=== block 1 ===
<file path="src/rtl/adder_pkg.sv">
// Shared constants and elaboration helpers for the pipelined add/subtract unit.
package adder_pkg;

    localparam int WIDTH_DEF  = 32;
    localparam int STAGES_DEF = 4;

    function automatic int chunk_width(input int width, input int stages);
        return width / stages;
    endfunction

    function automatic bit width_divisible(input int width, input int stages);
        return (stages > 0) && ((width % stages) == 0);
    endfunction

endpackage

</file>
<file path="src/rtl/adder_stage.sv">
// One carry-chunk of the adder: combinational CHUNK-bit add with carry in/out.
module adder_stage #(
    parameter int CHUNK = 8
) (
    input  logic [CHUNK-1:0] a,
    input  logic [CHUNK-1:0] b,
    input  logic             cin,
    output logic [CHUNK-1:0] sum,
    output logic             cout,
    output logic             c_msb
);

    logic [CHUNK:0] full;

    assign full  = {1'b0, a} + {1'b0, b} + {{CHUNK{1'b0}}, cin};
    assign sum   = full[CHUNK-1:0];
    assign cout  = full[CHUNK];
    // The MSB sum bit is a^b^carry_in, so the carry into it falls out for free.
    assign c_msb = a[CHUNK-1] ^ b[CHUNK-1] ^ full[CHUNK-1];

endmodule

</file>
<file path="src/rtl/pipelined_adder.sv">
// Pipelined add/subtract unit: one CHUNK-bit carry chunk per stage, valid/ready flow control.
module pipelined_adder
    import adder_pkg::*;
#(
    parameter int WIDTH  = WIDTH_DEF,
    parameter int STAGES = STAGES_DEF
) (
    input  logic             clk,
    input  logic             rst,
    input  logic             in_valid,
    output logic             in_ready,
    input  logic [WIDTH-1:0] a_in,
    input  logic [WIDTH-1:0] b_in,
    input  logic             cin_in,
    input  logic             sub_in,
    output logic             out_valid,
    input  logic             out_ready,
    output logic [WIDTH-1:0] sum_out,
    output logic             cout_out,
    output logic             ovf_out
);

    localparam int CHUNK = chunk_width(WIDTH, STAGES);
    localparam int LAST  = STAGES - 1;
    localparam logic [WIDTH-1:0] CHUNK_MASK = (WIDTH'(1) << CHUNK) - WIDTH'(1);

    if (!width_divisible(WIDTH, STAGES)) begin : g_width_check
        $error("pipelined_adder: WIDTH must be a multiple of STAGES");
    end

    logic [STAGES:0]                 ready;
    logic [STAGES-1:0]               vld_pipe, cy_q;
    logic [STAGES-1:0][WIDTH-1:0]    sum_q, a_q, b_q;
    logic                            ovf_q;

    logic [STAGES-1:0]               v_src, c_src, cout_w, cmsb_w;
    logic [STAGES-1:0][WIDTH-1:0]    a_src, b_src, s_src, sum_d;
    logic [STAGES-1:0][CHUNK-1:0]    csum;
    logic [WIDTH-1:0]                b_eff;

    assign b_eff         = b_in ^ {WIDTH{sub_in}};
    assign ready[STAGES] = out_ready;

    for (genvar k = 0; k < STAGES; k++) begin : g_stage
        if (k == 0) begin : g_head
            assign v_src[k] = in_valid;
            assign a_src[k] = a_in;
            assign b_src[k] = b_eff;
            assign c_src[k] = cin_in ^ sub_in;
            assign s_src[k] = '0;
        end else begin : g_body
            assign v_src[k] = vld_pipe[k-1];
            assign a_src[k] = a_q[k-1];
            assign b_src[k] = b_q[k-1];
            assign c_src[k] = cy_q[k-1];
            assign s_src[k] = sum_q[k-1];
        end

        adder_stage #(.CHUNK(CHUNK)) u_stage (
            .a     (a_src[k][k*CHUNK +: CHUNK]),
            .b     (b_src[k][k*CHUNK +: CHUNK]),
            .cin   (c_src[k]),
            .sum   (csum[k]),
            .cout  (cout_w[k]),
            .c_msb (cmsb_w[k])
        );

        // Lower chunks pass through already computed; this stage fills in chunk k.
        assign sum_d[k] = (s_src[k] & ~(CHUNK_MASK << (k*CHUNK)))
                        | (WIDTH'(csum[k]) << (k*CHUNK));
        assign ready[k] = ~vld_pipe[k] | ready[k+1];
    end

    always_ff @(posedge clk or posedge rst) begin
        if (rst) begin
            vld_pipe <= '0;
            cy_q     <= '0;
            sum_q    <= '0;
            a_q      <= '0;
            b_q      <= '0;
            ovf_q    <= 1'b0;
        end else begin
            for (int k = 0; k < STAGES; k++) begin
                if (ready[k]) begin
                    vld_pipe[k] <= v_src[k];
                    sum_q[k]    <= sum_d[k];
                    cy_q[k]     <= cout_w[k];
                    a_q[k]      <= a_src[k];
                    b_q[k]      <= b_src[k];
                end
            end
            if (ready[LAST])
                ovf_q <= cmsb_w[LAST] ^ cout_w[LAST];
        end
    end

    assign in_ready  = ready[0] & ~rst;
    assign out_valid = vld_pipe[LAST];
    assign sum_out   = sum_q[LAST];
    assign cout_out  = cy_q[LAST];
    assign ovf_out   = ovf_q;

endmodule

</file>
<file path="config.mk">
export PLATFORM = sky130hd
export DESIGN_NAME = pipelined_adder
export DESIGN_NICKNAME = d
export VERILOG_FILES = /design/src/rtl/adder_pkg.sv /design/src/rtl/adder_stage.sv /design/src/rtl/pipelined_adder.sv
export SDC_FILE = /design/constraint.sdc
export NUM_CORES = 1
export LEC_CHECK = 0
export CAP_MARGIN = 10
export CORE_MARGIN = 2
export CORE_UTILIZATION = 55
export CTS_CLUSTER_SIZE = 25
export DETAILED_ROUTE_END_ITERATION = 8
export PLACE_DENSITY = 0.79
export SKIP_LAST_GASP = 1
export SYNTH_ARGS = -nofsm -noshare
export SYNTH_HDL_FRONTEND = slang
export SYNTH_SLANG_ARGS = --single-unit
</file>
<file path="constraint.sdc">
create_clock -name clk -period 7.02 [get_ports clk]
set_input_delay 0.702 -clock clk [delete_from_list [all_inputs] [get_ports clk]]
set_output_delay 0.702 -clock clk [all_outputs]
set_load 0.02 [all_outputs]
</file>
=== block 2 ===
**config.mk**
```make
export PLATFORM = sky130hd
export DESIGN_NAME = fp_div_to_int
export DESIGN_NICKNAME = d
export VERILOG_FILES = /design/src/rtl/fp_div_to_int.sv
export SDC_FILE = /design/constraint.sdc
export NUM_CORES = 1
export LEC_CHECK = 0
export CORE_MARGIN = 5
export CORE_UTILIZATION = 40
export DETAILED_ROUTE_END_ITERATION = 6
export GPL_ROUTABILITY_DRIVEN = 0
export GPL_TIMING_DRIVEN = 1
export HOLD_SLACK_MARGIN = 0.15
export PLACE_DENSITY_LB_ADDON = 0.3
export SLEW_MARGIN = 0
export SYNTH_ARGS = -nofsm -noshare
export SYNTH_HDL_FRONTEND = slang
export SYNTH_SLANG_ARGS = --single-unit
```
**constraint.sdc**
```tcl
create_clock -name clk -period 2.7 [get_ports clk]
set_input_delay 0.405 -clock clk [delete_from_list [all_inputs] [get_ports clk]]
set_output_delay 0.405 -clock clk [all_outputs]
set_load 0.02 [all_outputs]
```
**src/rtl/fp_div_to_int.sv**
```systemverilog
// fp_div_to_int: converts a float quotient to a saturating W-bit integer (truncation) with a bit-serial shifter.
module fp_div_to_int #(
  parameter int N = 23,
  parameter int M = 8,
  parameter int W = 32
) (
  input  logic           clk,
  input  logic           rst,
  input  logic [N+M:0]   in_data,
  input  logic           in_valid,
  output logic           in_ready,
  output logic [W-1:0]   out_data,
  output logic           out_valid,
  input  logic           out_ready,
  output logic           out_ovf,
  output logic           out_inv
);
  localparam int BIAS = 2**(M-1) - 1;
  localparam int AW = N + 1 + W;
  localparam int CW = $clog2(N + W + 1);
  typedef enum logic [1:0] {IDLE, SHIFT, FIX, DONE} state_t;
  typedef enum logic [1:0] {C_NUM, C_ZERO, C_SAT, C_NAN} cls_t;
  state_t state_q, state_d;
  cls_t cls_q, cls_d;
  logic s_q, s_d, left_q, left_d, ovf_q, ovf_d, inv_q, inv_d;
  logic [AW-1:0] acc_q, acc_d;
  logic [CW-1:0] cnt_q, cnt_d;
  logic [W-1:0] out_data_q, out_data_d, mag, min_v;
  logic [M-1:0] exp_f;
  logic [N-1:0] frac_f;
  int e, k;
  assign exp_f = in_data[N +: M];
  assign frac_f = in_data[N-1:0];
  assign mag = acc_q[W-1:0];
  assign min_v = {1'b1, {(W-1){1'b0}}};
  assign in_ready = state_q == IDLE;
  assign out_valid = state_q == DONE;
  assign out_data = out_data_q;
  assign out_ovf = ovf_q;
  assign out_inv = inv_q;
  always_comb begin
    state_d = state_q;
    cls_d = cls_q;
    s_d = s_q;
    left_d = left_q;
    acc_d = acc_q;
    cnt_d = cnt_q;
    out_data_d = out_data_q;
    ovf_d = ovf_q;
    inv_d = inv_q;
    e = int'(exp_f) - BIAS;
    k = (e >= N) ? e - N : N - e;
    case (state_q)
      IDLE: if (in_valid) begin
        s_d = in_data[N+M];
        acc_d = AW'({1'b1, frac_f});
        left_d = e >= N;
        // e == W-1 only fits for exactly -2^(W-1)
        cls_d = (&exp_f) ? ((|frac_f) ? C_NAN : C_SAT) :
                (e < 0) ? C_ZERO :
                (e > W-1 || (e == W-1 && !(s_d && frac_f == '0))) ? C_SAT : C_NUM;
        cnt_d = (cls_d == C_NUM) ? CW'(k) : '0;
        state_d = (cnt_d == '0) ? FIX : SHIFT;
      end
      SHIFT: begin
        acc_d = left_q ? acc_q << 1 : acc_q >> 1;
        cnt_d = cnt_q - 1'b1;
        state_d = (cnt_q == CW'(1)) ? FIX : SHIFT;
      end
      FIX: begin
        out_data_d = (cls_q == C_NAN || cls_q == C_ZERO) ? '0 :
                     (cls_q == C_SAT) ? (s_q ? min_v : ~min_v) :
                     s_q ? -mag : mag;
        ovf_d = cls_q == C_SAT;
        inv_d = cls_q == C_NAN;
        state_d = DONE;
      end
      DONE: state_d = out_ready ? IDLE : DONE;
      default: state_d = IDLE;
    endcase
  end
  always_ff @(posedge clk) begin
    if (rst) begin
      state_q <= IDLE;
      cls_q <= C_NUM;
      s_q <= 1'b0;
      left_q <= 1'b0;
      acc_q <= '0;
      cnt_q <= '0;
      out_data_q <= '0;
      ovf_q <= 1'b0;
      inv_q <= 1'b0;
    end else begin
      state_q <= state_d;
      cls_q <= cls_d;
      s_q <= s_d;
      left_q <= left_d;
      acc_q <= acc_d;
      cnt_q <= cnt_d;
      out_data_q <= out_data_d;
      ovf_q <= ovf_d;
      inv_q <= inv_d;
    end
  end
endmodule

```
==> block_1/final_placement.png <==
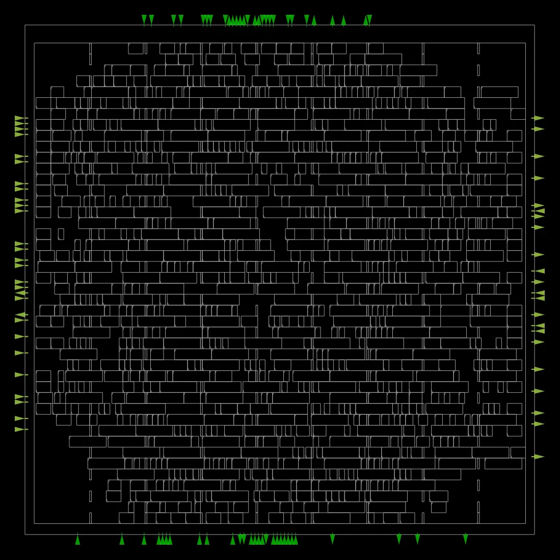
final instance count without filler cells: 1122
core box area: 14600 um2
Seq/total area: 46.2%
tap cell count: 184

==> qor.txt, block 1 <==
Top Usage Layer GRT - met2
Antenna cells - 0
Syn_area_per_cell - 9.91 um2
Placed cells - 1090
Chip area - 16100 um2
Initial antenna violation count - 1
Cell with the most instances after synthesis - nand2_1
Status - finished, final reports clean
Main logic family after synthesis - simple AND/OR/NAND/NOR gates
Post-DP Area - 9420 um2
Met2 Track Usage GR - 35.5%
Hold EP - sum_out[22]
GRT Total Usage - 21.2%
RR Endpoint - s_src[39]
Dominant cell type by area after synthesis - dfrtp_1
Hold Crit Depth - 2
Net Count, Synth - 944
## block 1: power breakdown
part | switching (mW) | leakage (nW) | internal, mW
clock network | 0.384 | 0.299 | 0.579
logic | 0.545 | 2.25 | 0.517
registers | 0.186 | 2.19 | 1.38
total | 1.12 | 4.74 | 2.48
## block 1: routing by layer
metal	vias to the layer above	part of all wire, %
met5	-	0.089
met4	2	2.2
met3	25	3.3
met2	93	50
met1	2659	44
li1	2873	-
## block 1: state kept, by name, indices dropped and copies added, names as in the netlist
register  cells
a_q          48
b_q          48
cy_q          4
ovf_out       1
s_src        48
sum_out      32
vld_pipe      4
## block 1: logic make-up after synthesis
group,count (synthesis)
fa+ha+maj,36
xor+xnor,56
flops,185
mux,35
simple gates,375
buf+inv,52
compound gates,99
## block 1: worst max-delay path, cell delays in order
cell	delay [ns]
clkdlybuf4s50_1	0.45
nor2b_4	0.72
and3_4	0.70
and2_2	0.26
nor2_1	0.04
clkdlybuf4s50_1	0.53
==> block_2/final_placement.png <==
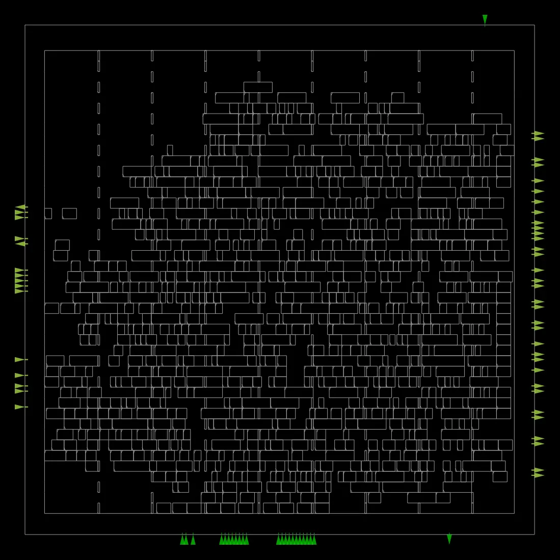
utilization after layout: 50.7%
core box area: 14500 um2
Seq/total area: 27.7%
final instance count without filler cells: 1013
# fillers: 1434

==> qor.txt, block 2 <==
Status - finished, final reports clean
Setup crit end - state_q[0]
P_int - 3.29 mW
Critical path launch point type - input port
Area grow syn2layout - 24.4%
Comb area - 3590 um2
Placed cells - 996
Sink Count - 102
Per-cell routed wire length - 14.7 um
Fin crit share - 94.2%
R2R Path Start - acc_q[21]
Root Buffer - clkbuf_16
Final tally of hold violations - 0
RSZ-0062 raised after global routing - false
GRT Total Usage - 16.5%
Clock buffers - 9
Non-clk buf share - 15.7%
And+or+nand+nor area frac - 22.1%
Fmax achieved - 393 MHz
Post-route cell area - 7370 um2
Hold slack - 0.450 ns
Top Usage Layer GRT - met1
Total gr overflow - 0
Biggest register - acc_q
CTS buffer count - 9
Cell row count - 44
Die Y - 132 um
Adder Area Share - 1.69%
WL met1 - 7.49 mm
First-pass GRT wire length - 24.5 mm
HP Class - register to register
Yosys synthesis chip area - 5930 um2
Clock tree buffer depth - 2
Worst-path clk slew - 0.07 ns
Share of cells above drive strength 1 - 12.8%
Seq pwr share - 36.5%
Cells after synthesis - 758
Largest cell class - multi-input combinational cells
Pre-CTS WS - -0.494 ns
Final setup viols - 0
#MultiIn Comb - 574
P_seq - 1.92 mW
P_leak - 2.50 nW
Clk ins delay skew pair - 0.36 ns
H-tree levels - 3
#FFs+latches synth - 102
Antenna cells - 0
Logic share of the area - 48.8%
Metal3 WL - 613 um
Comb power frac - 37.7%
Tool Warnings - 31
Max transition margin - 53.4%
Nets - 868
Vias in the first global route - 4828
Hold Crit Start - out_data[29]
Drt first pass iters - 4
Seq Cell Count - 102
NetSw - 1.98 mW
Hold buffer count at CTS - 0
Combinational power - 1.99 mW
Tap cell count - 184
Clk cell area share - 4.11%
Drt total wl - 14.9 mm
Worst Skew - 0.00939 ns
XOR Share, Synth - 5.17%
## block 2: timing repair
| action | in CTS | in global routing |
|---|---|---|
| buffers inserted | 1 | 0 |
| resized | 7 | 12 |
| endpoints found under the setup margin | 2 | 6 |
| pin swaps | 4 | 6 |
## block 2: worst max-delay path, cell delays in order
cell,delay [ns]
clkdlybuf4s50_1,0.54
and3b_1,0.21
or2_4,0.25
ha_4,0.17
nor2_1,0.10
mux2i_1,0.08
a211oi_2,0.20
buf_4,0.16
a31oi_2,0.10
mux2i_1,0.16
a311oi_2,0.29
and3_1,0.19
## block 2: synth_stat cells, types with 3 or more instances
cell and number:
nand3_1 16, a311oi_1 23, o41ai_1 5, xnor2_1 30, clkbuf_8 5, xor2_1 5, a21oi_1 45, buf_1 13
a31oi_1 36, nor4_1 12, dfxtp_1 102, mux2i_1 37, o21ai_1 5, nor2_1 79, o31a_1 3, or4_4 3
clkbuf_1 46, nand2_1 105, nor3_1 8, and2_1 4, a211oi_1 27, o31ai_1 8, ha_1 8, o21ai_0 40
or3_1 3, o22ai_1 4, inv_1 12, nor2b_1 23, nand2b_1 6, nand4_1 3

=== block 3 ===
==> block_3/met2.png <==
(4 px per um)
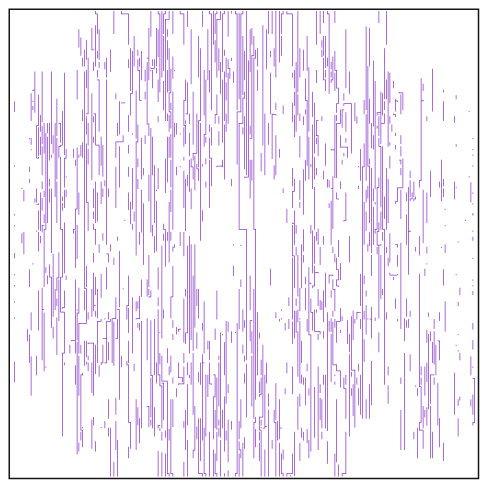

$ cat config.mk
export PLATFORM = sky130hd
export DESIGN_NAME = regbank_scan_8_16
export DESIGN_NICKNAME = d
export VERILOG_FILES = /design/src/rtl/regbank_scan_8_16.sv
export SDC_FILE = /design/constraint.sdc
export NUM_CORES = 1
export LEC_CHECK = 0
export ABC_AREA = 1
export ABC_CLOCK_PERIOD_IN_PS = 5300
export CAP_MARGIN = 20
export CORE_MARGIN = 1
export CORE_UTILIZATION = 40
export CTS_BUF_LIST = sky130_fd_sc_hd__clkbuf_4
export DETAILED_ROUTE_END_ITERATION = 8
export PLACE_DENSITY = 0.66
export SYNTH_ARGS = -nofsm -noshare
export SYNTH_HDL_FRONTEND = slang
export SYNTH_SLANG_ARGS = --single-unit
$ cat constraint.sdc
create_clock -name clk -period 5.3 [get_ports clk]
set_input_delay 1.06 -clock clk [delete_from_list [all_inputs] [get_ports clk]]
set_output_delay 1.06 -clock clk [all_outputs]
set_load 0.01 [all_outputs]
$ cat src/rtl/regbank_scan_8_16.sv
// Eight-word register bank feeding an 8:1 word mux, with a sequencer that
// walks the select through all eight words after a start request.
module regbank_scan_8_16 #(
  parameter int WIDTH = 16
) (
  input  logic             clk,
  input  logic             rst,
  input  logic             wr_en,
  input  logic [2:0]       wr_addr,
  input  logic [WIDTH-1:0] wr_data,
  input  logic             start,
  output logic [WIDTH-1:0] d0,
  output logic [WIDTH-1:0] d1,
  output logic [WIDTH-1:0] d2,
  output logic [WIDTH-1:0] d3,
  output logic [WIDTH-1:0] d4,
  output logic [WIDTH-1:0] d5,
  output logic [WIDTH-1:0] d6,
  output logic [WIDTH-1:0] d7,
  output logic             s0,
  output logic             s1,
  output logic             s2,
  output logic             valid,
  output logic             busy,
  output logic             done
);

  typedef enum logic [1:0] {
    ST_IDLE = 2'd0,
    ST_SCAN = 2'd1,
    ST_DONE = 2'd2
  } state_t;

  state_t           state_reg, state_next;
  logic [2:0]       sel_reg, sel_next;
  logic [WIDTH-1:0] regs_w [8];

  // Each word is a plain flop bank so it can be cleared by the async reset.
  for (genvar gi = 0; gi < 8; gi++) begin : g_word
    logic [WIDTH-1:0] word_reg;

    always_ff @(posedge clk or posedge rst) begin
      if (rst) begin
        word_reg <= '0;
      end else if (wr_en && (wr_addr == 3'(gi))) begin
        word_reg <= wr_data;
      end
    end

    assign regs_w[gi] = word_reg;
  end

  assign d0 = regs_w[0];
  assign d1 = regs_w[1];
  assign d2 = regs_w[2];
  assign d3 = regs_w[3];
  assign d4 = regs_w[4];
  assign d5 = regs_w[5];
  assign d6 = regs_w[6];
  assign d7 = regs_w[7];

  always_ff @(posedge clk or posedge rst) begin
    if (rst) begin
      state_reg <= ST_IDLE;
      sel_reg   <= 3'd0;
    end else begin
      state_reg <= state_next;
      sel_reg   <= sel_next;
    end
  end

  // The select never wraps inside a scan; it returns to 0 only when leaving SCAN.
  always_comb begin
    state_next = state_reg;
    sel_next   = sel_reg;
    case (state_reg)
      ST_IDLE: begin
        sel_next = 3'd0;
        if (start) begin
          state_next = ST_SCAN;
        end
      end
      ST_SCAN: begin
        if (sel_reg == 3'd7) begin
          state_next = ST_DONE;
          sel_next   = 3'd0;
        end else begin
          sel_next = sel_reg + 3'd1;
        end
      end
      ST_DONE: begin
        state_next = ST_IDLE;
        sel_next   = 3'd0;
      end
      default: begin
        state_next = ST_IDLE;
        sel_next   = 3'd0;
      end
    endcase
  end

  always_comb begin
    valid = 1'b0;
    busy  = 1'b0;
    done  = 1'b0;
    case (state_reg)
      ST_SCAN: begin
        valid = 1'b1;
        busy  = 1'b1;
      end
      ST_DONE: begin
        busy = 1'b1;
        done = 1'b1;
      end
      default: ;
    endcase
  end

  assign s0 = sel_reg[2];
  assign s1 = sel_reg[1];
  assign s2 = sel_reg[0];

endmodule

=== block 4 ===
### src/rtl/clkdiv_multi_if.sv
// Divisor-load port for clkdiv_multi: a valid/ready request carrying a
// target channel and a new divisor. The requester drives the master side.
interface clkdiv_multi_if #(
  parameter int CH_W  = 1,
  parameter int CNT_W = 16
) ();
  logic             ld_valid;
  logic [CH_W-1:0]  ld_ch;
  logic [CNT_W-1:0] ld_div;
  logic             ld_ready;

  modport master (output ld_valid, ld_ch, ld_div, input  ld_ready);
  modport slave  (input  ld_valid, ld_ch, ld_div, output ld_ready);
endinterface

### src/rtl/clkdiv_multi.sv
// Multi-channel clock-enable generator with runtime-programmable divisors.
// Each channel emits a one-cycle tick every D enabled cycles (D = 0 disables
// the channel). New divisors arrive through a single-entry load slot and are
// applied at the target's next wrap, so a period is never cut short.
// Optional build macro: CLKDIV_PHASE_OUT_EN adds a 50 % duty phase output per
// channel; without it the phase port is tied to zero.
module clkdiv_multi #(
  parameter int                      NUM_CH   = 2,
  parameter int                      CNT_W    = 16,
  parameter logic [NUM_CH*CNT_W-1:0] DIV_INIT = {16'd32768, 16'd2}
) (
  input  logic                clk,
  input  logic                clr,
  input  logic                en,
  clkdiv_multi_if.slave       ld,
  output logic [NUM_CH-1:0]   tick,
  output logic [NUM_CH-1:0]   phase
);

  localparam int CH_W = (NUM_CH > 1) ? $clog2(NUM_CH) : 1;

  logic [CNT_W-1:0] cnt [NUM_CH];
  logic [CNT_W-1:0] div [NUM_CH];
  logic [NUM_CH-1:0] tick_q;

  logic             pend_v;
  logic [CH_W-1:0]  pend_ch;
  logic [CNT_W-1:0] pend_div;

  logic [NUM_CH-1:0] wrap;     // channel reaches terminal count this edge
  logic [NUM_CH-1:0] apply;    // pending divisor lands on this channel now
  logic              pend_drop;

  assign ld.ld_ready = !pend_v;
  assign tick        = tick_q;

  // Wrap detection and pending-apply decode for every channel.
  always_comb begin
    // NOTE: every always_comb output gets a default before any branch so no
    // path leaves it unassigned and no latch is inferred.
    wrap      = '0;
    apply     = '0;
    pend_drop = pend_v && (int'(pend_ch) >= NUM_CH);
    for (int i = 0; i < NUM_CH; i++) begin
      wrap[i]  = en && (div[i] != '0) && (cnt[i] == div[i] - 1'b1);
      apply[i] = pend_v && (int'(pend_ch) == i) && ((div[i] == '0) || wrap[i]);
    end
  end

  // Per-channel counter, divisor and tick registers.
  always_ff @(posedge clk) begin
    if (clr) begin
      // NOTE: cnt/div are small per-channel flop arrays, not RAM, so clearing
      // them in reset is cheap and gives every channel a known phase.
      for (int i = 0; i < NUM_CH; i++) begin
        cnt[i] <= '0;
        div[i] <= DIV_INIT[i*CNT_W +: CNT_W];
      end
      tick_q <= '0;
    end else begin
      for (int i = 0; i < NUM_CH; i++) begin
        if (div[i] == '0) begin
          cnt[i]    <= '0;
          tick_q[i] <= 1'b0;
        end else if (en) begin
          // NOTE: non-blocking assignments keep every register sampling the
          // pre-edge values, so the order of these statements does not matter.
          if (wrap[i]) begin
            cnt[i]    <= '0;
            tick_q[i] <= 1'b1;
          end else begin
            cnt[i]    <= cnt[i] + 1'b1;
            tick_q[i] <= 1'b0;
          end
        end else begin
          tick_q[i] <= 1'b0;
        end
        // The wrap tick above still belongs to the old period; the new
        // divisor governs the period that starts at cnt = 0.
        if (apply[i]) div[i] <= pend_div;
      end
    end
  end

  // Single-entry load slot: capture when free, release on apply or discard.
  always_ff @(posedge clk) begin
    if (clr) begin
      pend_v <= 1'b0;
    end else if (pend_v) begin
      if (pend_drop || (|apply)) pend_v <= 1'b0;
    end else if (ld.ld_valid) begin
      pend_v   <= 1'b1;
      pend_ch  <= ld.ld_ch;
      pend_div <= ld.ld_div;
    end
  end

`ifdef CLKDIV_PHASE_OUT_EN
  logic [NUM_CH-1:0] phase_q;

  // Phase flips on every tick, giving a square wave of period 2D.
  always_ff @(posedge clk) begin
    if (clr) phase_q <= '0;
    else     phase_q <= phase_q ^ wrap;
  end

  assign phase = phase_q;
`else
  assign phase = '0;
`endif

endmodule

### src/flat_wrapper.sv
// flat-port wrapper written by rule: the top's interface ports become plain ports
module clkdiv_multi_flat 
#(
  parameter int                      NUM_CH   = 2,
  parameter int                      CNT_W    = 16,
  parameter logic [NUM_CH*CNT_W-1:0] DIV_INIT = {16'd32768, 16'd2}
)
  (clk, clr, en, tick, phase, ld_ld_valid, ld_ld_ch, ld_ld_div, ld_ld_ready);
  clkdiv_multi_if #(.CH_W((2)), .CNT_W(CNT_W)) ld_i ();
  input  logic clk;
  input  logic clr;
  input  logic en;
  output logic [NUM_CH-1:0] tick;
  output logic [NUM_CH-1:0] phase;
  input wire logic [$bits(ld_i.ld_valid)-1:0] ld_ld_valid;
  input wire logic [$bits(ld_i.ld_ch)-1:0] ld_ld_ch;
  input wire logic [$bits(ld_i.ld_div)-1:0] ld_ld_div;
  output wire logic [$bits(ld_i.ld_ready)-1:0] ld_ld_ready;
  assign ld_i.ld_valid = ld_ld_valid;
  assign ld_i.ld_ch = ld_ld_ch;
  assign ld_i.ld_div = ld_ld_div;
  assign ld_ld_ready = ld_i.ld_ready;
  clkdiv_multi #(.NUM_CH(NUM_CH), .CNT_W(CNT_W), .DIV_INIT(DIV_INIT)) u_core (.clk(clk), .clr(clr), .en(en), .ld(ld_i), .tick(tick), .phase(phase));
endmodule
### config.mk
export PLATFORM = sky130hd
export DESIGN_NAME = clkdiv_multi_flat
export DESIGN_NICKNAME = d
export VERILOG_FILES = /design/src/rtl/clkdiv_multi_if.sv /design/src/rtl/clkdiv_multi.sv /design/src/flat_wrapper.sv
export SDC_FILE = /design/constraint.sdc
export NUM_CORES = 1
export LEC_CHECK = 0
export CAP_MARGIN = 20
export CORE_MARGIN = 1.5
export CORE_UTILIZATION = 57
export CTS_BUF_LIST = sky130_fd_sc_hd__clkbuf_4 sky130_fd_sc_hd__clkbuf_8 sky130_fd_sc_hd__clkbuf_16
export DETAILED_ROUTE_END_ITERATION = 6
export PLACE_DENSITY = 0.73
export SLEW_MARGIN = 20
export SYNTH_ARGS = -nofsm -noshare
export SYNTH_HDL_FRONTEND = slang
export SYNTH_SLANG_ARGS = --single-unit
### constraint.sdc
create_clock -name clk -period 5.06 [get_ports clk]
set_input_delay 0.759 -clock clk [delete_from_list [all_inputs] [get_ports clk]]
set_output_delay 0.759 -clock clk [all_outputs]
set_load 0.01 [all_outputs]
=== block 5 ===
### src/rtl/rom_arb_pkg.sv
// rtl/rom_arb_pkg.sv - shared widths, ROM depth and FSM state encoding for rom_arbiter
package rom_arb_pkg;

  localparam int ADDR_W    = 4;
  localparam int DATA_W    = 8;
  localparam int ROM_DEPTH = 10;

  typedef enum logic [1:0] {
    IDLE  = 2'd0,
    FETCH = 2'd1,
    RESP  = 2'd2
  } state_t;

endpackage

### src/rtl/rom.sv
// rtl/rom.sv - asynchronous-read constant ROM, 4-bit address, 8-bit data
module rom
  import rom_arb_pkg::*;
(
  input  logic [ADDR_W-1:0] addr,
  output logic [DATA_W-1:0] data
);

  // Words past the populated range read as all-ones; callers mask them.
  always_comb begin
    data = 8'hFF;
    case (addr)
      4'd0: data = 8'h3C;
      4'd1: data = 8'hA5;
      4'd2: data = 8'h5A;
      4'd3: data = 8'h7E;
      4'd4: data = 8'h01;
      4'd5: data = 8'hC3;
      4'd6: data = 8'h99;
      4'd7: data = 8'h42;
      4'd8: data = 8'hF0;
      4'd9: data = 8'h0F;
      default: data = 8'hFF;
    endcase
  end

endmodule

### src/rtl/rom_arbiter.sv
// rtl/rom_arbiter.sv - two-requester round-robin arbiter in front of a shared ROM
module rom_arbiter
  import rom_arb_pkg::*;
#(
  parameter int DEPTH = ROM_DEPTH,
  parameter int N_REQ = 2
) (
  input  logic              clk,
  input  logic              rst,
  input  logic [N_REQ-1:0]  req,
  input  logic [ADDR_W-1:0] addr0,
  input  logic [ADDR_W-1:0] addr1,
  output logic [N_REQ-1:0]  gnt,
  output logic [N_REQ-1:0]  rvalid,
  output logic [DATA_W-1:0] rdata,
  output logic              oob
);

  state_t              state, state_nxt;
  logic                owner, owner_nxt;
  logic                last;
  logic [ADDR_W-1:0]   addr_q, addr_nxt;
  logic [DATA_W-1:0]   rom_data;
  logic                addr_oob;
  logic [N_REQ-1:0]    owner_oh;

  rom u_rom (
    .addr (addr_q),
    .data (rom_data)
  );

  assign addr_oob = int'(addr_q) >= DEPTH;
  assign owner_oh = owner ? 2'b10 : 2'b01;

  // Requests are only looked at in IDLE; the owner and its address are frozen
  // for the FETCH/RESP pair so late addr changes cannot disturb the read.
  always_comb begin
    state_nxt = state;
    owner_nxt = owner;
    addr_nxt  = addr_q;
    gnt       = '0;
    rvalid    = '0;
    case (state)
      IDLE: begin
        if (req != '0) begin
          owner_nxt = (req == 2'b11) ? ~last : req[1];
          addr_nxt  = owner_nxt ? addr1 : addr0;
          state_nxt = FETCH;
        end
      end
      FETCH: begin
        gnt       = owner_oh;
        state_nxt = RESP;
      end
      RESP: begin
        gnt       = owner_oh;
        rvalid    = owner_oh;
        state_nxt = IDLE;
      end
      default: state_nxt = IDLE;
    endcase
  end

  always_ff @(posedge clk) begin
    if (rst) begin
      state  <= IDLE;
      owner  <= 1'b0;
      last   <= 1'b1;
      addr_q <= '0;
      rdata  <= '0;
      oob    <= 1'b0;
    end else begin
      state  <= state_nxt;
      owner  <= owner_nxt;
      addr_q <= addr_nxt;
      if (state == FETCH) begin
        rdata <= addr_oob ? '0 : rom_data;
        oob   <= addr_oob;
      end
      // "last" starts at 1 so the first contested grant goes to requester 0.
      if (state == RESP) begin
        last <= owner;
      end
    end
  end

endmodule
### config.mk
export PLATFORM = sky130hd
export DESIGN_NAME = rom_arbiter
export DESIGN_NICKNAME = d
export VERILOG_FILES = /design/src/rtl/rom_arb_pkg.sv /design/src/rtl/rom.sv /design/src/rtl/rom_arbiter.sv
export SDC_FILE = /design/constraint.sdc
export NUM_CORES = 1
export LEC_CHECK = 0
export ABC_AREA = 1
export CAP_MARGIN = 20
export CORE_ASPECT_RATIO = 1.1
export CORE_MARGIN = 2
export CORE_UTILIZATION = 47
export CTS_BUF_LIST = sky130_fd_sc_hd__clkbuf_16
export DETAILED_ROUTE_END_ITERATION = 16
export PLACE_DENSITY = 0.81
export SYNTH_ARGS = -nofsm -noshare
export SYNTH_HDL_FRONTEND = slang
export SYNTH_SLANG_ARGS = --single-unit
export TNS_END_PERCENT = 20
### constraint.sdc
create_clock -name clk -period 2.09 [get_ports clk]
set_input_delay 0.3135 -clock clk [delete_from_list [all_inputs] [get_ports clk]]
set_output_delay 0.3135 -clock clk [all_outputs]
set_load 0.01 [all_outputs]
=== block 6 ===
`src/rtl/cpu_pkg.sv`:
```
// Shared CPU definitions: pcsrc encodings, opcode map and fetch FSM states.
package cpu_pkg;

    localparam logic [1:0] PCSRC_SEQ = 2'd0;
    localparam logic [1:0] PCSRC_IMM = 2'd1;
    localparam logic [1:0] PCSRC_REG = 2'd2;

    localparam logic [3:0] OP_JAL  = 4'b0000;
    localparam logic [3:0] OP_JALR = 4'b0001;
    localparam logic [3:0] OP_BEQ  = 4'b0010;
    localparam logic [3:0] OP_BNE  = 4'b0011;
    localparam logic [3:0] OP_BLT  = 4'b0100;
    localparam logic [3:0] OP_BGE  = 4'b0101;
    localparam logic [3:0] OP_LW   = 4'b0110;
    localparam logic [3:0] OP_SW   = 4'b0111;
    localparam logic [3:0] OP_ADD  = 4'b1000;
    localparam logic [3:0] OP_SUB  = 4'b1001;
    localparam logic [3:0] OP_AND  = 4'b1010;
    localparam logic [3:0] OP_OR   = 4'b1011;
    localparam logic [3:0] OP_XOR  = 4'b1100;
    localparam logic [3:0] OP_SLT  = 4'b1101;
    localparam logic [3:0] OP_ADDI = 4'b1110;
    localparam logic [3:0] OP_ORI  = 4'b1111;

    typedef enum logic [1:0] {
        S_FETCH = 2'd0,
        S_WAIT  = 2'd1,
        S_FLUSH = 2'd2
    } fetch_state_e;

    // Only the two target-forming pcsrc values move the PC; 0 and 3 are sequential.
    function automatic logic is_redirect(input logic valid, input logic [1:0] src);
        return valid && ((src == PCSRC_IMM) || (src == PCSRC_REG));
    endfunction

endpackage

```
`src/rtl/fetch_fifo.sv`:
```
// Synchronous prefetch FIFO with single-cycle flush; push at full is accepted when a pop
// happens in the same cycle.
module fetch_fifo #(
    parameter int WIDTH = 24,
    parameter int DEPTH = 2,
    localparam int PTR_W = $clog2(DEPTH),
    localparam int CNT_W = PTR_W + 1
) (
    input  logic             clk,
    input  logic             rst,
    input  logic             i_flush,
    input  logic             i_push,
    input  logic [WIDTH-1:0] i_data,
    input  logic             i_pop,
    output logic [WIDTH-1:0] o_head,
    output logic             o_empty,
    output logic             o_full
);

    logic [WIDTH-1:0] r_mem [DEPTH];
    logic [PTR_W-1:0] r_wr_ptr;
    logic [PTR_W-1:0] r_rd_ptr;
    logic [CNT_W-1:0] r_count;
    logic             w_do_pop;
    logic             w_do_push;

    assign o_empty   = (r_count == '0);
    assign o_full    = (r_count == CNT_W'(DEPTH));
    assign o_head    = r_mem[r_rd_ptr];
    assign w_do_pop  = i_pop && !o_empty;
    assign w_do_push = i_push && (!o_full || w_do_pop);

    always_ff @(posedge clk) begin
        if (rst || i_flush) begin
            r_wr_ptr <= '0;
            r_rd_ptr <= '0;
            r_count  <= '0;
        end else begin
            if (w_do_push) r_wr_ptr <= r_wr_ptr + 1'b1;
            if (w_do_pop)  r_rd_ptr <= r_rd_ptr + 1'b1;
            r_count <= r_count + CNT_W'(w_do_push) - CNT_W'(w_do_pop);
        end
    end

    // Storage needs no reset: entries are only visible through the count.
    always_ff @(posedge clk) begin
        if (w_do_push && !i_flush) r_mem[r_wr_ptr] <= i_data;
    end

endmodule

```
`src/rtl/instr_fetch_unit.sv`:
```
// CPU fetch front end: PC, imem req/ack FSM, prefetch FIFO and redirect handling.
// Optional FETCH_PERF_CNT_EN adds saturating fetch/flush counters.
module instr_fetch_unit
    import cpu_pkg::*;
#(
    parameter int                ADDR_W     = 8,
    parameter int                INSTR_W    = 16,
    parameter logic [ADDR_W-1:0] RESET_PC   = '0,
    parameter int                FIFO_DEPTH = 2
) (
    input  logic               clk,
    input  logic               rst,
    output logic               imem_req,
    output logic [ADDR_W-1:0]  imem_addr,
    input  logic               imem_ack,
    input  logic [INSTR_W-1:0] imem_rdata,
    output logic               out_valid,
    input  logic               out_ready,
    output logic [INSTR_W-1:0] out_instr,
    output logic [ADDR_W-1:0]  out_pc,
    output logic [3:0]         opcode,
    input  logic               redirect_valid,
    input  logic [1:0]         pcsrc,
    input  logic [ADDR_W-1:0]  redirect_base,
    input  logic [ADDR_W-1:0]  imm_sext,
    input  logic [ADDR_W-1:0]  reg_target,
    output logic [15:0]        perf_fetched,
    output logic [15:0]        perf_flushes
);

    fetch_state_e        r_state;
    fetch_state_e        w_next_state;
    logic [ADDR_W-1:0]   r_fetch_pc;
    logic [ADDR_W-1:0]   r_req_addr;
    logic                w_redirect;
    logic [ADDR_W-1:0]   w_target;
    logic                w_req;
    logic                w_issue;
    logic                w_push;
    logic                w_fifo_empty;
    logic                w_fifo_full;
    logic [INSTR_W+ADDR_W-1:0] w_head;

    assign w_redirect = is_redirect(redirect_valid, pcsrc);
    assign w_target   = (pcsrc == PCSRC_REG) ? redirect_base + reg_target
                                             : redirect_base + imm_sext;

    always_comb begin
        w_next_state = r_state;
        w_req        = 1'b0;
        w_issue      = 1'b0;
        w_push       = 1'b0;
        case (r_state)
            S_FETCH: begin
                if (!w_fifo_full && !w_redirect) begin
                    w_req        = 1'b1;
                    w_issue      = 1'b1;
                    w_next_state = S_WAIT;
                end
            end
            S_WAIT: begin
                w_req = 1'b1;
                if (imem_ack) begin
                    w_push       = !w_redirect;
                    w_next_state = S_FETCH;
                end else if (w_redirect) begin
                    w_next_state = S_FLUSH;
                end
            end
            // Outstanding request to the old path must complete before refetching.
            S_FLUSH: begin
                w_req = 1'b1;
                if (imem_ack) w_next_state = S_FETCH;
            end
            default: w_next_state = S_FETCH;
        endcase
    end

    always_ff @(posedge clk) begin
        if (rst) begin
            r_state    <= S_FETCH;
            r_fetch_pc <= RESET_PC;
            r_req_addr <= RESET_PC;
        end else begin
            r_state <= w_next_state;
            if (w_issue) r_req_addr <= r_fetch_pc;
            if (w_redirect)  r_fetch_pc <= w_target;
            else if (w_push) r_fetch_pc <= r_fetch_pc + 1'b1;
        end
    end

    assign imem_req  = w_req && !rst;
    assign imem_addr = (r_state == S_FETCH) ? r_fetch_pc : r_req_addr;

    fetch_fifo #(
        .WIDTH (INSTR_W + ADDR_W),
        .DEPTH (FIFO_DEPTH)
    ) u_fifo (
        .clk     (clk),
        .rst     (rst),
        .i_flush (w_redirect),
        .i_push  (w_push),
        .i_data  ({imem_rdata, r_fetch_pc}),
        .i_pop   (out_ready),
        .o_head  (w_head),
        .o_empty (w_fifo_empty),
        .o_full  (w_fifo_full)
    );

    assign out_valid = !w_fifo_empty;
    assign out_instr = out_valid ? w_head[INSTR_W+ADDR_W-1:ADDR_W] : '0;
    assign out_pc    = out_valid ? w_head[ADDR_W-1:0] : '0;
    assign opcode    = out_instr[INSTR_W-1:INSTR_W-4];

`ifdef FETCH_PERF_CNT_EN
    logic [15:0] r_perf_fetched;
    logic [15:0] r_perf_flushes;

    always_ff @(posedge clk) begin
        if (rst) begin
            r_perf_fetched <= '0;
            r_perf_flushes <= '0;
        end else begin
            if (w_push && (r_perf_fetched != 16'hFFFF))     r_perf_fetched <= r_perf_fetched + 1'b1;
            if (w_redirect && (r_perf_flushes != 16'hFFFF)) r_perf_flushes <= r_perf_flushes + 1'b1;
        end
    end

    assign perf_fetched = r_perf_fetched;
    assign perf_flushes = r_perf_flushes;
`else
    assign perf_fetched = '0;
    assign perf_flushes = '0;
`endif

endmodule

```
`config.mk`:
```
export PLATFORM = sky130hd
export DESIGN_NAME = instr_fetch_unit
export DESIGN_NICKNAME = d
export VERILOG_FILES = /design/src/rtl/cpu_pkg.sv /design/src/rtl/fetch_fifo.sv /design/src/rtl/instr_fetch_unit.sv
export SDC_FILE = /design/constraint.sdc
export NUM_CORES = 1
export LEC_CHECK = 0
export ABC_AREA = 1
export CAP_MARGIN = 20
export CORE_ASPECT_RATIO = 0.7
export CORE_MARGIN = 2
export CORE_UTILIZATION = 45
export DETAILED_ROUTE_END_ITERATION = 16
export PLACE_DENSITY = 0.78
export SETUP_SLACK_MARGIN = 0.4
export SYNTH_ARGS = -nofsm -noshare
export SYNTH_HDL_FRONTEND = slang
export SYNTH_HIERARCHICAL = 1
export SYNTH_SLANG_ARGS = --single-unit
```
`constraint.sdc`:
```
create_clock -name clk -period 6.05 [get_ports clk]
set_clock_uncertainty 0.1 [all_clocks]
set_input_delay 1.815 -clock clk [delete_from_list [all_inputs] [get_ports clk]]
set_output_delay 1.815 -clock clk [all_outputs]
set_load 0.05 [all_outputs]
```
==> block_5/port_nets.png <==
(8 px per um)
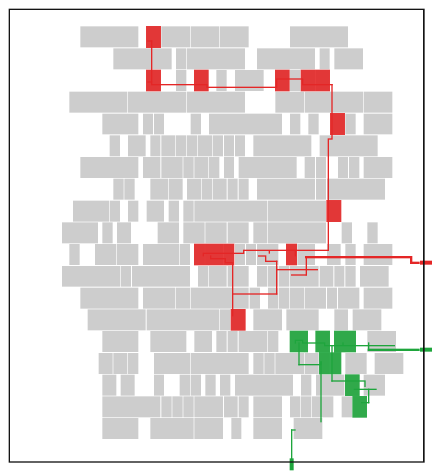
color	port	bits	direction	end cells	buffers	wire
red	`rst`	1	input	13	2	116 um
green	`req`	2	input	7	3	52.8 um
I/O pins: 25
Port Buf Inserts: 24

==> qor.txt, block 5 <==
Yosys cell count - 160
GRT met1 Usage - 22.8%
GRT met3 Usage - 4.26%
# fillers - 204
Tool Warnings - 33
Main logic family after synthesis - simple AND/OR/NAND/NOR gates
Final instance count without filler cells - 230
Per-cell routed wire length - 10.9 um
Logic share of the area - 35.7%
Top cells, area - dfxtp_1 (43%), nand2_1 (16%), ha_1 (9.6%)
CP max FO - 4
Max transition margin - 84.4%
Non-clk buf share - 20.3%
Initial antenna violation count - 0
Hold slack - 0.447 ns
XOR Share, Synth - 0%
Sequential-to-total area share from yosys stat - 42.6%
Status - finished, final reports clean
CP delay by family, top - buffers and inverters
RR Endpoint - u_rom.data[7]
Top area contributor share - 42.6%
Slew @ Worst Pin - 0.233 ns
Hold Crit Depth - 2
GRT Total Usage - 19.6%
Drt first pass iters - 4
Vias in the first global route - 1109
Area grow syn2layout - 38.6%
Dominant Register Cell - dfxtp_1
Cells after synthesis - 160
Fmax achieved - 503 MHz
Top Usage Layer GRT - met2
Total gr overflow - 0
Reg2reg setup slack - 0.18 ns
Net Count, Synth - 181
-- block 5: how the worst max path moves through the flow --
stage / startpoint / to / slack, ns / cells after the start
floorplan: state[0] / u_rom.data[7] / 0.19 / 13
global placement: req[1] / u_rom.data[7] / -0.003 / 10
detailed placement: req[1] / u_rom.data[7] / -0.05 / 10
CTS: state[0] / gnt[0] / 0.08 / 5
global route: state[0] / gnt[0] / 0.01 / 5
finish: state[0] / gnt[0] / 0.10 / 5
-- block 5: placed cells by master, fill, tap and decap left out, drive strengths merged --
cell type / instances
nand2: 57
dfxtp: 25
clkdlybuf4s50: 24
inv: 23
nand3: 17
buf: 12
a21oi: 11
ha: 9
nor2: 9
o21ai: 4
clkbuf: 3
clkinv: 2
nand3b: 2
clkinvlp: 1
-- block 5: cell usage after synthesis (2+ instances only) --
cell type,count
nand2_1,49
a21oi_1,11
nand3b_1,2
inv_1,20
nand3_1,16
nand2_2,7
clkinv_1,2
ha_1,9
o21ai_0,4
nor2_1,7
dfxtp_1,25
inv_2,3
-- block 5: report_power, final --
part	total [mW]	leakage [nW]	switching [mW]	internal, mW
Sequential	0.607	0.207	0.0372	0.570
Combinational	0.443	0.553	0.237	0.206
Clock	0.426	0.0371	0.167	0.260
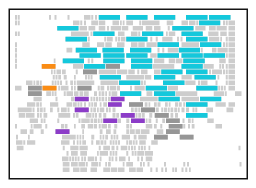
(block_6/registers.png)
(2 px per um) Other sequential cells in the stronger gray, the rest of the logic in the fainter gray.
color	netlist name	placed flops
purple	`r_fetch_pc`	8
orange	`u_fifo/r_count`	2
cyan	`u_fifo/r_mem`	48
not colored	13

==> block_6/final_placement.png <==
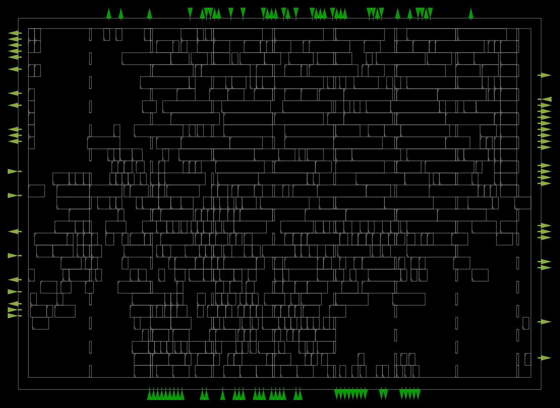
tap cell count: 124
utilization after layout: 58.3%
# fillers: 771
Seq/total area: 36.4%

==> qor.txt, block 6 <==
Setup Fix Bufs, Post-CTS - 0
Setup crit end kind - output pin
And+or+nand+nor area frac - 16.8%
Fin crit share - 89.9%
Final tally of hold violations - 0
Clock tree buffer depth - 2
Top cells excl fill/tap - nand2_1 (86), clkdlybuf4s50_1 (83), inv_1 (68)
Crit path DRT - 4.14 ns
Placed cells - 642
Clk cell area share - 6.30%
Via count - 3074
Port Buf Inserts - 84
Clk ins delay skew pair - 0.32 ns
Dominant cell type by area after synthesis - edfxtp_1
Max power group - registers
Cell row count - 29
CP max FO - 17
CTS buffer count - 9
Largest cell class - sequential cells
Top area contributor share - 35.1%
Tool Warnings - 30
CP most frequent cell - inv_1
CP Buf/Inv Count - 4
Seq pwr share - 34.8%
Crit-path cells - clkdlybuf4s50_1, inv_1, ha_1, inv_1, nand2_2, nand3_4, a211oi_2, buf_12
Hold slack - 0.351 ns
Nets - 593
Dominant Register Cell - edfxtp_1
Max transition margin - 38.1%
WL met1 - 3.48 mm
Vias in the first global route - 2909
Critical path launch point type - input port
H-tree levels - 3
Drt total wl - 7.92 mm
Buffers outside the clock class - 89
Fmax achieved - 184 MHz
Comb area - 1680 um2
Ys Warns - 6
Core box area - 8960 um2
Async S/R FF share, synth - 0%
I/O pins - 117
Peak VDD IR - 0.000166 V
Sink Count - 71
Root Buffer - clkbuf_16
Post-Synthesis Cell Area - 4110 um2
Routability congestion estimate from global placement - 0.894
XOR Share, Synth - 0.853%
Total design power - 1.71 mW
Power density over cell area - 328 nW/um2
Die Y - 84.0 um
Drt first pass iters - 5
HP Class - register to register
Sequential-to-total area share from yosys stat - 46.3%
Syn_area_per_cell - 9.17 um2
Post-DP Area - 4880 um2
Status - finished, final reports clean
GRT Total Usage - 16.3%
Clock buffers - 9
==> block 6: cells in the mapped netlist, types with 2 or more instances <==
library cell / number
mux2_2: 4
buf_4: 37
mux2_4: 20
inv_2: 2
xnor2_1: 3
buf_12: 2
nor2_1: 42
nand3_1: 17
nand4_1: 2
o21ai_0: 27
ha_1: 15
nand3b_1: 4
edfxtp_1: 48
buf_6: 3
clkbuf_1: 5
a21oi_1: 20
nand2_1: 86
inv_1: 68
dfxtp_1: 23
==> block 6: through the flow <==
step / utilization (%) / setup slack, ns
floorplan: - / 0.847
global placement: 54.4 / 0.623
detailed placement: 54.4 / 0.601
CTS: 58.1 / 0.591
global route: 58.3 / 0.476
finish: 58.3 / 0.610
==> block 6: sequential cells by signal (all words and copies together), names as in the netlist, named ones only <==
| signal | cells |
|---|---|
| u_fifo/r_count | 2 |
| r_req_addr | 8 |
| u_fifo/r_mem | 48 |
| r_fetch_pc | 8 |
| r_state | 2 |
| u_fifo/r_rd_ptr | 1 |
| u_fifo/r_wr_ptr | 1 |
==> block 6: per-layer routing <==
layer / track usage [%] / vias up
met5: 0 / -
met4: 5.81 / 0
met3: 3.96 / 13
met2: 28.1 / 95
met1: 20.0 / 1420
li1: - / 1546
==> block_3/clock_map.png <==
(2 px per um)
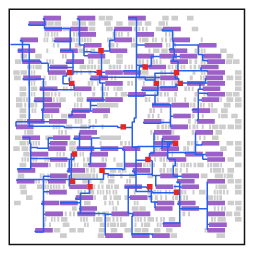
[red] cells driving clock nets | count: 17
[purple] flip-flops | count: 133
[blue] clock wires | length: 1510 um
routed clock nets	18
clk ins delay skew pair: 0.50 ns
Worst Skew: 0.0000451 ns
part of the power in the clock network: 25.7%
Clock Power: 738 uW

About block_3/met2.png:
share of all routed wire	47%
nets with wire on the layer	581
main direction	vertical

==> qor.txt, block 3 <==
GRT Total Usage - 22.8%
Area grow syn2layout - 37.3%
P_leak - 3.70 nW
RSZ-0062 raised after global routing - false
Via count - 4461
Mux area share - 0%
HP Class - register to register
Drt first pass iters - 4
Post-Synthesis Cell Area - 5280 um2
Max power group - registers
Port Buf Inserts - 156
Share of cells above drive strength 1 - 5.50%
CP Buf/Inv Count - 2
Main logic family after synthesis - simple AND/OR/NAND/NOR gates
Antenna cells - 0
Post-DRT Antenna Nets - 0
Final instance count without filler cells - 935
Hold buffer count at CTS - 0
CTS tree - built
Residual DRC - 0
Hold slack - 0.474 ns
Sequential-to-total area share from yosys stat - 63.0%
Vias in the first global route - 4339
Tool Warnings - 30
#FFs+latches synth - 133
FP Core Util - 41.4%
Cells after synthesis - 608
Placed cells - 900
Netlist cell types - 10
Total design power - 2.87 mW
Crit-path cells - inv_1, ha_1, clkdlybuf4s50_1
Ys Warns - 0
Sink Count - 133
Starting DRT DRC Count - 314
Setup_tns - 0 ns
Peak VDD IR - 0.000171 V
Worst path slowest cell - clkdlybuf4s50_1
Slew @ Worst Pin - 0.873 ns
Status - finished, final reports clean
Seq pwr share - 46.3%
Max transition margin - 41.8%
P_int - 2.01 mW
Top cells excl fill/tap - nand2_1 (342), clkdlybuf4s50_1 (156), dfrtp_1 (133)
Arr. time, crit path - 1.81 ns
-- block 3: area by class of cell --
cell class | count | area [um2]
clock inverters | 15 | 188
repair buffers | 163 | 1610
flip-flops and latches | 133 | 3330
inverters | 13 | 53.8
clock buffers | 17 | 128
multi-input cells | 422 | 1730
fillers | 1147 | 5520
well taps | 172 | 215
-- block 3: routing by layer --
layer	wire [um]	global-route usage [%]
met1	6530	30.4
met3	1120	6.64
met5	0	0
met2	6880	36.0
met4	251	7.34
-- block 3: cell usage after synthesis (all sizes together) --
library cell	instances
buf	16
ha	5
nor2	9
clkbuf	24
nand3	66
dfrtp	133
nand2	342
inv	13
-- block 3: final timing paths --
path | startpoint | to | slack [ns] | cells past startpoint
max in group asynchronous | rst | d7[1] | 3.20 | 3
min reg2reg | sel_reg[0] | sel_reg[0] | 0.47 | 1
min in group asynchronous | rst | d2[11] | 1.12 | 2
max | state_reg[1] | valid | 2.43 | 3
max reg2reg | sel_reg[0] | state_reg[0] | 4.14 | 7
min | sel_reg[0] | sel_reg[0] | 0.47 | 1
==> block_4/final_placement.png <==
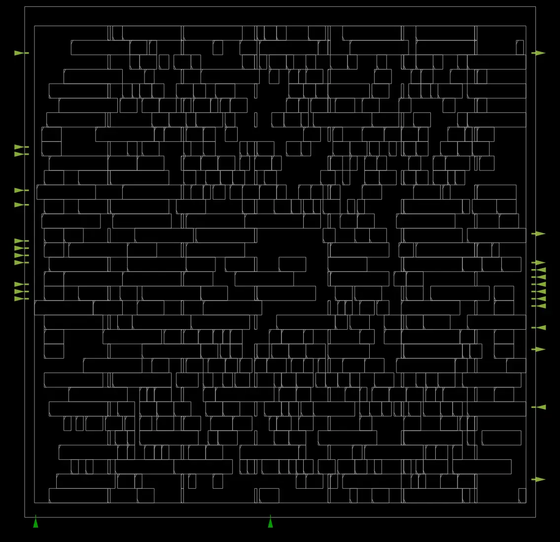
cell row count: 33
utilization after layout: 65.0%
core box area: 8300 um2
Seq Cell Count: 84

==> qor.txt, block 4 <==
Status - finished, final reports clean
CP Buf/Inv Count - 1
FP Core Util - 59.6%
CP delay by family, top - simple AND/OR/NAND/NOR gates
Top area contributor share - 49.2%
Minimum clock period - 4.05 ns
Share of cells above drive strength 1 - 10.2%
Peak VDD IR - 0.000195 V
HP Class - register to register
Total of max-cap violations - 0
NetSw - 409 uW
Worst Skew - 0.00763 ns
Post-route cell area - 5400 um2
Drt total wl - 10.5 mm
#FFs+latches synth - 84
Slew Limit Fails - 0
Starting DRT DRC Count - 223
Seq pwr share - 57.5%
Die Wd - 96.1 um
Crit-path cells - inv_1, ha_1, or4b_1, nor4_1, xnor2_1, nand2_1, nor4b_1, a31o_1, a31o_2
Buffers outside the clock class - 27
Main logic family after synthesis - simple AND/OR/NAND/NOR gates
Clk cell area share - 3.36%
Area grow syn2layout - 9.19%
Setup CP Type - register to register
Vias in the first global route - 3251
Dominant Register Cell - edfxtp_1
Flip-flops with a built-in enable - 81
P_leak - 1.75 nW
Yosys cell count - 443
Critical path launch point type - register
Cells after synthesis - 443
block 4: routing by layer:
metal | track usage (%) | up-vias | wire [um]
li1 | - | 1709 | -
met1 | 35.7 | 1742 | 5090
met2 | 35.8 | 120 | 4690
met3 | 4.11 | 12 | 538
met4 | 7.35 | 0 | 147
met5 | 0 | - | 0
block 4: stage by stage:
step	hold slack (ns)	utilization, %	std cells	worst slack (ns)	power [mW]
floorplan	0.500	-	444	1.84	0.974
global placement	0.528	62.8	552	1.20	1.02
detailed placement	0.523	62.8	552	1.12	1.03
CTS	0.558	65.0	567	1.08	1.48
global route	0.592	65.0	567	0.744	1.54
finish	0.548	65.0	567	1.01	1.47
block 4: power groups by stage:
stage	combinational, mW	sequential [mW]	clock, mW
after floorplan	0.132	0.843	0
after global placement	0.160	0.862	0
after detailed placement	0.166	0.863	0
final	0.169	0.848	0.457
after CTS	0.167	0.847	0.467
after global routing	0.185	0.853	0.497
block 4: registers in the layout, indices dropped and copies added (netlist names):
register	count
u_core.cnt	32
u_core.div	32
u_core.pend_div	16
u_core.tick	2
u_core.pend_ch	1
u_core.pend_v	1

=== block 7 ===
==> block_7/registers.png <==
(2 px per um) Other sequential cells in the stronger gray, the rest of the logic in the fainter gray.
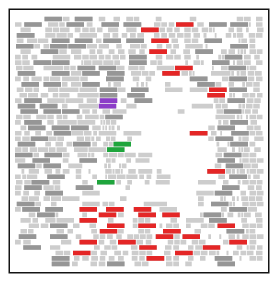

==> src/rtl/mem_port_arbiter_pkg.sv <==
// Shared types for the unified memory port arbiter:
// FSM states, access size codes and requester identifiers.
package mem_port_arbiter_pkg;

    typedef enum logic [1:0] {
        ST_IDLE   = 2'd0,
        ST_BUSY_I = 2'd1,
        ST_BUSY_D = 2'd2
    } state_e;

    localparam logic [1:0] SZ_BYTE = 2'b00;
    localparam logic [1:0] SZ_HALF = 2'b01;
    localparam logic [1:0] SZ_WORD = 2'b10;

    typedef enum logic {
        REQ_I = 1'b0,
        REQ_D = 1'b1
    } req_id_e;

    function automatic state_e busy_state(input req_id_e id);
        return (id == REQ_D) ? ST_BUSY_D : ST_BUSY_I;
    endfunction

endpackage

==> src/rtl/mem_port_arbiter_if.sv <==
// Fetch, load/store and memory handshake signals of the arbiter.
// master = arbiter view, slave = requesters plus memory view.
interface mem_port_arbiter_if #(
    parameter int ADDR_W = 32,
    parameter int DATA_W = 32
);
    logic              if_req;
    logic [ADDR_W-1:0] if_addr;
    logic              flush;
    logic [DATA_W-1:0] if_rdata;
    logic              if_valid;
    logic              if_stall;

    logic              dm_req;
    logic              dm_we;
    logic [1:0]        dm_size;
    logic [ADDR_W-1:0] dm_addr;
    logic [DATA_W-1:0] dm_wdata;
    logic [DATA_W-1:0] dm_rdata;
    logic              dm_valid;
    logic              dm_stall;

    logic              mem_req;
    logic              mem_we;
    logic [1:0]        mem_size;
    logic [ADDR_W-1:0] mem_addr;
    logic [DATA_W-1:0] mem_wdata;
    logic              mem_ack;
    logic [DATA_W-1:0] mem_rdata;

    modport master (
        input  if_req, if_addr, flush,
        output if_rdata, if_valid, if_stall,
        input  dm_req, dm_we, dm_size, dm_addr, dm_wdata,
        output dm_rdata, dm_valid, dm_stall,
        output mem_req, mem_we, mem_size, mem_addr, mem_wdata,
        input  mem_ack, mem_rdata
    );

    modport slave (
        output if_req, if_addr, flush,
        input  if_rdata, if_valid, if_stall,
        output dm_req, dm_we, dm_size, dm_addr, dm_wdata,
        input  dm_rdata, dm_valid, dm_stall,
        input  mem_req, mem_we, mem_size, mem_addr, mem_wdata,
        output mem_ack, mem_rdata
    );

endinterface

==> src/rtl/mem_port_arbiter_streak.sv <==
// Saturating count of data grants given while fetch waits.
// sat_o tells the arbiter to let fetch in next.
module arb_streak_counter #(
    parameter int MAX = 4
) (
    input  logic clk,
    input  logic reset,
    input  logic inc_i,
    input  logic clr_i,
    output logic sat_o
);
    localparam int CW = $clog2(MAX + 1);
    localparam logic [CW-1:0] MAXV = CW'(MAX);

    logic [CW-1:0] cnt_q;
    logic [CW-1:0] cnt_d;

    assign sat_o = (cnt_q >= MAXV);

    // clear wins over increment; hold at the limit
    always_comb begin
        cnt_d = cnt_q;
        if (clr_i) begin
            cnt_d = '0;
        end else if (inc_i && !sat_o) begin
            cnt_d = cnt_q + 1'b1;
        end
    end

    // streak register
    always_ff @(posedge clk or negedge reset) begin
        if (!reset) begin
            cnt_q <= '0;
        end else begin
            cnt_q <= cnt_d;
        end
    end

endmodule

==> src/rtl/mem_port_arbiter.sv <==
// Arbitrates fetch and load/store onto one req/ack memory port.
// Data wins unless fetch has waited MAX_DATA_STREAK data grants.
module mem_port_arbiter
    import mem_port_arbiter_pkg::*;
#(
    parameter int ADDR_W          = 32,
    parameter int DATA_W          = 32,
    parameter int MAX_DATA_STREAK = 4
) (
    input logic clk,
    input logic reset,
    mem_port_arbiter_if.master bus
);
    state_e            state_q;
    logic              mem_req_q;
    logic              mem_we_q;
    logic [1:0]        mem_size_q;
    logic [ADDR_W-1:0] mem_addr_q;
    logic [DATA_W-1:0] mem_wdata_q;
    logic              if_valid_q;
    logic [DATA_W-1:0] if_rdata_q;
    logic              dm_valid_q;
    logic [DATA_W-1:0] dm_rdata_q;
    logic              squash_q;

    logic idle;
    logic sat;
    logic grant_d;
    logic grant_i;
    logic strk_inc;
    logic strk_clr;

    // arbitration decision for the current IDLE cycle
    always_comb begin
        idle     = (state_q == ST_IDLE);
        grant_d  = idle & bus.dm_req & (~bus.if_req | ~sat);
        grant_i  = idle & ~grant_d & bus.if_req & ~bus.flush;
        strk_inc = grant_d & bus.if_req;
        strk_clr = grant_i | ~bus.if_req;
    end

    arb_streak_counter #(
        .MAX   (MAX_DATA_STREAK)
    ) u_streak (
        .clk   (clk),
        .reset (reset),
        .inc_i (strk_inc),
        .clr_i (strk_clr),
        .sat_o (sat)
    );

    // FSM with registered request and response outputs
    always_ff @(posedge clk or negedge reset) begin
        if (!reset) begin
            state_q     <= ST_IDLE;
            mem_req_q   <= 1'b0;
            mem_we_q    <= 1'b0;
            mem_size_q  <= 2'b00;
            mem_addr_q  <= '0;
            mem_wdata_q <= '0;
            if_valid_q  <= 1'b0;
            if_rdata_q  <= '0;
            dm_valid_q  <= 1'b0;
            dm_rdata_q  <= '0;
            squash_q    <= 1'b0;
        end else begin
            if_valid_q <= 1'b0;
            dm_valid_q <= 1'b0;
            unique case (state_q)
                ST_IDLE: begin
                    if (grant_d) begin
                        state_q     <= busy_state(REQ_D);
                        mem_req_q   <= 1'b1;
                        mem_we_q    <= bus.dm_we;
                        mem_size_q  <= bus.dm_size;
                        mem_addr_q  <= bus.dm_addr;
                        mem_wdata_q <= bus.dm_wdata;
                    end else if (grant_i) begin
                        state_q     <= busy_state(REQ_I);
                        mem_req_q   <= 1'b1;
                        mem_we_q    <= 1'b0;
                        mem_size_q  <= SZ_WORD;
                        mem_addr_q  <= bus.if_addr;
                        mem_wdata_q <= '0;
                    end
                end
                ST_BUSY_I: begin
                    if (bus.mem_ack) begin
                        state_q   <= ST_IDLE;
                        mem_req_q <= 1'b0;
                        squash_q  <= 1'b0;
                        if (!squash_q && !bus.flush) begin
                            if_valid_q <= 1'b1;
                            if_rdata_q <= bus.mem_rdata;
                        end
                    end else if (bus.flush) begin
                        squash_q <= 1'b1;
                    end
                end
                ST_BUSY_D: begin
                    if (bus.mem_ack) begin
                        state_q    <= ST_IDLE;
                        mem_req_q  <= 1'b0;
                        dm_valid_q <= 1'b1;
                        if (!mem_we_q) begin
                            dm_rdata_q <= bus.mem_rdata;
                        end
                    end
                end
                default: begin
                    state_q   <= ST_IDLE;
                    mem_req_q <= 1'b0;
                end
            endcase
        end
    end

    assign bus.mem_req   = mem_req_q;
    assign bus.mem_we    = mem_we_q;
    assign bus.mem_size  = mem_size_q;
    assign bus.mem_addr  = mem_addr_q;
    assign bus.mem_wdata = mem_wdata_q;
    assign bus.if_valid  = if_valid_q;
    assign bus.if_rdata  = if_rdata_q;
    assign bus.dm_valid  = dm_valid_q;
    assign bus.dm_rdata  = dm_rdata_q;
    assign bus.if_stall  = bus.if_req & ~if_valid_q;
    assign bus.dm_stall  = bus.dm_req & ~dm_valid_q;

endmodule

==> src/flat_wrapper.sv <==
// flat-port wrapper written by rule: the top's interface ports become plain ports
module mem_port_arbiter_flat import mem_port_arbiter_pkg::*;
#(
    parameter int ADDR_W          = 32,
    parameter int DATA_W          = 32,
    parameter int MAX_DATA_STREAK = 4
)
  (clk, reset, bus_if_req, bus_if_addr, bus_flush, bus_if_rdata, bus_if_valid, bus_if_stall, bus_dm_req, bus_dm_we, bus_dm_size, bus_dm_addr, bus_dm_wdata, bus_dm_rdata, bus_dm_valid, bus_dm_stall, bus_mem_req, bus_mem_we, bus_mem_size, bus_mem_addr, bus_mem_wdata, bus_mem_ack, bus_mem_rdata);
  mem_port_arbiter_if #(.ADDR_W(ADDR_W), .DATA_W(DATA_W)) bus_i ();
  input logic clk;
  input logic reset;
  input wire logic [$bits(bus_i.if_req)-1:0] bus_if_req;
  input wire logic [$bits(bus_i.if_addr)-1:0] bus_if_addr;
  input wire logic [$bits(bus_i.flush)-1:0] bus_flush;
  output wire logic [$bits(bus_i.if_rdata)-1:0] bus_if_rdata;
  output wire logic [$bits(bus_i.if_valid)-1:0] bus_if_valid;
  output wire logic [$bits(bus_i.if_stall)-1:0] bus_if_stall;
  input wire logic [$bits(bus_i.dm_req)-1:0] bus_dm_req;
  input wire logic [$bits(bus_i.dm_we)-1:0] bus_dm_we;
  input wire logic [$bits(bus_i.dm_size)-1:0] bus_dm_size;
  input wire logic [$bits(bus_i.dm_addr)-1:0] bus_dm_addr;
  input wire logic [$bits(bus_i.dm_wdata)-1:0] bus_dm_wdata;
  output wire logic [$bits(bus_i.dm_rdata)-1:0] bus_dm_rdata;
  output wire logic [$bits(bus_i.dm_valid)-1:0] bus_dm_valid;
  output wire logic [$bits(bus_i.dm_stall)-1:0] bus_dm_stall;
  output wire logic [$bits(bus_i.mem_req)-1:0] bus_mem_req;
  output wire logic [$bits(bus_i.mem_we)-1:0] bus_mem_we;
  output wire logic [$bits(bus_i.mem_size)-1:0] bus_mem_size;
  output wire logic [$bits(bus_i.mem_addr)-1:0] bus_mem_addr;
  output wire logic [$bits(bus_i.mem_wdata)-1:0] bus_mem_wdata;
  input wire logic [$bits(bus_i.mem_ack)-1:0] bus_mem_ack;
  input wire logic [$bits(bus_i.mem_rdata)-1:0] bus_mem_rdata;
  assign bus_i.if_req = bus_if_req;
  assign bus_i.if_addr = bus_if_addr;
  assign bus_i.flush = bus_flush;
  assign bus_if_rdata = bus_i.if_rdata;
  assign bus_if_valid = bus_i.if_valid;
  assign bus_if_stall = bus_i.if_stall;
  assign bus_i.dm_req = bus_dm_req;
  assign bus_i.dm_we = bus_dm_we;
  assign bus_i.dm_size = bus_dm_size;
  assign bus_i.dm_addr = bus_dm_addr;
  assign bus_i.dm_wdata = bus_dm_wdata;
  assign bus_dm_rdata = bus_i.dm_rdata;
  assign bus_dm_valid = bus_i.dm_valid;
  assign bus_dm_stall = bus_i.dm_stall;
  assign bus_mem_req = bus_i.mem_req;
  assign bus_mem_we = bus_i.mem_we;
  assign bus_mem_size = bus_i.mem_size;
  assign bus_mem_addr = bus_i.mem_addr;
  assign bus_mem_wdata = bus_i.mem_wdata;
  assign bus_i.mem_ack = bus_mem_ack;
  assign bus_i.mem_rdata = bus_mem_rdata;
  mem_port_arbiter #(.ADDR_W(ADDR_W), .DATA_W(DATA_W), .MAX_DATA_STREAK(MAX_DATA_STREAK)) u_core (.clk(clk), .reset(reset), .bus(bus_i));
endmodule
==> config.mk <==
export PLATFORM = sky130hd
export DESIGN_NAME = mem_port_arbiter_flat
export DESIGN_NICKNAME = d
export VERILOG_FILES = /design/src/rtl/mem_port_arbiter_pkg.sv /design/src/rtl/mem_port_arbiter_if.sv /design/src/rtl/mem_port_arbiter_streak.sv /design/src/rtl/mem_port_arbiter.sv /design/src/flat_wrapper.sv
export SDC_FILE = /design/constraint.sdc
export NUM_CORES = 1
export LEC_CHECK = 0
export CORE_AREA = 2 2 127 129
export CTS_CLUSTER_SIZE = 16
export DETAILED_ROUTE_END_ITERATION = 6
export DIE_AREA = 0 0 129 131
export PLACE_DENSITY = 0.77
export SYNTH_ARGS = -nofsm -noshare
export SYNTH_HDL_FRONTEND = slang
export SYNTH_SLANG_ARGS = --single-unit
==> constraint.sdc <==
create_clock -name clk -period 1.6 [get_ports clk]
set_input_delay 0.32 -clock clk [delete_from_list [all_inputs] [get_ports clk]]
set_output_delay 0.32 -clock clk [all_outputs]
set_load 0.01 [all_outputs]
=== block 8 ===
<file path="src/rtl/instruction_fetch.sv">
// MIPS fetch stage: owns the PC, reads instruction memory over req/ack and feeds IF/ID through a one-entry skid buffer.
// Define IF_MISALIGN_TRAP_EN to trap on misaligned redirect targets instead of silently aligning them.
module instruction_fetch #(
    parameter logic [31:0] RESET_PC = 32'h0000_0000
) (
    input  logic        clk,
    input  logic        reset,
    input  logic        stall,
    input  logic        branch_taken,
    input  logic [31:0] branch_target,
    output logic        imem_req,
    output logic [31:0] imem_addr,
    input  logic        imem_ack,
    input  logic [31:0] imem_rdata,
    output logic [31:0] next_instruction,
    output logic [31:0] supposed_next_address,
    output logic        instr_valid,
    output logic        misaligned
);

    typedef enum logic [1:0] {
        IDLE,
        FETCH,
        FLUSH
`ifdef IF_MISALIGN_TRAP_EN
        , TRAP
`endif
    } fetch_state_t;

    fetch_state_t state, next_state;

    logic [31:0] pc;
    logic [31:0] pc_plus4;
    logic [31:0] flush_addr;
    logic        skid_valid;
    logic [31:0] skid_instr;
    logic [31:0] skid_next;
    logic [31:0] target_load;
    logic        target_bad;

    assign pc_plus4 = pc + 32'd4;

`ifdef IF_MISALIGN_TRAP_EN
    logic misaligned_flag;
    assign target_load = branch_target;
    assign target_bad  = branch_taken && (branch_target[1:0] != 2'b00);
    assign misaligned  = misaligned_flag;
`else
    assign target_load = branch_target & ~32'h0000_0003;
    assign target_bad  = 1'b0;
    assign misaligned  = 1'b0;
`endif

    always_ff @(posedge clk or posedge reset) begin
        if (reset) state <= IDLE;
        else       state <= next_state;
    end

    // A full skid buffer suppresses new requests; FLUSH keeps the abandoned request alive on its original address.
    always_comb begin
        next_state = state;
        imem_req   = 1'b0;
        imem_addr  = pc;
        case (state)
            IDLE: next_state = FETCH;
            FETCH: begin
                imem_req = !skid_valid;
                if (branch_taken) begin
                    if (imem_req && !imem_ack) next_state = FLUSH;
`ifdef IF_MISALIGN_TRAP_EN
                    if (target_bad) next_state = TRAP;
`endif
                end
            end
            FLUSH: begin
                imem_req  = 1'b1;
                imem_addr = flush_addr;
                if (imem_ack) next_state = FETCH;
`ifdef IF_MISALIGN_TRAP_EN
                if (target_bad) next_state = TRAP;
`endif
            end
            default: begin
                next_state = state;
            end
        endcase
    end

    always_ff @(posedge clk or posedge reset) begin
        if (reset) begin
            pc                    <= RESET_PC;
            flush_addr            <= 32'd0;
            next_instruction      <= 32'd0;
            supposed_next_address <= 32'd0;
            instr_valid           <= 1'b0;
            skid_valid            <= 1'b0;
            skid_instr            <= 32'd0;
            skid_next             <= 32'd0;
`ifdef IF_MISALIGN_TRAP_EN
            misaligned_flag       <= 1'b0;
`endif
        end else begin
            case (state)
                FETCH: begin
                    if (branch_taken) begin
                        pc          <= target_load;
                        instr_valid <= 1'b0;
                        skid_valid  <= 1'b0;
                        if (imem_req && !imem_ack) flush_addr <= pc;
`ifdef IF_MISALIGN_TRAP_EN
                        if (target_bad) misaligned_flag <= 1'b1;
`endif
                    end else if (skid_valid) begin
                        if (!stall) begin
                            next_instruction      <= skid_instr;
                            supposed_next_address <= skid_next;
                            instr_valid           <= 1'b1;
                            skid_valid            <= 1'b0;
                        end
                    end else if (imem_req && imem_ack) begin
                        pc <= pc_plus4;
                        if (instr_valid && stall) begin
                            skid_instr <= imem_rdata;
                            skid_next  <= pc_plus4;
                            skid_valid <= 1'b1;
                        end else begin
                            next_instruction      <= imem_rdata;
                            supposed_next_address <= pc_plus4;
                            instr_valid           <= 1'b1;
                        end
                    end else if (!stall) begin
                        instr_valid <= 1'b0;
                    end
                end
                FLUSH: begin
                    if (branch_taken) begin
                        pc <= target_load;
`ifdef IF_MISALIGN_TRAP_EN
                        if (target_bad) misaligned_flag <= 1'b1;
`endif
                    end
                end
                default: begin
                end
            endcase
        end
    end

endmodule
</file>
<file path="config.mk">
export PLATFORM = sky130hd
export DESIGN_NAME = instruction_fetch
export DESIGN_NICKNAME = d
export VERILOG_FILES = /design/src/rtl/instruction_fetch.sv
export SDC_FILE = /design/constraint.sdc
export NUM_CORES = 1
export LEC_CHECK = 0
export CAP_MARGIN = 20
export CORE_MARGIN = 3
export CORE_UTILIZATION = 55
export CTS_CLUSTER_SIZE = 14
export DETAILED_ROUTE_END_ITERATION = 6
export HOLD_SLACK_MARGIN = 0.06
export PLACE_DENSITY = 0.83
export SYNTH_ARGS = -nofsm -noshare
export SYNTH_HDL_FRONTEND = slang
export SYNTH_SLANG_ARGS = --single-unit
</file>
<file path="constraint.sdc">
create_clock -name clk -period 10.84 [get_ports clk]
set_clock_uncertainty 0.2 [all_clocks]
set_input_delay 1.626 -clock clk [delete_from_list [all_inputs] [get_ports clk]]
set_output_delay 1.626 -clock clk [all_outputs]
set_load 0.1 [all_outputs]
</file>
==> block_8/registers.png <==
(2 px per um) Other sequential cells in the stronger gray, the rest of the logic in the fainter gray.
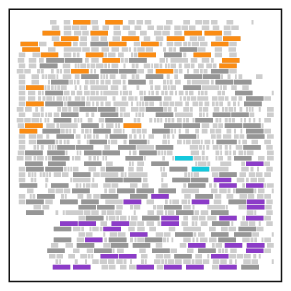
color	netlist name	placed flops
cyan	`state`	2
purple	`next_instruction`	32
orange	`flush_addr`	30
not colored	124
utilization after layout: 71.0%
register area: 4710 um2
Seq/total area: 41.1%

==> qor.txt, block 8 <==
Async S/R FF share, synth - 100%
Sink Count - 188
Buffers outside the clock class - 169
Status - finished, final reports clean
Clock tree buffer depth - 2
RSZ-0062 raised after global routing - false
Starting DRT DRC Count - 675
Worst-path clk slew - 0.07 ns
Hold Crit Start - supposed_next_address[21]
Seq Cell Count - 188
Met2 Track Usage GR - 41.2%
CP delay by family, top - buffers and inverters
Share of cells above drive strength 1 - 15.0%
Via/cell ratio - 5.86
I/O pins - 168
Hold EP - supposed_next_address[21]
Vias in the first global route - 7252
Core box area - 16100 um2
Routability congestion estimate from global placement - 0.900
R2R cell count - 7
# fillers - 1206
Syn_area_per_cell - 10.3 um2
Port Buf Inserts - 160
CTS tree - built
XOR Share, Synth - 1.71%
Setup crit end kind - output pin
Critical path launch point type - register
Minimum clock period - 4.81 ns
Fin crit share - 44.4%
Arr. time, crit path - 2.99 ns
Main logic family after synthesis - multiplexers
First-pass GRT wire length - 36.5 mm
Hold Crit Depth - 2
Largest net degree at the start of global routing - 108
Nets - 1088
Post-DRT Antenna Nets - 0
Clk ins delay skew pair - 0.43 ns
WL met2 - 11.1 mm
GRT met1 Usage - 32.4%
Final tally of hold violations - 0
And+or+nand+nor area frac - 12.6%
Top Usage Layer GRT - met2
Hold buffer count at CTS - 0
Clk cell area share - 4.83%
Fmax achieved - 208 MHz
Comb area - 4150 um2
Initial antenna violation count - 0
Top Registers - next_instruction x32, skid_instr x32
WL met1 - 9.26 mm
CTS buffer count - 17
Die Y - 135 um
Adder Area Share - 0.680%
Detail Placement HPWL - 14.9 mm
Logic share of the area - 36.3%
Netlist cell types - 54
block 8: cells in the mapped netlist (3+ instances only):
master	n	area (um2)
o22ai_1	15	93.8
o221ai_1	7	61.3
ha_1	5	62.6
xnor2_1	11	96.3
clkbuf_1	49	184
a21oi_1	56	280
xor2_1	7	61.3
nand3_1	19	95.1
o311ai_1	3	26.3
and4_1	5	43.8
dfrtp_1	188	4700
and3_1	4	25.0
o21ai_0	84	420
o21a_1	6	45.0
nor3_1	12	60.1
nor3b_1	3	22.5
mux2i_1	39	390
o31ai_1	9	67.6
a22oi_1	3	22.5
nand2_1	112	420
inv_1	17	63.8
o31a_1	5	43.8
buf_4	5	37.5
buf_2	10	50.1
nand4_1	8	50.1
nor4_1	9	56.3
nor2_1	56	210
a2bb2oi_1	9	78.8
buf_1	8	30.0
mux2_2	96	1080
block 8: metrics by stage:
step	hold WS, ns	worst slack [ns]	cell area (um2)	util (%)
floorplan	0.275	3.90	9220	-
global placement	0.252	6.21	10900	67.4
detailed placement	0.259	6.18	10900	67.4
CTS	0.274	6.00	11400	70.8
global route	0.301	5.86	11400	71.0
finish	0.269	6.03	11400	71.0
==> block_7/cell_classes.png <==
(2 px per um)
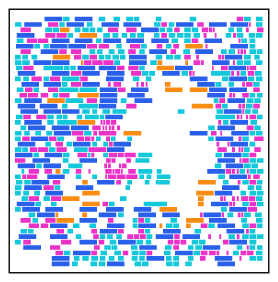
color	class	cells
orange	clock drivers and dummy loads	32
blue	flops	140
cyan	other buffers and delay cells	315
magenta	all other logic	241

==> block_7/port_nets.png <==
(4 px per um)
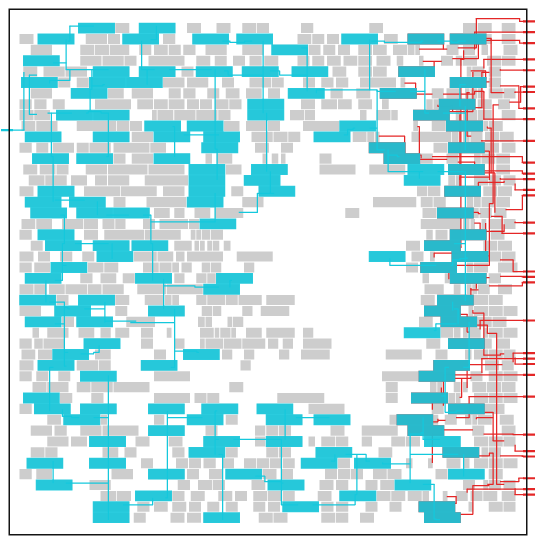
color	port	bits	direction	end cells	buffers	wire
cyan	`reset`	1	input	140	4	1040 um
red	`bus_mem_addr`	32	output	32	32	895 um

## Picture notes: block_7/registers.png
color	netlist name	placed flops
green	`u_core.u_streak.cnt_q`	3
purple	`u_core.state_q`	2
red	`u_core.bus.mem_wdata`	32
Seq/total area: 36.0%
utilization after layout: 62.3%

==> qor.txt, block 7 <==
Failing checks - negative setup slack
Clock tree buffer depth - 2
Worst Setup SP - u_core.state_q[0]
RSZ-0062 raised after global routing - true
Top cells excl fill/tap - dfrtp_1 (140), clkdlybuf4s50_1 (135), dlygate4sd2_1 (134)
Slew Limit Fails - 0
Comb area - 2140 um2
Setup crit end - u_core.bus.if_rdata[19]
CP most frequent cell - buf_6
Drt first pass iters - 4
H-tree levels - 4
CTS tree - built
Post-DP Area - 8720 um2
Antenna cells - 0
# fillers - 1235
Nets - 857
Chip area - 16900 um2
Setup CP Type - register to register
Pre-CTS WS - -0.339 ns
Ys Warns - 0
Top cells, area - dfrtp_1 (62%), mux2_2 (13%), mux2i_1 (5.7%)
Per-cell routed wire length - 18.6 um
XOR Share, Synth - 0%
HP Class - input port to asynchronous set/reset pin
Largest net degree at the start of global routing - 59
Hold slack - 0.354 ns
Via/cell ratio - 4.78
Placed cells - 890
Yosys cell count - 406
Post-Synthesis Cell Area - 5650 um2
Die Wd - 129 um
Largest cell class - sequential cells
Sequential-to-total area share from yosys stat - 62.0%
I/O pins - 273
Buffers outside the clock class - 315
CP delay by family, top - buffers and inverters
Status - finished with violations
Reg2reg setup slack - -0.06 ns
First-pass GRT wire length - 25.2 mm
Final setup viols - 67
Worst path slowest cell - dfrtp_1
Cells after synthesis - 406
Port Buf Inserts - 272
Main logic family after synthesis - multiplexers
Post-route cell area - 9720 um2
Final setup margin - -0.0584 ns
Synth Area in Compound Gates - 10.5%
Top area contributor share - 62.0%
## block 7: worst reg2reg max path: cells and delay by family, from the launching register on
kind | cells | cell delay, ns
AND/OR/NAND/NOR | 2 | 0.20
buffers and inverters | 3 | 0.46
flip-flops | 1 | 0.40
multiplexers | 1 | 0.34
adder cells (fa/ha/maj) | 1 | 0.14
## block 7: cell usage after synthesis, drive strengths merged
library cell    n
nor2            7
o22a            1
nand3           1
a22oi           1
mux2i          32
buf            19
and2            1
dfrtp         140
nand2          34
o211a           1
ha              5
a21boi          1
clkbuf          6
mux2           64
inv             6
nand2b          2
a21oi           7
o21ai          34
o22ai           2
a21o            1
nor3            1
a22o           34
o31ai           1
nor2b           4
or2b            1
## block 7: metal layers
metal	vias to the layer above	track usage (%)	wire [um]
met4	0	6.71	251
met5	-	0	0
met3	20	8.63	1620
li1	2064	-	-
met1	2239	21.1	6530
met2	191	35.1	9160

==> layout pictures side by side <==
Clock network drawn from the DEF.
(2 px per um)
panel A
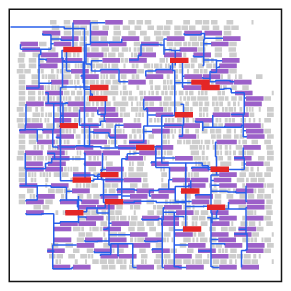
panel B
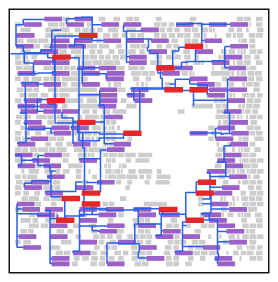
block 8 -> panel A
block 7 -> panel B
- most sequential cells: panel A



==> notes/layouts.md <==
Pictures saved along the way, in no particular order.

Clock network drawn from the DEF.
image #1
(3 px per um)
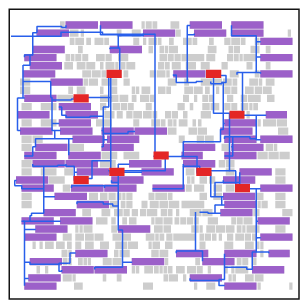
image #2
(2 px per um)
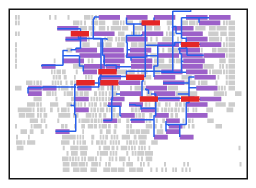
image #3
(2 px per um)
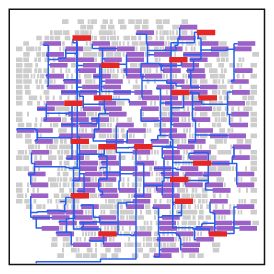
image #4
(2 px per um)
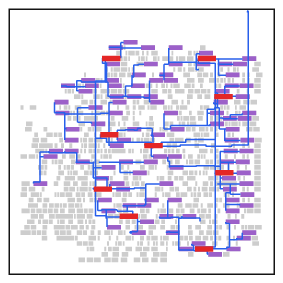
image #5
(4 px per um)
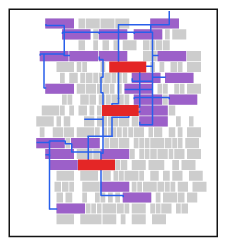
- fewest sequential cells: image #5
- image #1 = block 4
- image #5 = block 5
- image #3 = block 1
- image #2 = block 6
- image #4 = block 2


==> gallery <==
Register map, names as in the netlist.
(a)
(4 px per um) Other sequential cells in the stronger gray, the rest of the logic in the fainter gray.
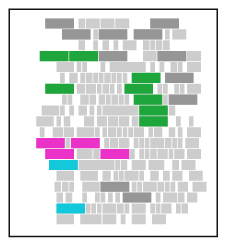
(b)
(2 px per um) Other sequential cells in the stronger gray, the rest of the logic in the fainter gray.
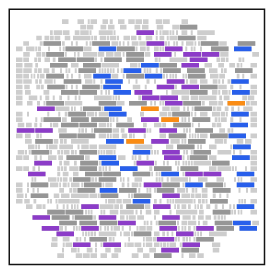
(c)
(2 px per um) Other sequential cells in the stronger gray, the rest of the logic in the fainter gray.
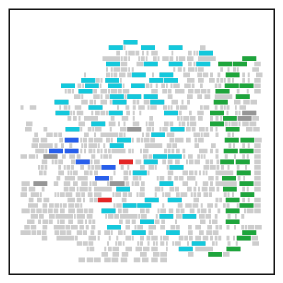
(d)
(3 px per um) Other sequential cells in the stronger gray, the rest of the logic in the fainter gray.
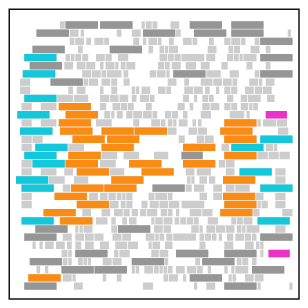
block 2 -> (c)
block 5 -> (a)
block 4 -> (d)
block 1 -> (b)

Key to (b):
color	netlist name	placed flops
purple	`b_q`	48
orange	`vld_pipe`	4
blue	`sum_out`	32
not colored	101

Power figures rest on the tool's default switching activity, not on a simulated workload.
